==================== output_bcd_unit_flat
File: src/rtl/output_bcd_unit_if.sv
// Result/strobe bundle between the processor OUT path and the BCD display unit.
interface output_bcd_unit_if #(
  parameter int WIDTH  = 32,
  parameter int DIGITS = 10
);
  logic                  out;
  logic [WIDTH-1:0]      dado;
  logic                  busy;
  logic                  done;
  logic                  neg;
  logic [4*DIGITS-1:0]   bcd;
  logic [7*DIGITS-1:0]   seg;

  modport master (output out, dado, input busy, done, neg, bcd, seg);
  modport slave  (input out, dado, output busy, done, neg, bcd, seg);
endinterface

File: src/rtl/output_bcd_unit.sv
// Captures the OUT word on each strobe rise and converts it to BCD and 7-segment
// patterns with a one-shift-per-clock double-dabble engine and a one-deep request buffer.
module output_bcd_unit #(
  parameter int WIDTH  = 32,
  parameter int DIGITS = 10,
  parameter bit SIGNED = 1'b1,
  parameter bit BLANK  = 1'b1
) (
  input logic              clk,
  input logic              rst,
  output_bcd_unit_if.slave bus
);
  localparam int CW = $clog2(WIDTH + 1);
  localparam int AW = 4 * DIGITS;

  typedef enum logic {IDLE, SHIFT} state_t;

  function automatic logic [6:0] seg7(input logic [3:0] d);
    logic [6:0] r;
    case (d)
      4'd0: r = 7'h40;
      4'd1: r = 7'h79;
      4'd2: r = 7'h24;
      4'd3: r = 7'h30;
      4'd4: r = 7'h19;
      4'd5: r = 7'h12;
      4'd6: r = 7'h02;
      4'd7: r = 7'h78;
      4'd8: r = 7'h00;
      4'd9: r = 7'h10;
      default: r = 7'h7F;
    endcase
    return r;
  endfunction

  // Walk from the top digit down; once a non-zero digit (or digit 0) is seen, everything below is lit.
  function automatic logic [7*DIGITS-1:0] seg_word(input logic [AW-1:0] v);
    logic [7*DIGITS-1:0] r;
    logic lit;
    r   = '0;
    lit = 1'b0;
    for (int i = DIGITS - 1; i >= 0; i--) begin
      if ((v[4*i +: 4] != 4'd0) || (i == 0) || !BLANK) lit = 1'b1;
      r[7*i +: 7] = lit ? seg7(v[4*i +: 4]) : 7'h7F;
    end
    return r;
  endfunction

  localparam logic [7*DIGITS-1:0] SEG_RST = seg_word('0);

  state_t              state;
  logic                out_q;
  logic                pending;
  logic [WIDTH-1:0]    pend_word;
  logic [WIDTH-1:0]    mag;
  logic [AW-1:0]       acc;
  logic                sign_q;
  logic [CW-1:0]       cnt;

  logic                rise;
  logic [WIDTH-1:0]    load_word;
  logic [WIDTH-1:0]    load_mag;
  logic [AW-1:0]       adj;
  logic [AW+WIDTH-1:0] shifted;
  logic [AW-1:0]       acc_next;
  logic [WIDTH-1:0]    mag_next;

  // A fresh rise in IDLE wins over the buffered word; the magnitude is taken modulo 2^WIDTH so the most negative value stays exact.
  always_comb begin
    rise      = bus.out & ~out_q;
    load_word = rise ? bus.dado : pend_word;
    load_mag  = (SIGNED && load_word[WIDTH-1]) ? (-load_word) : load_word;
    adj       = acc;
    for (int i = 0; i < DIGITS; i++) begin
      if (acc[4*i +: 4] >= 4'd5) adj[4*i +: 4] = acc[4*i +: 4] + 4'd3;
    end
    shifted  = {adj, mag} << 1;
    acc_next = shifted[AW+WIDTH-1:WIDTH];
    mag_next = shifted[WIDTH-1:0];
  end

  always_ff @(posedge clk or posedge rst) begin
    if (rst) begin
      state     <= IDLE;
      out_q     <= 1'b1;
      pending   <= 1'b0;
      pend_word <= '0;
      mag       <= '0;
      acc       <= '0;
      sign_q    <= 1'b0;
      cnt       <= '0;
      bus.busy  <= 1'b0;
      bus.done  <= 1'b0;
      bus.neg   <= 1'b0;
      bus.bcd   <= '0;
      bus.seg   <= SEG_RST;
    end else begin
      out_q    <= bus.out;
      bus.done <= 1'b0;
      case (state)
        IDLE: begin
          if (rise || pending) begin
            mag      <= load_mag;
            sign_q   <= SIGNED && load_word[WIDTH-1];
            acc      <= '0;
            cnt      <= '0;
            pending  <= 1'b0;
            bus.busy <= 1'b1;
            state    <= SHIFT;
          end
        end
        SHIFT: begin
          if (rise) begin
            pend_word <= bus.dado;
            pending   <= 1'b1;
          end
          acc <= acc_next;
          mag <= mag_next;
          cnt <= cnt + 1'b1;
          if (cnt == CW'(WIDTH - 1)) begin
            bus.bcd  <= acc_next;
            bus.seg  <= seg_word(acc_next);
            bus.neg  <= sign_q;
            bus.done <= 1'b1;
            bus.busy <= 1'b0;
            state    <= IDLE;
          end
        end
        default: state <= IDLE;
      endcase
    end
  end
endmodule
File: src/flat_wrapper.sv
// flat-port wrapper written by rule: the top's interface ports become plain ports
module output_bcd_unit_flat 
#(
  parameter int WIDTH  = 32,
  parameter int DIGITS = 10,
  parameter bit SIGNED = 1'b1,
  parameter bit BLANK  = 1'b1
)
  (clk, rst, bus_out, bus_dado, bus_busy, bus_done, bus_neg, bus_bcd, bus_seg);
  output_bcd_unit_if #(.WIDTH(WIDTH), .DIGITS(DIGITS)) bus_i ();
  input logic clk;
  input logic rst;
  input wire logic [$bits(bus_i.out)-1:0] bus_out;
  input wire logic [$bits(bus_i.dado)-1:0] bus_dado;
  output wire logic [$bits(bus_i.busy)-1:0] bus_busy;
  output wire logic [$bits(bus_i.done)-1:0] bus_done;
  output wire logic [$bits(bus_i.neg)-1:0] bus_neg;
  output wire logic [$bits(bus_i.bcd)-1:0] bus_bcd;
  output wire logic [$bits(bus_i.seg)-1:0] bus_seg;
  assign bus_i.out = bus_out;
  assign bus_i.dado = bus_dado;
  assign bus_busy = bus_i.busy;
  assign bus_done = bus_i.done;
  assign bus_neg = bus_i.neg;
  assign bus_bcd = bus_i.bcd;
  assign bus_seg = bus_i.seg;
  output_bcd_unit #(.WIDTH(WIDTH), .DIGITS(DIGITS), .SIGNED(SIGNED), .BLANK(BLANK)) u_core (.clk(clk), .rst(rst), .bus(bus_i));
endmodule
File: config.mk
export PLATFORM = sky130hd
export DESIGN_NAME = output_bcd_unit_flat
export DESIGN_NICKNAME = d
export VERILOG_FILES = /design/src/rtl/output_bcd_unit_if.sv /design/src/rtl/output_bcd_unit.sv /design/src/flat_wrapper.sv
export SDC_FILE = /design/constraint.sdc
export NUM_CORES = 1
export LEC_CHECK = 0
export CAP_MARGIN = 20
export CORE_MARGIN = 2
export CORE_UTILIZATION = 35
export DETAILED_ROUTE_END_ITERATION = 7
export PLACE_DENSITY = 0.53
export SETUP_SLACK_MARGIN = 0.1
export SLEW_MARGIN = 0
export SYNTH_ARGS = -nofsm -noshare
export SYNTH_HDL_FRONTEND = slang
export SYNTH_SLANG_ARGS = --single-unit
export TNS_END_PERCENT = 1
File: constraint.sdc
create_clock -name clk -period 14.21 [get_ports clk]
set_input_delay 3.5525 -clock clk [delete_from_list [all_inputs] [get_ports clk]]
set_output_delay 3.5525 -clock clk [all_outputs]
set_load 0.005 [all_outputs]
==================== adder_result_drain_flat
File: config.mk
export PLATFORM = sky130hd
export DESIGN_NAME = adder_result_drain_flat
export DESIGN_NICKNAME = d
export VERILOG_FILES = /design/src/rtl/adder_result_drain_if.sv /design/src/rtl/adder_result_drain.sv /design/src/flat_wrapper.sv
export SDC_FILE = /design/constraint.sdc
export NUM_CORES = 1
export LEC_CHECK = 0
export ABC_AREA = 1
export CAP_MARGIN = 10
export CORE_UTILIZATION = 50
export CTS_BUF_LIST = sky130_fd_sc_hd__clkbuf_16
export DETAILED_ROUTE_END_ITERATION = 7
export PLACE_DENSITY = 0.72
export SETUP_SLACK_MARGIN = 0.1
export SYNTH_ARGS = -nofsm -noshare
export SYNTH_HDL_FRONTEND = slang
export SYNTH_SLANG_ARGS = --single-unit
File: constraint.sdc
create_clock -name clk -period 3 [get_ports clk]
set_input_delay 0.45 -clock clk [delete_from_list [all_inputs] [get_ports clk]]
set_output_delay 0.45 -clock clk [all_outputs]
set_load 0.02 [all_outputs]
File: src/rtl/adder_result_drain_if.sv
// Handshake bundle between the adder issue logic, the adder outputs and the
// result consumer around adder_result_drain.
interface adder_result_drain_if #(
    parameter int WIDTH = 32,
    parameter int DEPTH = 8
);
    logic                     issue_valid;
    logic                     issue_ready;
    logic [WIDTH-1:0]         adder_s;
    logic                     adder_co;
    logic                     out_valid;
    logic                     out_ready;
    logic [WIDTH-1:0]         out_sum;
    logic                     out_co;
    logic [$clog2(DEPTH):0]   occupancy;
    logic                     err_ovf;

    modport master (
        output issue_valid, adder_s, adder_co, out_ready,
        input  issue_ready, out_valid, out_sum, out_co, occupancy, err_ovf
    );

    modport slave (
        input  issue_valid, adder_s, adder_co, out_ready,
        output issue_ready, out_valid, out_sum, out_co, occupancy, err_ovf
    );
endinterface

File: src/rtl/adder_result_drain.sv
// Captures results of the unstalled 32-bit pipelined adder for issue slots that
// carried real operands, buffers them in a FIFO and grants credits upstream.
module adder_result_drain #(
    parameter int LATENCY = 5,
    parameter int DEPTH   = 8,
    parameter int WIDTH   = 32
) (
    input  logic                 clk,
    input  logic                 rst,
    adder_result_drain_if.slave  bus
);

    localparam int AW = $clog2(DEPTH);
    localparam int CW = AW + 1;
    localparam logic [CW-1:0] DEPTH_C = CW'(DEPTH);

    logic [LATENCY-1:0] vpipe_q, vpipe_d;
    logic [AW-1:0]      wptr_q, wptr_d;
    logic [AW-1:0]      rptr_q, rptr_d;
    logic [CW-1:0]      count_q, count_d;
    logic [CW-1:0]      occ_q, occ_d;
    logic               err_ovf_q, err_ovf_d;
    logic [WIDTH:0]     mem_q [DEPTH];

    logic issue_ready;
    logic issue_fire;
    logic capture;
    logic out_valid;
    logic pop;
    logic full;
    logic wr_en;

    // Credits come from registered occupancy only, so out_ready never reaches issue_ready.
    assign issue_ready = (occ_q < DEPTH_C);
    assign issue_fire  = bus.issue_valid & issue_ready;
    assign capture     = vpipe_q[LATENCY-1];
    assign out_valid   = (count_q != '0);
    assign pop         = out_valid & bus.out_ready;
    assign full        = (count_q == DEPTH_C);
    assign wr_en       = capture & (~full | pop);

    always_comb begin
        // NOTE: every signal gets a default first so no path through this block infers a latch.
        vpipe_d    = vpipe_q << 1;
        vpipe_d[0] = issue_fire;
        wptr_d     = wptr_q;
        rptr_d     = rptr_q;
        err_ovf_d  = err_ovf_q;

        if (wr_en) wptr_d = wptr_q + AW'(1);
        if (pop)   rptr_d = rptr_q + AW'(1);
        if (capture & full & ~pop) err_ovf_d = 1'b1;

        count_d = count_q + CW'(wr_en) - CW'(pop);
        occ_d   = occ_q + CW'(issue_fire) - CW'(pop);
    end

    always_ff @(posedge clk or posedge rst) begin
        // NOTE: state uses non-blocking assignments so all registers update from pre-edge values.
        if (rst) begin
            vpipe_q   <= '0;
            wptr_q    <= '0;
            rptr_q    <= '0;
            count_q   <= '0;
            occ_q     <= '0;
            err_ovf_q <= 1'b0;
        end else begin
            vpipe_q   <= vpipe_d;
            wptr_q    <= wptr_d;
            rptr_q    <= rptr_d;
            count_q   <= count_d;
            occ_q     <= occ_d;
            err_ovf_q <= err_ovf_d;
        end
    end

    // NOTE: storage is deliberately not reset; count_q decides which entries are meaningful.
    always_ff @(posedge clk) begin
        if (wr_en) mem_q[wptr_q] <= {bus.adder_co, bus.adder_s};
    end

    assign bus.issue_ready = issue_ready;
    assign bus.out_valid   = out_valid;
    assign bus.out_sum     = out_valid ? mem_q[rptr_q][WIDTH-1:0] : '0;
    assign bus.out_co      = out_valid & mem_q[rptr_q][WIDTH];
    assign bus.occupancy   = occ_q;
    assign bus.err_ovf     = err_ovf_q;

endmodule
File: src/flat_wrapper.sv
// flat-port wrapper written by rule: the top's interface ports become plain ports
module adder_result_drain_flat 
#(
    parameter int LATENCY = 5,
    parameter int DEPTH   = 8,
    parameter int WIDTH   = 32
)
  (clk, rst, bus_issue_valid, bus_adder_s, bus_adder_co, bus_out_ready, bus_issue_ready, bus_out_valid, bus_out_sum, bus_out_co, bus_occupancy, bus_err_ovf);
  adder_result_drain_if #(.WIDTH(WIDTH), .DEPTH(DEPTH)) bus_i ();
  input  logic clk;
  input  logic rst;
  input wire logic [$bits(bus_i.issue_valid)-1:0] bus_issue_valid;
  input wire logic [$bits(bus_i.adder_s)-1:0] bus_adder_s;
  input wire logic [$bits(bus_i.adder_co)-1:0] bus_adder_co;
  input wire logic [$bits(bus_i.out_ready)-1:0] bus_out_ready;
  output wire logic [$bits(bus_i.issue_ready)-1:0] bus_issue_ready;
  output wire logic [$bits(bus_i.out_valid)-1:0] bus_out_valid;
  output wire logic [$bits(bus_i.out_sum)-1:0] bus_out_sum;
  output wire logic [$bits(bus_i.out_co)-1:0] bus_out_co;
  output wire logic [$bits(bus_i.occupancy)-1:0] bus_occupancy;
  output wire logic [$bits(bus_i.err_ovf)-1:0] bus_err_ovf;
  assign bus_i.issue_valid = bus_issue_valid;
  assign bus_i.adder_s = bus_adder_s;
  assign bus_i.adder_co = bus_adder_co;
  assign bus_i.out_ready = bus_out_ready;
  assign bus_issue_ready = bus_i.issue_ready;
  assign bus_out_valid = bus_i.out_valid;
  assign bus_out_sum = bus_i.out_sum;
  assign bus_out_co = bus_i.out_co;
  assign bus_occupancy = bus_i.occupancy;
  assign bus_err_ovf = bus_i.err_ovf;
  adder_result_drain #(.LATENCY(LATENCY), .DEPTH(DEPTH), .WIDTH(WIDTH)) u_core (.clk(clk), .rst(rst), .bus(bus_i));
endmodule
==================== apb_slave_regfile_flat
## config.mk

```make
export PLATFORM = sky130hd
export DESIGN_NAME = apb_slave_regfile_flat
export DESIGN_NICKNAME = d
export VERILOG_FILES = /design/src/rtl/apb_slave_regfile_if.sv /design/src/rtl/apb_slave_regfile.sv /design/src/flat_wrapper.sv
export SDC_FILE = /design/constraint.sdc
export NUM_CORES = 1
export LEC_CHECK = 0
export CAP_MARGIN = 40
export CORE_MARGIN = 3
export CORE_UTILIZATION = 50
export CTS_CLUSTER_SIZE = 12
export DETAILED_ROUTE_END_ITERATION = 8
export PLACE_DENSITY = 0.76
export SLEW_MARGIN = 0
export SYNTH_ARGS = -nofsm -noshare
export SYNTH_HDL_FRONTEND = slang
export SYNTH_SLANG_ARGS = --single-unit
```

## constraint.sdc

```tcl
create_clock -name clk -period 5 [get_ports clk]
set_input_delay 1 -clock clk [delete_from_list [all_inputs] [get_ports clk]]
set_output_delay 1 -clock clk [all_outputs]
set_load 0.05 [all_outputs]
```

## src/rtl/apb_slave_regfile_if.sv

```systemverilog
// APB bus bundle between a master and the apb_slave_regfile slave.
// The pstrb lane is only present when APB_PSTRB_EN is defined.
interface apb_slave_regfile_if #(
  parameter int ADDR_WIDTH = 8,
  parameter int DATA_WIDTH = 8
);
  logic                  psel;
  logic                  penable;
  logic                  pwrite;
  logic [ADDR_WIDTH-1:0] paddr;
  logic [DATA_WIDTH-1:0] pwdata;
`ifdef APB_PSTRB_EN
  logic [DATA_WIDTH/8-1:0] pstrb;
`endif
  logic [DATA_WIDTH-1:0] prdata;
  logic                  pready;
  logic                  pslverr;

`ifdef APB_PSTRB_EN
  modport master (
    output psel, penable, pwrite, paddr, pwdata, pstrb,
    input  prdata, pready, pslverr
  );
  modport slave (
    input  psel, penable, pwrite, paddr, pwdata, pstrb,
    output prdata, pready, pslverr
  );
`else
  modport master (
    output psel, penable, pwrite, paddr, pwdata,
    input  prdata, pready, pslverr
  );
  modport slave (
    input  psel, penable, pwrite, paddr, pwdata,
    output prdata, pready, pslverr
  );
`endif
endinterface

```

## src/rtl/apb_slave_regfile.sv

```systemverilog
// APB slave with a NUM_REGS x DATA_WIDTH register file, programmable wait
// states, PSLVERR on out-of-range index and abort when the master drops
// PSEL/PENABLE before the transfer completes.
// Optional feature: define APB_PSTRB_EN to add byte strobes (pstrb); a read
// with any strobe bit set then reports PSLVERR.
module apb_slave_regfile #(
  parameter int DATA_WIDTH  = 8,
  parameter int ADDR_WIDTH  = 8,
  parameter int NUM_REGS    = 16,
  parameter int WAIT_STATES = 0
) (
  input  logic              clk,
  input  logic              rst_n,
  apb_slave_regfile_if.slave bus
);

  localparam int IDX_W = (NUM_REGS > 1) ? $clog2(NUM_REGS) : 1;
  localparam logic [ADDR_WIDTH:0] NUM_REGS_W = (ADDR_WIDTH+1)'(NUM_REGS);
  localparam logic [3:0] WAIT_INIT = 4'(WAIT_STATES);

  // The wait counter is 4 bits wide, so larger settings cannot be honoured.
  if (WAIT_STATES < 0 || WAIT_STATES > 15) begin : g_bad_wait
    $error("apb_slave_regfile: WAIT_STATES must be in 0..15");
  end
  if (DATA_WIDTH % 8 != 0) begin : g_bad_width
    $error("apb_slave_regfile: DATA_WIDTH must be a multiple of 8");
  end
  if (NUM_REGS < 1 || NUM_REGS > 2**ADDR_WIDTH) begin : g_bad_regs
    $error("apb_slave_regfile: NUM_REGS must be in 1..2**ADDR_WIDTH");
  end

  typedef enum logic {
    IDLE,
    ACCESS
  } state_t;

  state_t                state;
  state_t                state_next;
  logic [3:0]            cnt;
  logic [3:0]            cnt_next;
  logic                  ready;
  logic                  commit;
  logic                  range_err;
  logic                  err;
  logic [IDX_W-1:0]      idx;
  logic [DATA_WIDTH-1:0] regs [NUM_REGS];

  assign idx       = bus.paddr[IDX_W-1:0];
  assign range_err = ({1'b0, bus.paddr} >= NUM_REGS_W);

  // A read carrying strobes is an APB4 protocol error; writes only fail on range.
`ifdef APB_PSTRB_EN
  assign err = range_err | (!bus.pwrite && (bus.pstrb != '0));
`else
  assign err = range_err;
`endif

  // State and wait-counter registers.
  always_ff @(posedge clk or negedge rst_n) begin
    if (!rst_n) begin
      state <= IDLE;
      cnt   <= 4'd0;
    end else begin
      state <= state_next;
      cnt   <= cnt_next;
    end
  end

  // Next-state: setup enters ACCESS, ready completes, dropped strobes abort.
  always_comb begin
    state_next = state;
    cnt_next   = cnt;
    ready      = 1'b0;
    commit     = 1'b0;
    case (state)
      IDLE: begin
        if (bus.psel && !bus.penable) begin
          state_next = ACCESS;
          cnt_next   = WAIT_INIT;
        end
      end
      ACCESS: begin
        ready = (cnt == 4'd0);
        if (!bus.psel || !bus.penable) begin
          state_next = IDLE;
        end else if (ready) begin
          commit     = 1'b1;
          state_next = IDLE;
        end else begin
          cnt_next = cnt - 4'd1;
        end
      end
      default: begin
        state_next = IDLE;
      end
    endcase
  end

  // Register file: writes land only on a completing, in-range write transfer.
  always_ff @(posedge clk or negedge rst_n) begin
    if (!rst_n) begin
      for (int i = 0; i < NUM_REGS; i++) begin
        regs[i] <= '0;
      end
    end else if (commit && bus.pwrite && !range_err) begin
`ifdef APB_PSTRB_EN
      for (int b = 0; b < DATA_WIDTH/8; b++) begin
        if (bus.pstrb[b]) begin
          regs[idx][b*8 +: 8] <= bus.pwdata[b*8 +: 8];
        end
      end
`else
      regs[idx] <= bus.pwdata;
`endif
    end
  end

  assign bus.pready  = ready;
  assign bus.pslverr = ready & err;
  assign bus.prdata  = (ready && !bus.pwrite && !err) ? regs[idx] : '0;

endmodule

```

## src/flat_wrapper.sv

```systemverilog
// flat-port wrapper written by rule: the top's interface ports become plain ports
module apb_slave_regfile_flat 
#(
  parameter int DATA_WIDTH  = 8,
  parameter int ADDR_WIDTH  = 8,
  parameter int NUM_REGS    = 16,
  parameter int WAIT_STATES = 0
)
  (clk, rst_n, bus_psel, bus_penable, bus_pwrite, bus_paddr, bus_pwdata, bus_prdata, bus_pready, bus_pslverr);
  apb_slave_regfile_if #(.ADDR_WIDTH(ADDR_WIDTH), .DATA_WIDTH(DATA_WIDTH)) bus_i ();
  input  logic clk;
  input  logic rst_n;
  input wire logic [$bits(bus_i.psel)-1:0] bus_psel;
  input wire logic [$bits(bus_i.penable)-1:0] bus_penable;
  input wire logic [$bits(bus_i.pwrite)-1:0] bus_pwrite;
  input wire logic [$bits(bus_i.paddr)-1:0] bus_paddr;
  input wire logic [$bits(bus_i.pwdata)-1:0] bus_pwdata;
  output wire logic [$bits(bus_i.prdata)-1:0] bus_prdata;
  output wire logic [$bits(bus_i.pready)-1:0] bus_pready;
  output wire logic [$bits(bus_i.pslverr)-1:0] bus_pslverr;
  assign bus_i.psel = bus_psel;
  assign bus_i.penable = bus_penable;
  assign bus_i.pwrite = bus_pwrite;
  assign bus_i.paddr = bus_paddr;
  assign bus_i.pwdata = bus_pwdata;
  assign bus_prdata = bus_i.prdata;
  assign bus_pready = bus_i.pready;
  assign bus_pslverr = bus_i.pslverr;
  apb_slave_regfile #(.DATA_WIDTH(DATA_WIDTH), .ADDR_WIDTH(ADDR_WIDTH), .NUM_REGS(NUM_REGS), .WAIT_STATES(WAIT_STATES)) u_core (.clk(clk), .rst_n(rst_n), .bus(bus_i));
endmodule
```

==================== ir_xmit
<file path="src/rtl/ir_xmit.sv">
// NEC infrared transmitter: sends a full 32-bit frame, then repeat codes while hold_i stays high.
// Define IR_XMIT_CARRIER_EN to modulate marks with a carrier; the default build is baseband.
module ir_xmit #(
    parameter int unsigned T_LEADER_MARK  = 243000,
    parameter int unsigned T_LEADER_SPACE = 121500,
    parameter int unsigned T_BIT_MARK     = 15188,
    parameter int unsigned T_SPACE0       = 15188,
    parameter int unsigned T_SPACE1       = 45563,
    parameter int unsigned T_REPEAT_SPACE = 60750,
    parameter int unsigned T_FRAME        = 2916000
`ifdef IR_XMIT_CARRIER_EN
    ,
    parameter int unsigned CARRIER_DIV    = 711,
    parameter int unsigned CARRIER_ON     = 237
`endif
) (
    input  logic        clk27,
    input  logic        reset_n,
    input  logic [15:0] ir_code_i,
    input  logic        send_i,
    input  logic        hold_i,
    output logic        ir_tx_o,
    output logic        busy_o,
    output logic        done_o
);

    localparam int unsigned CW = 22;

    // Last count value of each segment; counters start at 0 on state entry
    localparam logic [CW-1:0] END_LM    = CW'(T_LEADER_MARK - 1);
    localparam logic [CW-1:0] END_LS    = CW'(T_LEADER_SPACE - 1);
    localparam logic [CW-1:0] END_BM    = CW'(T_BIT_MARK - 1);
    localparam logic [CW-1:0] END_S0    = CW'(T_SPACE0 - 1);
    localparam logic [CW-1:0] END_S1    = CW'(T_SPACE1 - 1);
    localparam logic [CW-1:0] END_RS    = CW'(T_REPEAT_SPACE - 1);
    localparam logic [CW-1:0] END_FRAME = CW'(T_FRAME - 1);
`ifdef IR_XMIT_CARRIER_EN
    localparam logic [CW-1:0] END_CAR   = CW'(CARRIER_DIV - 1);
    localparam logic [CW-1:0] CAR_ON    = CW'(CARRIER_ON);
`endif

    typedef enum logic [3:0] {
        S_IDLE,
        S_LEAD_MARK,
        S_LEAD_SPACE,
        S_BIT_MARK,
        S_BIT_SPACE,
        S_STOP_MARK,
        S_GAP,
        S_REP_MARK,
        S_REP_SPACE
    } state_t;

    state_t          state, state_nxt;
    logic [CW-1:0]   dur_cnt, dur_nxt;
    logic [CW-1:0]   frame_cnt, frame_nxt;
    logic [4:0]      bit_idx, bit_idx_nxt;
    logic [31:0]     frame_data, frame_data_nxt;
    logic            state_chg;
    logic            mark_nxt;
    logic            tx_nxt;
    logic            busy_nxt;
    logic            done_nxt;
`ifdef IR_XMIT_CARRIER_EN
    logic [CW-1:0]   car_cnt, car_nxt;
`endif

    // State register
    always_ff @(posedge clk27 or negedge reset_n) begin
        if (!reset_n) begin
            state <= S_IDLE;
        end else begin
            state <= state_nxt;
        end
    end

    // Next state, counters and next output values
    always_comb begin
        state_nxt      = state;
        frame_data_nxt = frame_data;
        bit_idx_nxt    = bit_idx;

        case (state)
            S_IDLE: begin
                if (send_i) begin
                    state_nxt      = S_LEAD_MARK;
                    frame_data_nxt = {~ir_code_i[7:0], ir_code_i[7:0],
                                      ~ir_code_i[15:8], ir_code_i[15:8]};
                end
            end
            S_LEAD_MARK:  if (dur_cnt == END_LM) state_nxt = S_LEAD_SPACE;
            S_LEAD_SPACE: if (dur_cnt == END_LS) state_nxt = S_BIT_MARK;
            S_BIT_MARK:   if (dur_cnt == END_BM) state_nxt = S_BIT_SPACE;
            S_BIT_SPACE: begin
                if (dur_cnt == (frame_data[bit_idx] ? END_S1 : END_S0)) begin
                    if (bit_idx == 5'd31) begin
                        state_nxt = S_STOP_MARK;
                    end else begin
                        state_nxt   = S_BIT_MARK;
                        bit_idx_nxt = bit_idx + 5'd1;
                    end
                end
            end
            S_STOP_MARK:  if (dur_cnt == END_BM) state_nxt = S_GAP;
            S_GAP: begin
                if (frame_cnt == END_FRAME) begin
                    state_nxt = hold_i ? S_REP_MARK : S_IDLE;
                end
            end
            S_REP_MARK:   if (dur_cnt == END_LM) state_nxt = S_REP_SPACE;
            S_REP_SPACE:  if (dur_cnt == END_RS) state_nxt = S_STOP_MARK;
            default:      state_nxt = S_IDLE;
        endcase

        if (state_nxt == S_LEAD_MARK) begin
            bit_idx_nxt = 5'd0;
        end

        state_chg = (state_nxt != state);
        dur_nxt   = state_chg ? '0 : dur_cnt + CW'(1);
        frame_nxt = (state_chg && (state_nxt == S_LEAD_MARK || state_nxt == S_REP_MARK))
                    ? '0 : frame_cnt + CW'(1);

        mark_nxt = (state_nxt == S_LEAD_MARK) || (state_nxt == S_BIT_MARK) ||
                   (state_nxt == S_STOP_MARK) || (state_nxt == S_REP_MARK);

`ifdef IR_XMIT_CARRIER_EN
        // Carrier phase restarts on every mark entry
        if (!mark_nxt || state_chg) begin
            car_nxt = '0;
        end else begin
            car_nxt = (car_cnt == END_CAR) ? '0 : car_cnt + CW'(1);
        end
        tx_nxt = !(mark_nxt && (car_nxt < CAR_ON));
`else
        tx_nxt = !mark_nxt;
`endif

        busy_nxt = (state_nxt != S_IDLE);
        done_nxt = (state != S_IDLE) && (state_nxt == S_IDLE);
    end

    // Datapath and registered outputs
    always_ff @(posedge clk27 or negedge reset_n) begin
        if (!reset_n) begin
            dur_cnt    <= '0;
            frame_cnt  <= '0;
            bit_idx    <= '0;
            frame_data <= '0;
            ir_tx_o    <= 1'b1;
            busy_o     <= 1'b0;
            done_o     <= 1'b0;
        end else begin
            dur_cnt    <= dur_nxt;
            frame_cnt  <= frame_nxt;
            bit_idx    <= bit_idx_nxt;
            frame_data <= frame_data_nxt;
            ir_tx_o    <= tx_nxt;
            busy_o     <= busy_nxt;
            done_o     <= done_nxt;
        end
    end

`ifdef IR_XMIT_CARRIER_EN
    always_ff @(posedge clk27 or negedge reset_n) begin
        if (!reset_n) begin
            car_cnt <= '0;
        end else begin
            car_cnt <= car_nxt;
        end
    end
`endif

endmodule

</file>
<file path="config.mk">
export PLATFORM = sky130hd
export DESIGN_NAME = ir_xmit
export DESIGN_NICKNAME = d
export VERILOG_FILES = /design/src/rtl/ir_xmit.sv
export SDC_FILE = /design/constraint.sdc
export NUM_CORES = 1
export LEC_CHECK = 0
export CORE_MARGIN = 1.5
export CORE_UTILIZATION = 65
export CTS_BUF_LIST = sky130_fd_sc_hd__clkbuf_8
export CTS_CLUSTER_DIAMETER = 30
export CTS_CLUSTER_SIZE = 30
export DETAILED_ROUTE_END_ITERATION = 7
export PLACE_DENSITY = 0.87
export SYNTH_ARGS = -nofsm -noshare
export SYNTH_HDL_FRONTEND = slang
export SYNTH_SLANG_ARGS = --single-unit
</file>
<file path="constraint.sdc">
create_clock -name clk27 -period 7.4 [get_ports clk27]
set_input_delay 1.85 -clock clk27 [delete_from_list [all_inputs] [get_ports clk27]]
set_output_delay 1.85 -clock clk27 [all_outputs]
set_load 0.02 [all_outputs]
</file>
**apb_slave_regfile_flat: register map, names as in the netlist**

Scale bar: 20 um. Other sequential cells in the stronger grey, the rest of the logic in the fainter grey.
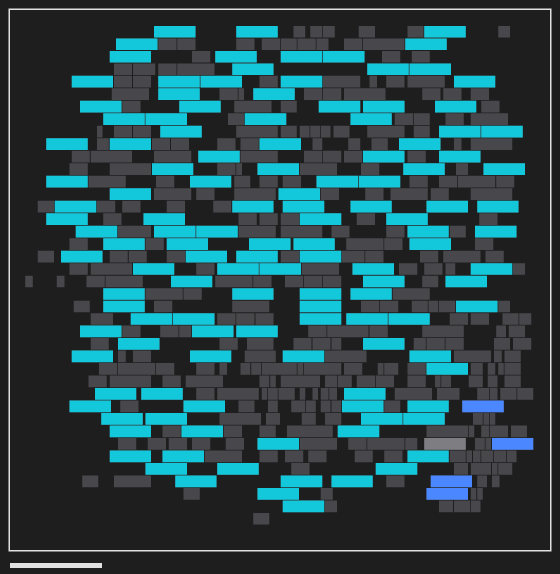
blue -> u_core.cnt  # flops 4, where lower right
cyan -> u_core.regs  # flops 128
not coloured = 1

**apb_slave_regfile_flat: a small window of the routed layout**

Scale bar: 10 um. Region (17, 17) to (42, 42) um. Cells in grey, sequential cells in the stronger grey; small squares are vias.
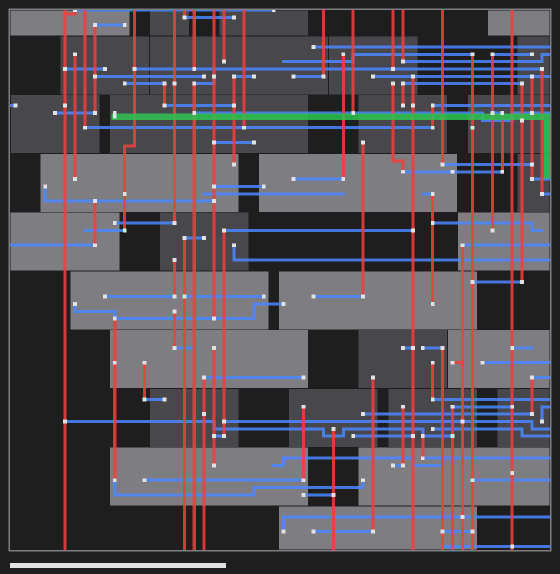
red -> met2
blue -> met1
green -> met3
most frequent = dfrtp_1 (10), mux2_2 (8), mux2_1 (2)
netlist names of flops here include = u_core.regs (10)
cells with their middle in the window = 22
sequential cells in the window = 10

==> reports/results.txt, apb_slave_regfile_flat <==
post-layout period usage: 80.9%
critical path class: in -> out
crit path capture type: output pin
Flops: 133
Worst Hold End: u_core.regs[13]
Post-Synthesis Cells: 402
average footprint of a synthesized cell: 15.5 um^2
outcome: completed
Critical Path, Cell by Cell: clkdlybuf4s50_1 -> or4_4 -> nor3_1 -> nand2b_1 -> o22ai_1 -> buf_4
upper clock frequency limit: 247 MHz
largest net degree at the start of global routing: 69
most frequent cells after synthesis: 133 x dfrtp_1, 126 x mux2_2, 32 x mux4_2
Top reg by flops: u_core.regs
cell row count: 40
die footprint: 0.0138 mm^2
Leading cell kind: sequential cells
Final nets: 455
Comb. pwr: 0.226 mW
drt total wl: 12,600 um
Register Area: 0.00333 mm^2
TritonCTS buffer count: 17
HP Start: u_core.regs[13]
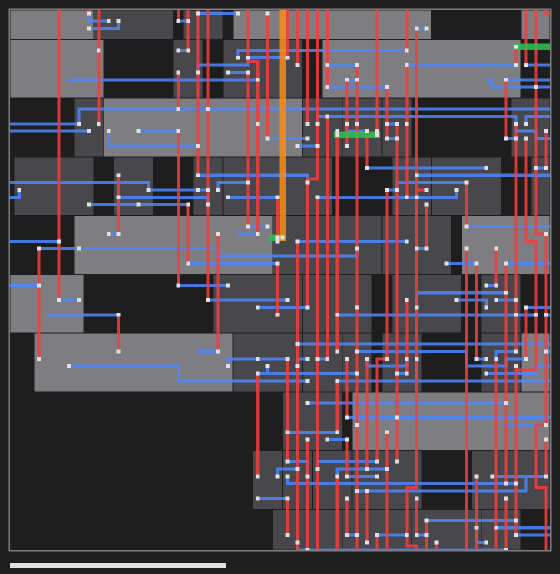
**Above:** ir_xmit (a small window of the routed layout).
Scale bar: 10 um. Region (9, 9) to (34, 34) um. Cells in grey, sequential cells in the stronger grey; small squares are vias.
green -> met3
blue -> met1
orange -> met4
red -> met2
netlist names of flops here include = dur_cnt (3), frame_data (2)
cells with their middle in the window = 39
sequential cells in the window = 5
most frequent = nor3_1 (7), dfrtp_1 (5)

==> reports/results.txt, ir_xmit <==
share of layout cells above drive strength 1: 11.0%
Synth logic family: simple AND/OR/NAND/NOR gates
Register Area: 0.00220 mm^2
leakage power: 2.24 nW
Crit path arrival time: 4.59 ns
largest net degree at the start of global routing: 89
adder share: 1.34%
I/O Pins: 23
number of flops mapped to enable cells by yosys: 0
upper clock frequency limit: 228 MHz
mux frac, synth: 7.76%
cell at the root of the clock tree: clkbuf_8
yosys cell count: 473
xor/xnor cell area share of the yosys netlist: 7.87%
Synth Cell Area: 0.00468 mm^2
stages on the worst setup path: 8
DRC: 0
Multi-input gate area: 0.00233 mm^2
CTS sink cnt: 88
Tightest Pin Transition: 1.08 ns
sequential power: 0.480 mW
DR vias/cell: 6.16
worst vdd ir: 123 uV
Die Wd: 87.8 um
DR top layer: met4
WL met3: 500 um
busiest layer in global routing: met2
non-clock buffer share of cell area: 4.54%
top-count cell post-synth: dfrtp_1
fill cell count: 487
hold depth: 1
gp weighted congestion: 0.926
outcome: completed
RSZ-0062 raised after global routing: false
inverters: 8
CTS max path bufs: 2
placed cell count: 571
aoi share: 6.82%
worst hold slack: 0.497 ns
Total Power: 0.841 mW
Non-Filler Instances: 587
Max-cap violations: 0
largest area contributor in the netlist: dfrtp_1
Die Ht: 87.8 um
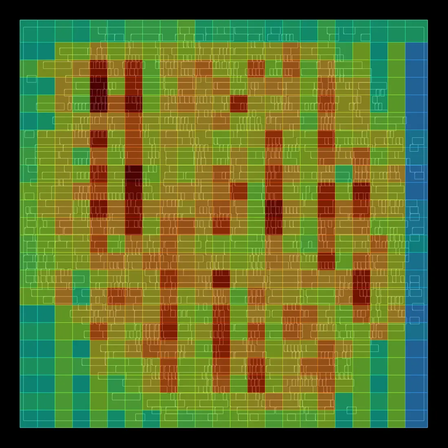
**Above:** adder_result_drain_flat (routing congestion map).
WL/cell: 16.0 um
aggregate global-route resource usage: 21.3%

==> reports/results.txt, adder_result_drain_flat <==
crit path max fanout: 68
Worst Hold End: u_core.vpipe_q[4]
most frequent cells in the layout: 348 x nand2_1, 280 x inv_1, 264 x edfxtp_1
Register Area: 0.00844 mm^2
Core Area: 0.0245 mm^2
final hold vios: 0
Top reg by flops: u_core.mem_q
DR vias/cell: 5.00
final-report max-slew violation count: 0
yosys stat chip area: 0.0126 mm^2
TritonCTS buffer count: 30
clk_skew: 0.00656 ns
Clock-cell share: 7.15%
Area Growth Syn to Fin: 19.7%
crit path capture type: output pin
Basic Gates by Area: 19.9%
HP Start: u_core.vpipe_q[3]
hold crit path type: reg -> reg
wl on met1: 11,400 um
final worst slack: 0.110 ns
number of gates resized after CTS: 13
outcome: completed
xor/xnor cell area share of the yosys netlist: 0.557%
DRC: 0
IO buf count: 76
Fin Setup TNS: 0 ns
mux frac, synth: 0%
**output_bcd_unit_flat: gate families picked out**

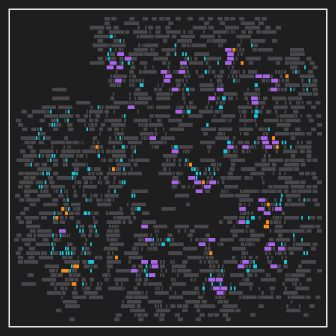
cyan -> NOR gates  # cells 152, most used nor2_1, where all over the die
purple -> adder and majority cells  # cells 67, most used ha_1
orange -> AND and OR gates  # cells 20, most used or3_1, where all over the die

==> reports/results.txt, output_bcd_unit_flat <==
most frequent logic cell in the layout: nand2_1
outcome: complete, but fails checks
cell mode on critical path: inv_1
switching part of the total: 40.3%
DRC: 9
CTS Hold Bufs: 0
sequential power: 1.15 mW
first-pass GRT wire length: 50,900 um
GR Util met2: 26.1%
failing checks: design-rule violations
yosys cell count: 1,341
upper clock frequency limit: 152 MHz
FP Util: 35.6%
Tightest Pin Transition: 1.06 ns
Area Growth Syn to Fin: 21.8%
DP Wirelength: 20,900 um
CTS tree: built

==================== mp_comparator_msw_flat
**mp_comparator_msw_flat: routing congestion map**

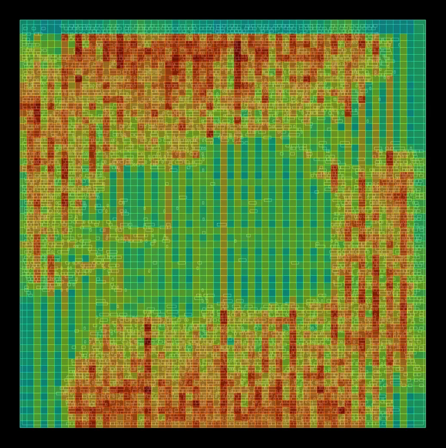

==> src/rtl/mp_comparator_msw_if.sv <==
// rtl/mp_comparator_msw_if.sv - request/result bundle for the word-serial magnitude comparator
interface mp_comparator_msw_if #(
    parameter int OPERAND_WIDTH = 512
);
    logic                     iStart;
    logic                     iSigned;
    logic [OPERAND_WIDTH-1:0] iOpA;
    logic [OPERAND_WIDTH-1:0] iOpB;
    logic                     oGt;
    logic                     oEq;
    logic                     oLt;
    logic                     oBusy;
    logic                     oDone;

    modport master (
        output iStart, iSigned, iOpA, iOpB,
        input  oGt, oEq, oLt, oBusy, oDone
    );

    modport slave (
        input  iStart, iSigned, iOpA, iOpB,
        output oGt, oEq, oLt, oBusy, oDone
    );
endinterface

==> src/rtl/mp_comparator_msw.sv <==
// rtl/mp_comparator_msw.sv - MSW-first word-serial magnitude comparator with early exit
module mp_comparator_msw #(
    parameter int OPERAND_WIDTH = 512,
    parameter int WORD_WIDTH    = 32,
    parameter int N_WORDS       = OPERAND_WIDTH / WORD_WIDTH
) (
    input  logic                iClk,
    input  logic                iRst_n,
    mp_comparator_msw_if.slave  bus
);
    localparam int CNT_WIDTH = $clog2(N_WORDS) + 1;
    localparam logic [CNT_WIDTH-1:0] LAST_WORD = CNT_WIDTH'(N_WORDS - 1);

    typedef enum logic [1:0] {
        IDLE    = 2'd0,
        COMPARE = 2'd1,
        DONE    = 2'd2
    } state_t;

    state_t                   state, stateNext;
    logic [OPERAND_WIDTH-1:0] regA, regANext;
    logic [OPERAND_WIDTH-1:0] regB, regBNext;
    logic                     regSigned, regSignedNext;
    logic [CNT_WIDTH-1:0]     cnt, cntNext;
    logic                     gt, gtNext;
    logic                     eq, eqNext;
    logic                     lt, ltNext;

    logic [WORD_WIDTH-1:0]        wA, wB;
    logic signed [WORD_WIDTH-1:0] sA, sB;
    logic                         useSigned;
    logic                         wordEq;
    logic                         wordGt;

    assign wA = regA[OPERAND_WIDTH-1 -: WORD_WIDTH];
    assign wB = regB[OPERAND_WIDTH-1 -: WORD_WIDTH];
    assign sA = wA;
    assign sB = wB;
    // Only the most significant word carries the sign; lower words are magnitude digits.
    assign useSigned = regSigned && (cnt == '0);
    assign wordEq    = (wA == wB);
    assign wordGt    = useSigned ? (sA > sB) : (wA > wB);

    always_ff @(posedge iClk) begin
        if (!iRst_n) begin
            state     <= IDLE;
            regA      <= '0;
            regB      <= '0;
            regSigned <= 1'b0;
            cnt       <= '0;
            gt        <= 1'b0;
            eq        <= 1'b0;
            lt        <= 1'b0;
        end else begin
            state     <= stateNext;
            regA      <= regANext;
            regB      <= regBNext;
            regSigned <= regSignedNext;
            cnt       <= cntNext;
            gt        <= gtNext;
            eq        <= eqNext;
            lt        <= ltNext;
        end
    end

    always_comb begin
        stateNext     = state;
        regANext      = regA;
        regBNext      = regB;
        regSignedNext = regSigned;
        cntNext       = cnt;
        gtNext        = gt;
        eqNext        = eq;
        ltNext        = lt;
        case (state)
            IDLE: begin
                if (bus.iStart) begin
                    regANext      = bus.iOpA;
                    regBNext      = bus.iOpB;
                    regSignedNext = bus.iSigned;
                    cntNext       = '0;
                    gtNext        = 1'b0;
                    eqNext        = 1'b0;
                    ltNext        = 1'b0;
                    stateNext     = COMPARE;
                end
            end
            COMPARE: begin
                if (!wordEq) begin
                    gtNext    = wordGt;
                    ltNext    = !wordGt;
                    stateNext = DONE;
                end else if (cnt == LAST_WORD) begin
                    eqNext    = 1'b1;
                    stateNext = DONE;
                end else begin
                    regANext = regA << WORD_WIDTH;
                    regBNext = regB << WORD_WIDTH;
                    cntNext  = cnt + 1'b1;
                end
            end
            DONE: begin
                stateNext = IDLE;
            end
            default: begin
                stateNext = IDLE;
            end
        endcase
    end

    assign bus.oGt   = gt;
    assign bus.oEq   = eq;
    assign bus.oLt   = lt;
    assign bus.oBusy = (state != IDLE);
    assign bus.oDone = (state == DONE);
endmodule

==> src/flat_wrapper.sv <==
// flat-port wrapper written by rule: the top's interface ports become plain ports
module mp_comparator_msw_flat 
#(
    parameter int OPERAND_WIDTH = 512,
    parameter int WORD_WIDTH    = 32,
    parameter int N_WORDS       = OPERAND_WIDTH / WORD_WIDTH
)
  (iClk, iRst_n, bus_iStart, bus_iSigned, bus_iOpA, bus_iOpB, bus_oGt, bus_oEq, bus_oLt, bus_oBusy, bus_oDone);
  mp_comparator_msw_if #(.OPERAND_WIDTH(OPERAND_WIDTH)) bus_i ();
  input  logic iClk;
  input  logic iRst_n;
  input wire logic [$bits(bus_i.iStart)-1:0] bus_iStart;
  input wire logic [$bits(bus_i.iSigned)-1:0] bus_iSigned;
  input wire logic [$bits(bus_i.iOpA)-1:0] bus_iOpA;
  input wire logic [$bits(bus_i.iOpB)-1:0] bus_iOpB;
  output wire logic [$bits(bus_i.oGt)-1:0] bus_oGt;
  output wire logic [$bits(bus_i.oEq)-1:0] bus_oEq;
  output wire logic [$bits(bus_i.oLt)-1:0] bus_oLt;
  output wire logic [$bits(bus_i.oBusy)-1:0] bus_oBusy;
  output wire logic [$bits(bus_i.oDone)-1:0] bus_oDone;
  assign bus_i.iStart = bus_iStart;
  assign bus_i.iSigned = bus_iSigned;
  assign bus_i.iOpA = bus_iOpA;
  assign bus_i.iOpB = bus_iOpB;
  assign bus_oGt = bus_i.oGt;
  assign bus_oEq = bus_i.oEq;
  assign bus_oLt = bus_i.oLt;
  assign bus_oBusy = bus_i.oBusy;
  assign bus_oDone = bus_i.oDone;
  mp_comparator_msw #(.OPERAND_WIDTH(OPERAND_WIDTH), .WORD_WIDTH(WORD_WIDTH), .N_WORDS(N_WORDS)) u_core (.iClk(iClk), .iRst_n(iRst_n), .bus(bus_i));
endmodule
==> config.mk <==
export PLATFORM = sky130hd
export DESIGN_NAME = mp_comparator_msw_flat
export DESIGN_NICKNAME = d
export VERILOG_FILES = /design/src/rtl/mp_comparator_msw_if.sv /design/src/rtl/mp_comparator_msw.sv /design/src/flat_wrapper.sv
export SDC_FILE = /design/constraint.sdc
export NUM_CORES = 2
export LEC_CHECK = 0
export CAP_MARGIN = 20
export CORE_AREA = 2 2 403 405
export DETAILED_ROUTE_END_ITERATION = 7
export DIE_AREA = 0 0 405 407
export SYNTH_ARGS = -nofsm -noshare
export SYNTH_HDL_FRONTEND = slang
export SYNTH_SLANG_ARGS = --single-unit
==> constraint.sdc <==
create_clock -name iClk -period 4.4 [get_ports iClk]
set_clock_uncertainty 0.2 [all_clocks]
set_input_delay 0.44 -clock iClk [delete_from_list [all_inputs] [get_ports iClk]]
set_output_delay 0.44 -clock iClk [all_outputs]
set_load 0.03 [all_outputs]
==================== spi_frame_tx_flat
### src/rtl/spi_frame_tx_if.sv
// Host-side request/response bundle for the SPI frame initiator.
interface spi_frame_tx_if;
    logic       start;
    logic       rw;
    logic [6:0] addr;
    logic [7:0] wdata;
    logic       ready;
    logic       done;
    logic [7:0] rdata;

    modport master (
        output start, rw, addr, wdata,
        input  ready, done, rdata
    );

    modport slave (
        input  start, rw, addr, wdata,
        output ready, done, rdata
    );
endinterface

### src/rtl/spi_frame_tx.sv
// SPI mode-0 initiator emitting one 16-bit {rw, addr, wdata} frame per request and
// capturing CIPO into rdata on read frames.
module spi_frame_tx #(
    parameter int unsigned CLK_DIV = 4
) (
    input  logic          clk,
    input  logic          rst,
    spi_frame_tx_if.slave host,
    output logic          ncs,
    output logic          sclk,
    output logic          copi,
    input  logic          cipo
);

    localparam int unsigned CntW = (CLK_DIV > 1) ? $clog2(CLK_DIV) : 1;
    localparam logic [CntW-1:0] CntMax = CntW'(CLK_DIV - 1);

    typedef enum logic [2:0] {StIdle, StSetup, StShift, StHold, StGap} state_e;

    state_e          state_q;
    logic [CntW-1:0] cnt_q;
    logic [4:0]      bit_q;
    logic [14:0]     sh_q;
    logic [7:0]      cap_q;
    logic            rw_q;
    logic            ready_q;
    logic            done_q;
    logic [7:0]      rdata_q;
    logic            ncs_q;
    logic            sclk_q;
    logic            copi_q;
    logic            cnt_end;

    assign cnt_end    = (cnt_q == CntMax);
    assign host.ready = ready_q;
    assign host.done  = done_q;
    assign host.rdata = rdata_q;
    assign ncs        = ncs_q;
    assign sclk       = sclk_q;
    assign copi       = copi_q;

    always_ff @(posedge clk) begin
        if (rst) begin
            state_q <= StIdle;
            cnt_q   <= '0;
            bit_q   <= '0;
            sh_q    <= '0;
            cap_q   <= '0;
            rw_q    <= 1'b0;
            ready_q <= 1'b1;
            done_q  <= 1'b0;
            rdata_q <= '0;
            ncs_q   <= 1'b1;
            sclk_q  <= 1'b0;
            copi_q  <= 1'b0;
        end else begin
            done_q <= 1'b0;
            if (state_q != StIdle) begin
                cnt_q <= cnt_end ? '0 : cnt_q + 1'b1;
            end
            unique case (state_q)
                StIdle: begin
                    cnt_q <= '0;
                    if (host.start) begin
                        // copi carries the rw bit; sh_q holds the 15 bits still to send
                        sh_q    <= {host.addr, host.wdata};
                        rw_q    <= host.rw;
                        copi_q  <= host.rw;
                        ncs_q   <= 1'b0;
                        ready_q <= 1'b0;
                        state_q <= StSetup;
                    end
                end
                StSetup: begin
                    if (cnt_end) begin
                        sclk_q  <= 1'b1;
                        cap_q   <= {cap_q[6:0], cipo};
                        bit_q   <= '0;
                        state_q <= StShift;
                    end
                end
                StShift: begin
                    if (cnt_end) begin
                        if (sclk_q) begin
                            sclk_q <= 1'b0;
                            if (bit_q != 5'd15) begin
                                copi_q <= sh_q[14];
                                sh_q   <= {sh_q[13:0], 1'b0};
                            end
                        end else if (bit_q == 5'd15) begin
                            state_q <= StHold;
                        end else begin
                            bit_q  <= bit_q + 5'd1;
                            sclk_q <= 1'b1;
                            cap_q  <= {cap_q[6:0], cipo};
                        end
                    end
                end
                StHold: begin
                    if (cnt_end) begin
                        ncs_q   <= 1'b1;
                        copi_q  <= 1'b0;
                        state_q <= StGap;
                    end
                end
                StGap: begin
                    if (cnt_end) begin
                        ready_q <= 1'b1;
                        done_q  <= 1'b1;
                        if (!rw_q) begin
                            rdata_q <= cap_q;
                        end
                        state_q <= StIdle;
                    end
                end
                default: state_q <= StIdle;
            endcase
        end
    end

endmodule

### src/flat_wrapper.sv
// flat-port wrapper written by rule: the top's interface ports become plain ports
module spi_frame_tx_flat 
#(
    parameter int unsigned CLK_DIV = 4
)
  (clk, rst, ncs, sclk, copi, cipo, host_start, host_rw, host_addr, host_wdata, host_ready, host_done, host_rdata);
  spi_frame_tx_if host_i ();
  input  logic clk;
  input  logic rst;
  output logic ncs;
  output logic sclk;
  output logic copi;
  input  logic cipo;
  input wire logic [$bits(host_i.start)-1:0] host_start;
  input wire logic [$bits(host_i.rw)-1:0] host_rw;
  input wire logic [$bits(host_i.addr)-1:0] host_addr;
  input wire logic [$bits(host_i.wdata)-1:0] host_wdata;
  output wire logic [$bits(host_i.ready)-1:0] host_ready;
  output wire logic [$bits(host_i.done)-1:0] host_done;
  output wire logic [$bits(host_i.rdata)-1:0] host_rdata;
  assign host_i.start = host_start;
  assign host_i.rw = host_rw;
  assign host_i.addr = host_addr;
  assign host_i.wdata = host_wdata;
  assign host_ready = host_i.ready;
  assign host_done = host_i.done;
  assign host_rdata = host_i.rdata;
  spi_frame_tx #(.CLK_DIV(CLK_DIV)) u_core (.clk(clk), .rst(rst), .host(host_i), .ncs(ncs), .sclk(sclk), .copi(copi), .cipo(cipo));
endmodule
### config.mk
export PLATFORM = sky130hd
export DESIGN_NAME = spi_frame_tx_flat
export DESIGN_NICKNAME = d
export VERILOG_FILES = /design/src/rtl/spi_frame_tx_if.sv /design/src/rtl/spi_frame_tx.sv /design/src/flat_wrapper.sv
export SDC_FILE = /design/constraint.sdc
export NUM_CORES = 1
export LEC_CHECK = 0
export ABC_AREA = 1
export CORE_MARGIN = 2
export CORE_UTILIZATION = 45
export DETAILED_ROUTE_END_ITERATION = 10
export PLACE_DENSITY = 0.68
export RECOVER_POWER = 25
export SLEW_MARGIN = 10
export SYNTH_ARGS = -nofsm -noshare
export SYNTH_HDL_FRONTEND = slang
export SYNTH_SLANG_ARGS = --single-unit
### constraint.sdc
create_clock -name clk -period 2.98 [get_ports clk]
set_input_delay 0.596 -clock clk [delete_from_list [all_inputs] [get_ports clk]]
set_output_delay 0.596 -clock clk [all_outputs]
set_load 0.1 [all_outputs]
==================== keypad_scanner_flat
File: config.mk
export PLATFORM = sky130hd
export DESIGN_NAME = keypad_scanner_flat
export DESIGN_NICKNAME = d
export VERILOG_FILES = /design/src/rtl/keypad_pkg.sv /design/src/rtl/keypad_scanner_if.sv /design/src/rtl/scan_tick_gen.sv /design/src/rtl/keypad_scanner.sv /design/src/flat_wrapper.sv
export SDC_FILE = /design/constraint.sdc
export NUM_CORES = 1
export LEC_CHECK = 0
export ABC_AREA = 1
export CAP_MARGIN = 20
export CORE_ASPECT_RATIO = 0.75
export CORE_MARGIN = 2
export CORE_UTILIZATION = 36
export DETAILED_ROUTE_END_ITERATION = 10
export PLACE_DENSITY = 0.55
export SYNTH_ARGS = -nofsm -noshare
export SYNTH_HDL_FRONTEND = slang
export SYNTH_SLANG_ARGS = --single-unit
File: constraint.sdc
create_clock -name clk -period 4.3 [get_ports clk]
set_input_delay 0.86 -clock clk [delete_from_list [all_inputs] [get_ports clk]]
set_output_delay 0.86 -clock clk [all_outputs]
set_load 0.02 [all_outputs]
File: src/rtl/keypad_pkg.sv
// Shared types and helpers for the keypad scanner and related display/keypad blocks.
// Holds the scan FSM states, the idle row pattern and the column priority encoder.
package keypad_pkg;

    typedef enum logic [1:0] {
        SCAN     = 2'd0,
        DEBOUNCE = 2'd1,
        PRESSED  = 2'd2,
        RELEASE  = 2'd3
    } scan_state_t;

    localparam logic [3:0] ROW_IDLE = 4'b1110;
    localparam int         KEY_W    = 4;

    // The lowest-numbered low column wins when several columns read low together.
    function automatic logic [1:0] col_priority(input logic [3:0] col_n);
        logic [1:0] idx;
        idx = 2'd0;
        if (!col_n[0]) begin
            idx = 2'd0;
        end else if (!col_n[1]) begin
            idx = 2'd1;
        end else if (!col_n[2]) begin
            idx = 2'd2;
        end else if (!col_n[3]) begin
            idx = 2'd3;
        end else begin
            idx = 2'd0;
        end
        return idx;
    endfunction

endpackage

File: src/rtl/keypad_scanner_if.sv
// Bundles the keypad pins, the multiplex strobe and the entry datapath of the scanner.
// The slave side is the scanner; the master side is the board/system around it.
interface keypad_scanner_if #(
    parameter int ENTRY_DIGITS = 6
);
    import keypad_pkg::*;

    logic                      m_f;
    logic                      clr;
    logic [3:0]                col;
    logic [3:0]                row;
    logic [KEY_W-1:0]          key_code;
    logic                      key_valid;
    logic [4*ENTRY_DIGITS-1:0] entry;

    modport master (
        output m_f, clr, col,
        input  row, key_code, key_valid, entry
    );

    modport slave (
        input  m_f, clr, col,
        output row, key_code, key_valid, entry
    );

endinterface

File: src/rtl/scan_tick_gen.sv
// Turns the asynchronous multiplex square wave into a one-clk strobe per rising edge.
// Shared with the display driver so both sides step on the same multiplex rhythm.
module scan_tick_gen (
    input  logic clk,
    input  logic rst,
    input  logic m_f,
    output logic tick
);

    logic m_f_meta_r;
    logic m_f_sync_r;
    logic m_f_sync_d_r;

    // Two-flop synchronizer followed by one delay stage for edge detection.
    always_ff @(posedge clk) begin
        if (rst) begin
            m_f_meta_r   <= 1'b0;
            m_f_sync_r   <= 1'b0;
            m_f_sync_d_r <= 1'b0;
        end else begin
            m_f_meta_r   <= m_f;
            m_f_sync_r   <= m_f_meta_r;
            m_f_sync_d_r <= m_f_sync_r;
        end
    end

    assign tick = m_f_sync_r & ~m_f_sync_d_r;

endmodule

File: src/rtl/keypad_scanner.sv
// 4x4 hex keypad scanner with tick-based debounce; accepted key codes are shifted
// into a hex entry register that feeds the multiplexed display driver directly.
module keypad_scanner
    import keypad_pkg::*;
#(
    parameter int DEBOUNCE_TICKS = 4,
    parameter int ENTRY_DIGITS   = 6
) (
    input  logic              clk,
    input  logic              rst,
    keypad_scanner_if.slave   kp
);

    localparam int         ENTRY_W   = 4 * ENTRY_DIGITS;
    localparam logic [7:0] DEB_LIMIT = 8'(DEBOUNCE_TICKS);

    logic              tick_s;
    logic [3:0]        col_meta_r;
    logic [3:0]        col_sync_r;

    scan_state_t       state_r;
    logic [1:0]        row_idx_r;
    logic [1:0]        col_idx_r;
    logic [7:0]        cnt_r;
    logic [3:0]        row_r;
    logic [KEY_W-1:0]  key_code_r;
    logic              key_valid_r;
    logic [ENTRY_W-1:0] entry_r;

    logic              all_up_s;
    logic              held_s;
    logic [1:0]        prio_s;
    logic [7:0]        cnt_inc_s;
    logic              accept_s;
    logic [KEY_W-1:0]  accept_code_s;

    scan_tick_gen u_tick (
        .clk  (clk),
        .rst  (rst),
        .m_f  (kp.m_f),
        .tick (tick_s)
    );

    // Column synchronizer; idles high like the pulled-up keypad lines.
    always_ff @(posedge clk) begin
        if (rst) begin
            col_meta_r <= 4'hF;
            col_sync_r <= 4'hF;
        end else begin
            col_meta_r <= kp.col;
            col_sync_r <= col_meta_r;
        end
    end

    // Column decode and accept detection for the current tick.
    always_comb begin
        all_up_s      = (col_sync_r == 4'hF);
        prio_s        = col_priority(col_sync_r);
        held_s        = ~col_sync_r[col_idx_r];
        cnt_inc_s     = cnt_r + 8'd1;
        accept_s      = 1'b0;
        accept_code_s = {row_idx_r, col_idx_r};
        if (tick_s && (state_r == SCAN) && !all_up_s && (DEB_LIMIT == 8'd1)) begin
            accept_s      = 1'b1;
            accept_code_s = {row_idx_r, prio_s};
        end else if (tick_s && (state_r == DEBOUNCE) && held_s && (cnt_inc_s == DEB_LIMIT)) begin
            accept_s      = 1'b1;
        end else begin
            accept_s      = 1'b0;
        end
    end

    // Scan/debounce FSM together with its registered row, key and entry outputs.
    always_ff @(posedge clk) begin
        if (rst) begin
            state_r     <= SCAN;
            row_idx_r   <= 2'd0;
            col_idx_r   <= 2'd0;
            cnt_r       <= 8'd0;
            row_r       <= ROW_IDLE;
            key_code_r  <= '0;
            key_valid_r <= 1'b0;
            entry_r     <= '0;
        end else begin
            key_valid_r <= accept_s;
            if (accept_s) begin
                key_code_r <= accept_code_s;
            end else begin
                key_code_r <= key_code_r;
            end
            // clr has priority: a key accepted in the same cycle is dropped from entry.
            if (kp.clr) begin
                entry_r <= '0;
            end else if (accept_s) begin
                entry_r <= {entry_r[ENTRY_W-KEY_W-1:0], accept_code_s};
            end else begin
                entry_r <= entry_r;
            end

            if (tick_s) begin
                case (state_r)
                    SCAN: begin
                        if (all_up_s) begin
                            row_idx_r <= row_idx_r + 2'd1;
                            row_r     <= {row_r[2:0], row_r[3]};
                        end else begin
                            col_idx_r <= prio_s;
                            cnt_r     <= 8'd1;
                            state_r   <= accept_s ? PRESSED : DEBOUNCE;
                        end
                    end
                    DEBOUNCE: begin
                        if (held_s) begin
                            cnt_r   <= cnt_inc_s;
                            state_r <= accept_s ? PRESSED : DEBOUNCE;
                        end else begin
                            state_r   <= SCAN;
                            row_idx_r <= row_idx_r + 2'd1;
                            row_r     <= {row_r[2:0], row_r[3]};
                        end
                    end
                    PRESSED: begin
                        if (all_up_s && (DEB_LIMIT == 8'd1)) begin
                            state_r   <= SCAN;
                            row_idx_r <= row_idx_r + 2'd1;
                            row_r     <= {row_r[2:0], row_r[3]};
                        end else if (all_up_s) begin
                            cnt_r   <= 8'd1;
                            state_r <= RELEASE;
                        end else begin
                            state_r <= PRESSED;
                        end
                    end
                    RELEASE: begin
                        if (all_up_s && (cnt_inc_s == DEB_LIMIT)) begin
                            state_r   <= SCAN;
                            row_idx_r <= row_idx_r + 2'd1;
                            row_r     <= {row_r[2:0], row_r[3]};
                        end else if (all_up_s) begin
                            cnt_r <= cnt_inc_s;
                        end else begin
                            state_r <= PRESSED;
                        end
                    end
                    default: begin
                        state_r   <= SCAN;
                        row_idx_r <= 2'd0;
                        row_r     <= ROW_IDLE;
                    end
                endcase
            end else begin
                state_r <= state_r;
            end
        end
    end

    assign kp.row       = row_r;
    assign kp.key_code  = key_code_r;
    assign kp.key_valid = key_valid_r;
    assign kp.entry     = entry_r;

endmodule

File: src/flat_wrapper.sv
// flat-port wrapper written by rule: the top's interface ports become plain ports
module keypad_scanner_flat import keypad_pkg::*;
#(
    parameter int DEBOUNCE_TICKS = 4,
    parameter int ENTRY_DIGITS   = 6
)
  (clk, rst, kp_m_f, kp_clr, kp_col, kp_row, kp_key_code, kp_key_valid, kp_entry);
  keypad_scanner_if #(.ENTRY_DIGITS(ENTRY_DIGITS)) kp_i ();
  input  logic clk;
  input  logic rst;
  input wire logic [$bits(kp_i.m_f)-1:0] kp_m_f;
  input wire logic [$bits(kp_i.clr)-1:0] kp_clr;
  input wire logic [$bits(kp_i.col)-1:0] kp_col;
  output wire logic [$bits(kp_i.row)-1:0] kp_row;
  output wire logic [$bits(kp_i.key_code)-1:0] kp_key_code;
  output wire logic [$bits(kp_i.key_valid)-1:0] kp_key_valid;
  output wire logic [$bits(kp_i.entry)-1:0] kp_entry;
  assign kp_i.m_f = kp_m_f;
  assign kp_i.clr = kp_clr;
  assign kp_i.col = kp_col;
  assign kp_row = kp_i.row;
  assign kp_key_code = kp_i.key_code;
  assign kp_key_valid = kp_i.key_valid;
  assign kp_entry = kp_i.entry;
  keypad_scanner #(.DEBOUNCE_TICKS(DEBOUNCE_TICKS), .ENTRY_DIGITS(ENTRY_DIGITS)) u_core (.clk(clk), .rst(rst), .kp(kp_i));
endmodule
==================== game_status_ctrl
**src/rtl/game_status_ctrl.sv**
```systemverilog
// Game phase controller: INIT/WAIT/GAME/WIN/LOSE sequencing, hit points with a
// post-hit invulnerability window, and a saturating volume setting.
module game_status_ctrl #(
  parameter int unsigned MAX_HP       = 7,
  parameter int unsigned MAX_VOL      = 5,
  parameter int unsigned INIT_VOL     = 3,
  parameter int unsigned WAIT_HSECS   = 6,
  parameter int unsigned END_HSECS    = 10,
  parameter int unsigned INVULN_HSECS = 2
) (
  input  logic       clk,
  input  logic       rst,
  input  logic       div_hsec,
  input  logic       btn_start,
  input  logic       btn_vol_up,
  input  logic       btn_vol_down,
  input  logic       hit,
  input  logic       goal,
  output logic [2:0] state,
  output logic [2:0] curr_hp,
  output logic [2:0] volume,
  output logic       hp_lost
);

  localparam int unsigned HSEC_MAX = (WAIT_HSECS > END_HSECS) ? WAIT_HSECS : END_HSECS;
  localparam int unsigned HSEC_W   = (HSEC_MAX > 1) ? $clog2(HSEC_MAX) : 1;
  localparam int unsigned INV_W    = $clog2(INVULN_HSECS + 1);

  localparam logic [2:0]        HP_FULL  = 3'(MAX_HP);
  localparam logic [2:0]        VOL_TOP  = 3'(MAX_VOL);
  localparam logic [2:0]        VOL_RST  = 3'(INIT_VOL);
  localparam logic [HSEC_W-1:0] WAIT_END = HSEC_W'(WAIT_HSECS - 1);
  localparam logic [HSEC_W-1:0] END_END  = HSEC_W'(END_HSECS - 1);
  localparam logic [INV_W-1:0]  INV_LOAD = INV_W'(INVULN_HSECS);

  typedef enum logic [2:0] {
    S_INIT = 3'b000,
    S_WAIT = 3'b001,
    S_GAME = 3'b010,
    S_WIN  = 3'b011,
    S_LOSE = 3'b100
  } state_t;

  state_t            state_q, state_n;
  logic [2:0]        hp_q, hp_n;
  logic [2:0]        vol_q, vol_n;
  logic              lost_q, lost_n;
  logic [HSEC_W-1:0] hsec_q, hsec_n;
  logic [INV_W-1:0]  inv_q, inv_n;
  logic              div_d;
  logic              tick;

  assign tick = div_hsec & ~div_d;

  always_ff @(posedge clk or negedge rst) begin
    if (!rst) begin
      state_q <= S_INIT;
      hp_q    <= HP_FULL;
      vol_q   <= VOL_RST;
      lost_q  <= 1'b0;
      hsec_q  <= '0;
      inv_q   <= '0;
      div_d   <= 1'b0;
    end else begin
      state_q <= state_n;
      hp_q    <= hp_n;
      vol_q   <= vol_n;
      lost_q  <= lost_n;
      hsec_q  <= hsec_n;
      inv_q   <= inv_n;
      div_d   <= div_hsec;
    end
  end

  always_comb begin
    vol_n = vol_q;
    if (btn_vol_up && !btn_vol_down) begin
      vol_n = (vol_q >= VOL_TOP) ? VOL_TOP : vol_q + 3'd1;
    end else if (btn_vol_down && !btn_vol_up) begin
      vol_n = (vol_q == 3'd0) ? 3'd0 : vol_q - 3'd1;
    end
  end

  always_comb begin
    state_n = state_q;
    hp_n    = hp_q;
    lost_n  = 1'b0;
    hsec_n  = hsec_q;
    inv_n   = inv_q;

    case (state_q)
      S_INIT: begin
        if (btn_start) begin
          state_n = S_WAIT;
          hsec_n  = '0;
        end
      end

      S_WAIT: begin
        if (tick) begin
          if (hsec_q == WAIT_END) begin
            state_n = S_GAME;
            hp_n    = HP_FULL;
            inv_n   = '0;
            hsec_n  = '0;
          end else begin
            hsec_n = hsec_q + HSEC_W'(1);
          end
        end
      end

      S_GAME: begin
        if (goal) begin
          state_n = S_WIN;
          hsec_n  = '0;
          inv_n   = '0;
        end else begin
          // A hit is judged against the pre-tick counter, so a hit landing on
          // the tick that expires the window is still dropped.
          if (tick && inv_q != '0) begin
            inv_n = inv_q - INV_W'(1);
          end
          if (hit && inv_q == '0) begin
            hp_n   = hp_q - 3'd1;
            lost_n = 1'b1;
            inv_n  = INV_LOAD;
            if (hp_q == 3'd1) begin
              state_n = S_LOSE;
              hsec_n  = '0;
              inv_n   = '0;
            end
          end
        end
      end

      S_WIN, S_LOSE: begin
        if (btn_start || (tick && hsec_q == END_END)) begin
          state_n = S_INIT;
          hp_n    = HP_FULL;
          hsec_n  = '0;
        end else if (tick) begin
          hsec_n = hsec_q + HSEC_W'(1);
        end
      end

      default: begin
        state_n = S_INIT;
        hp_n    = HP_FULL;
        hsec_n  = '0;
        inv_n   = '0;
      end
    endcase
  end

  assign state   = state_q;
  assign curr_hp = hp_q;
  assign volume  = vol_q;
  assign hp_lost = lost_q;

endmodule

```
**config.mk**
```make
export PLATFORM = sky130hd
export DESIGN_NAME = game_status_ctrl
export DESIGN_NICKNAME = d
export VERILOG_FILES = /design/src/rtl/game_status_ctrl.sv
export SDC_FILE = /design/constraint.sdc
export NUM_CORES = 1
export LEC_CHECK = 0
export CAP_MARGIN = 20
export CORE_MARGIN = 2
export CORE_UTILIZATION = 44
export DETAILED_ROUTE_END_ITERATION = 8
export PLACE_DENSITY = 0.68
export SLEW_MARGIN = 40
export SYNTH_ARGS = -nofsm -noshare
export SYNTH_HDL_FRONTEND = slang
export SYNTH_SLANG_ARGS = --single-unit
```
**constraint.sdc**
```tcl
create_clock -name clk -period 5.6 [get_ports clk]
set_input_delay 1.12 -clock clk [delete_from_list [all_inputs] [get_ports clk]]
set_output_delay 1.12 -clock clk [all_outputs]
set_load 0.05 [all_outputs]
```
**keypad_scanner_flat: routing congestion map**

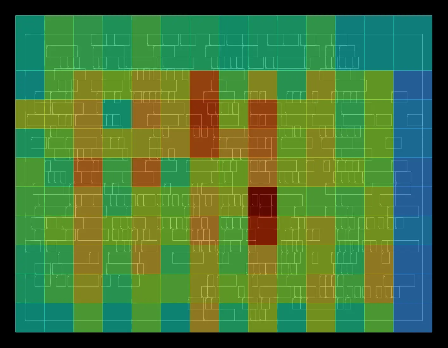
Layout Utilization: 47.5%
WL/cell: 11.4 um

==> reports/results.txt, keypad_scanner_flat <==
outcome: completed
pre-CTS setup slack: 1.49 ns
yosys cell count: 333
most frequent logic cell in the layout: nand2_1
placed cell count: 442
final worst slack: 1.90 ns
Post-Synthesis Cells: 333
Netlist cell types: 29
I/O Pins: 41
Total Power: 1.10 mW
R2R Path Start: u_core.cnt_r[0]
CTS tree: built
largest area contributor in the netlist: dfxtp_1
adder share: 1.03%
busiest layer in global routing: met2
Multi-input gate area: 0.00110 mm^2
Max-cap violations: 0
DR vias/cell: 4.58
Core Area: 0.00641 mm^2
drt total wl: 5240 um
Slew HR: 49.1%
TritonCTS buffer count: 9
cell row count: 25
Synth logic family: simple AND/OR/NAND/NOR gates
Register Area: 0.00116 mm^2
fill cell count: 658
gp weighted congestion: 0.745
DRC: 0
worst vdd ir: 201 uV
Worst Setup EP: u_core.kp.entry[15]
Flops: 58
Comb. pwr: 0.0636 mW
most frequent cells in the layout: 107 x nand2_1, 58 x dfxtp_1, 41 x a21oi_1
die footprint: 0.00743 mm^2
Internal Power: 0.838 mW
clk_skew: 0.0107 ns
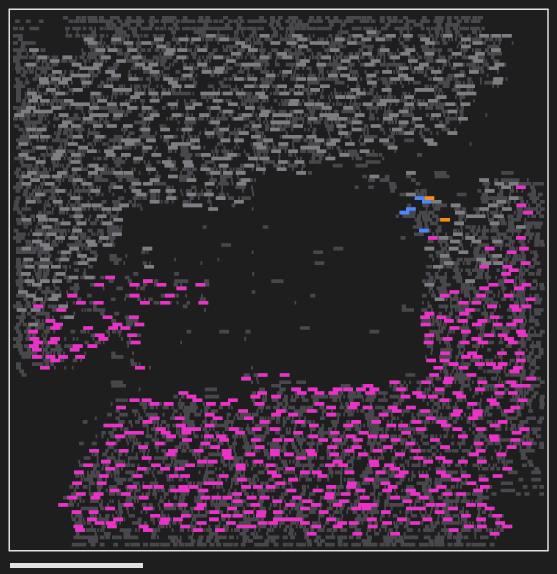
**Above:** mp_comparator_msw_flat (register map, names as in the netlist).
Scale bar: 100 um. Other sequential cells in the stronger grey, the rest of the logic in the fainter grey.
orange -> u_core.state  # flops 2
blue -> u_core.cnt  # flops 5
magenta -> u_core.regB  # flops 512
not coloured = 516

## Picture notes: 'routing congestion map' of mp_comparator_msw_flat
M1 GR Usage: 28.5%
WL/cell: 23.1 um

==> reports/results.txt, mp_comparator_msw_flat <==
largest net degree at the start of global routing: 187
Post-synth ARST share: 0%
cell area power density: 409 mW/mm^2
DP Wirelength: 151,000 um
cell mode on critical path: buf_12
worst vdd ir: 411 uV
I/O Pins: 1,033
DR vias/cell: 5.09
most frequent logic cell in the layout: nand2_1
met2 routed WL: 94,700 um
cell row count: 147
outcome: completed
Fin Setup TNS: 0 ns
worst hold slack: 0.0662 ns
RSZ-0062 raised after global routing: false
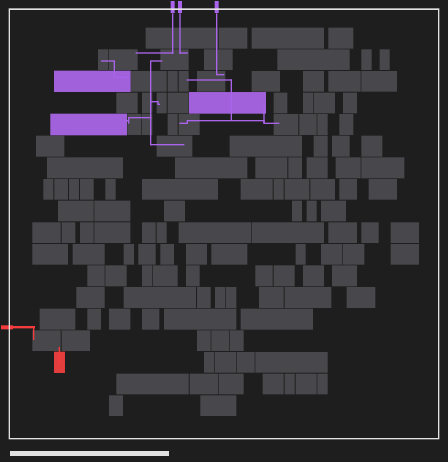
**Above:** game_status_ctrl (port wiring).
Scale bar: 20 um.
purple -> curr_hp  # bits 3, direction output, edge top, end cells 3, wire 76.6 um
red -> btn_vol_down  # bits 1, direction input, edge left, end cells 1, wire 6.20 um

**game_status_ctrl: gate families picked out**

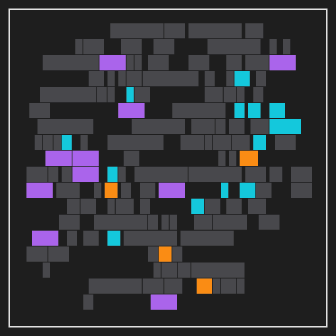
cyan -> NOR gates  # cells 13, most used nor2b_1
purple -> adder and majority cells  # cells 10, most used ha_1
orange -> AND and OR gates  # cells 4

==> reports/results.txt, game_status_ctrl <==
initial antenna violation count: 0
Setup Fix Bufs, Post-CTS: 0
DRC: 0
Crit path arrival time: 1.75 ns
worst hold slack: 0.499 ns
crit path max fanout: 13
GR Util met2: 27.4%
CTS max path bufs: 2
outcome: completed
most frequent cells after synthesis: 14 x nand2_1, 12 x dfrtp_1, 11 x inv_1
Late-Pin Clk Latency: 0.28 ns
OpenROAD warning count: 31
worst vdd ir: 263 uV
final-report max-slew violation count: 0
Clk power: 0.0635 mW
adder share: 11.4%
DR vias/cell: 5.60
CTS sink cnt: 17
Worst R2R Path Depth: 6
critical path class: reg -> out
Comb/total area: 46.6%
vias in the first global route: 840
hold depth: 2
**spi_frame_tx_flat: register map, names as in the netlist**

Scale bar: 20 um. Other sequential cells in the stronger grey, the rest of the logic in the fainter grey.
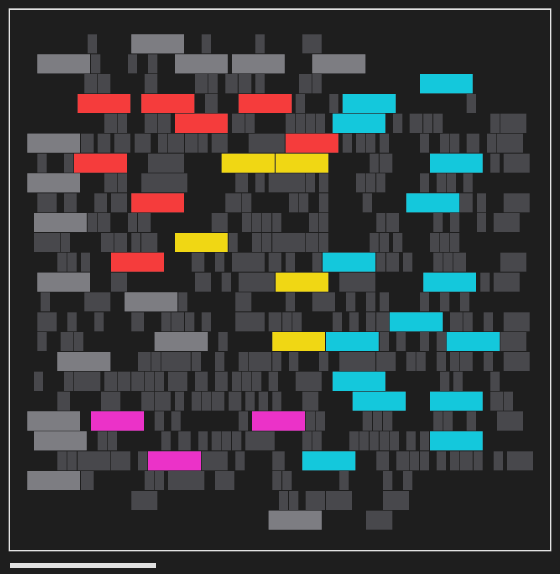
red -> u_core.cap_q  # flops 8
yellow -> u_core.bit_q  # flops 5, where centre
cyan -> u_core.sh_q  # flops 15
magenta -> u_core.state_q  # flops 3

==> reports/results.txt, spi_frame_tx_flat <==
outcome: completed
bufs w/o clock: 36
R2R Path Start: u_core.bit_q[0]
clkbuf count: 7
cell area power density: 736 mW/mm^2
drt total wl: 4320 um
CTS sink cnt: 47
Clk power: 0.425 mW
CP startpoint kind: flop
DR vias: 1,973
number of gates resized after CTS: 0
DR top layer: met4
Reg clk slew, reported paths: 0.09 ns
CP delay by family, top: buffers and inverters
vias in the first global route: 1,746
Area Growth Syn to Fin: 17.7%
Die Wd: 74.0 um
FP Util: 46.7%
Top reg by flops: u_core.sh_q
Multi-input gate area: 0.00106 mm^2
OpenROAD warning count: 26
Setup Fix Bufs, Post-CTS: 0
final worst slack: 0.879 ns
number of synthesized register bits: 47
Die Ht: 74.0 um
clk_skew: 0.00471 ns
Max-cap violations: 0


## Gallery

Port wiring.
(a)
Scale bar: 20 um.
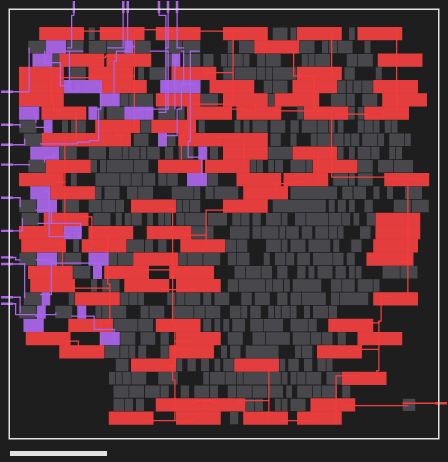
(b)
Scale bar: 50 um.
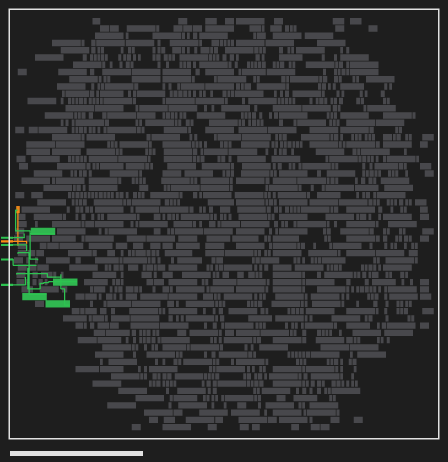
(c)
Scale bar: 100 um.
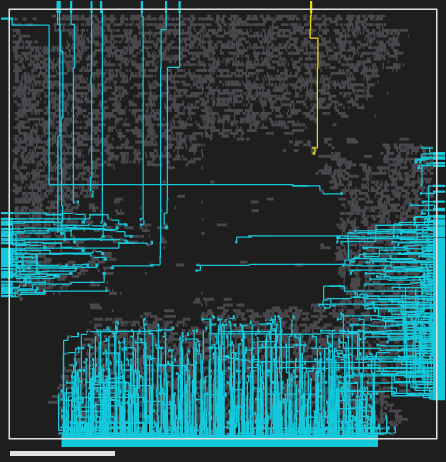
(d)
Scale bar: 20 um.
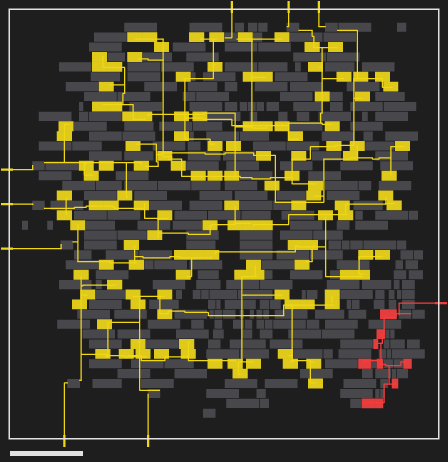
(e)
Scale bar: 20 um.
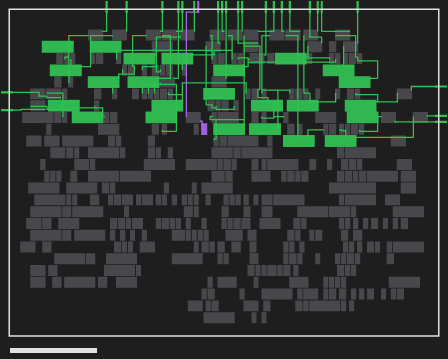
(f)
Scale bar: 50 um.
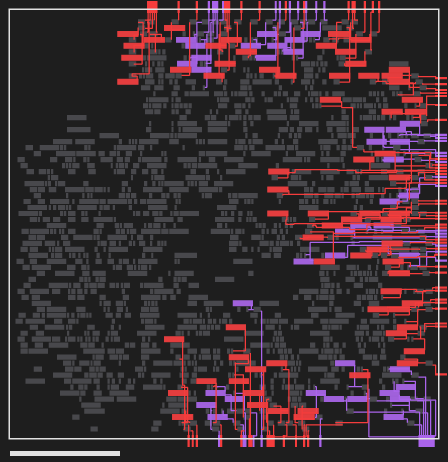
- (f) = output_bcd_unit_flat
- (c) = mp_comparator_msw_flat
- (a) = ir_xmit
- (d) = apb_slave_regfile_flat
- (b) = adder_result_drain_flat
- (e) = keypad_scanner_flat


==> notes/layouts.md <==
Pictures saved along the way, in no particular order.

Routing congestion map.
shot_01.png
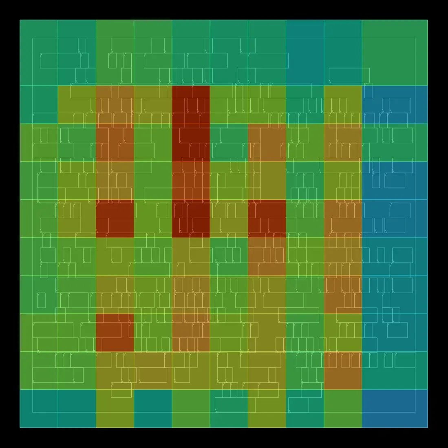
shot_02.png
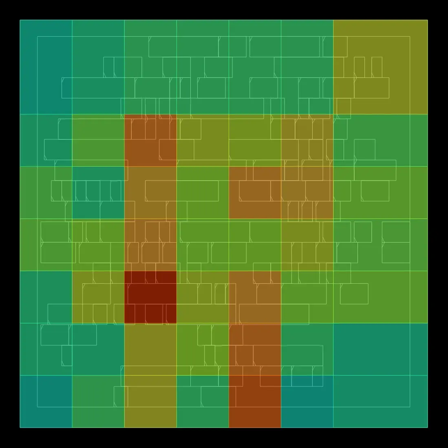
shot_03.png
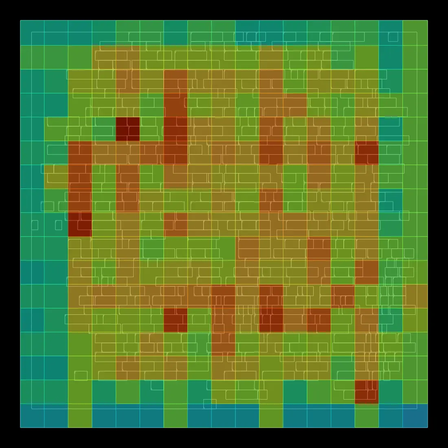
shot_04.png
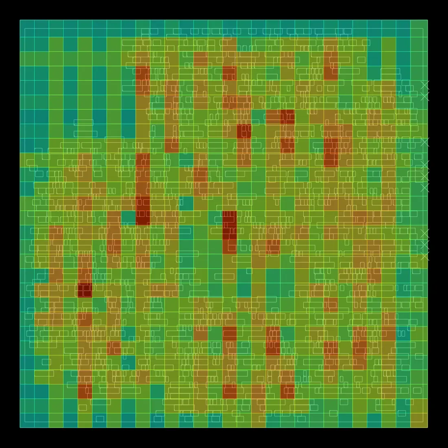
shot_05.png
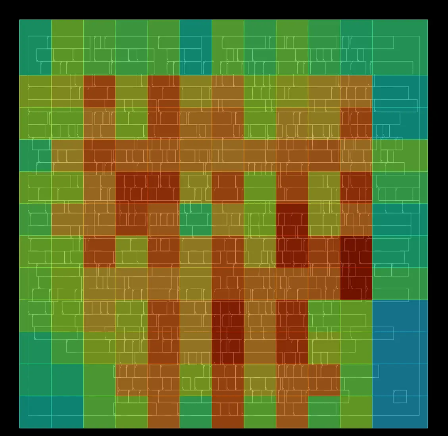
- shot_04.png = output_bcd_unit_flat
- shot_03.png = apb_slave_regfile_flat
- shot_01.png = spi_frame_tx_flat
- shot_02.png = game_status_ctrl
- shot_05.png = ir_xmit
Of these, highest track usage: shot_05.png
Of these, highest utilization: shot_05.png

Power and IR drop assume default switching activity.
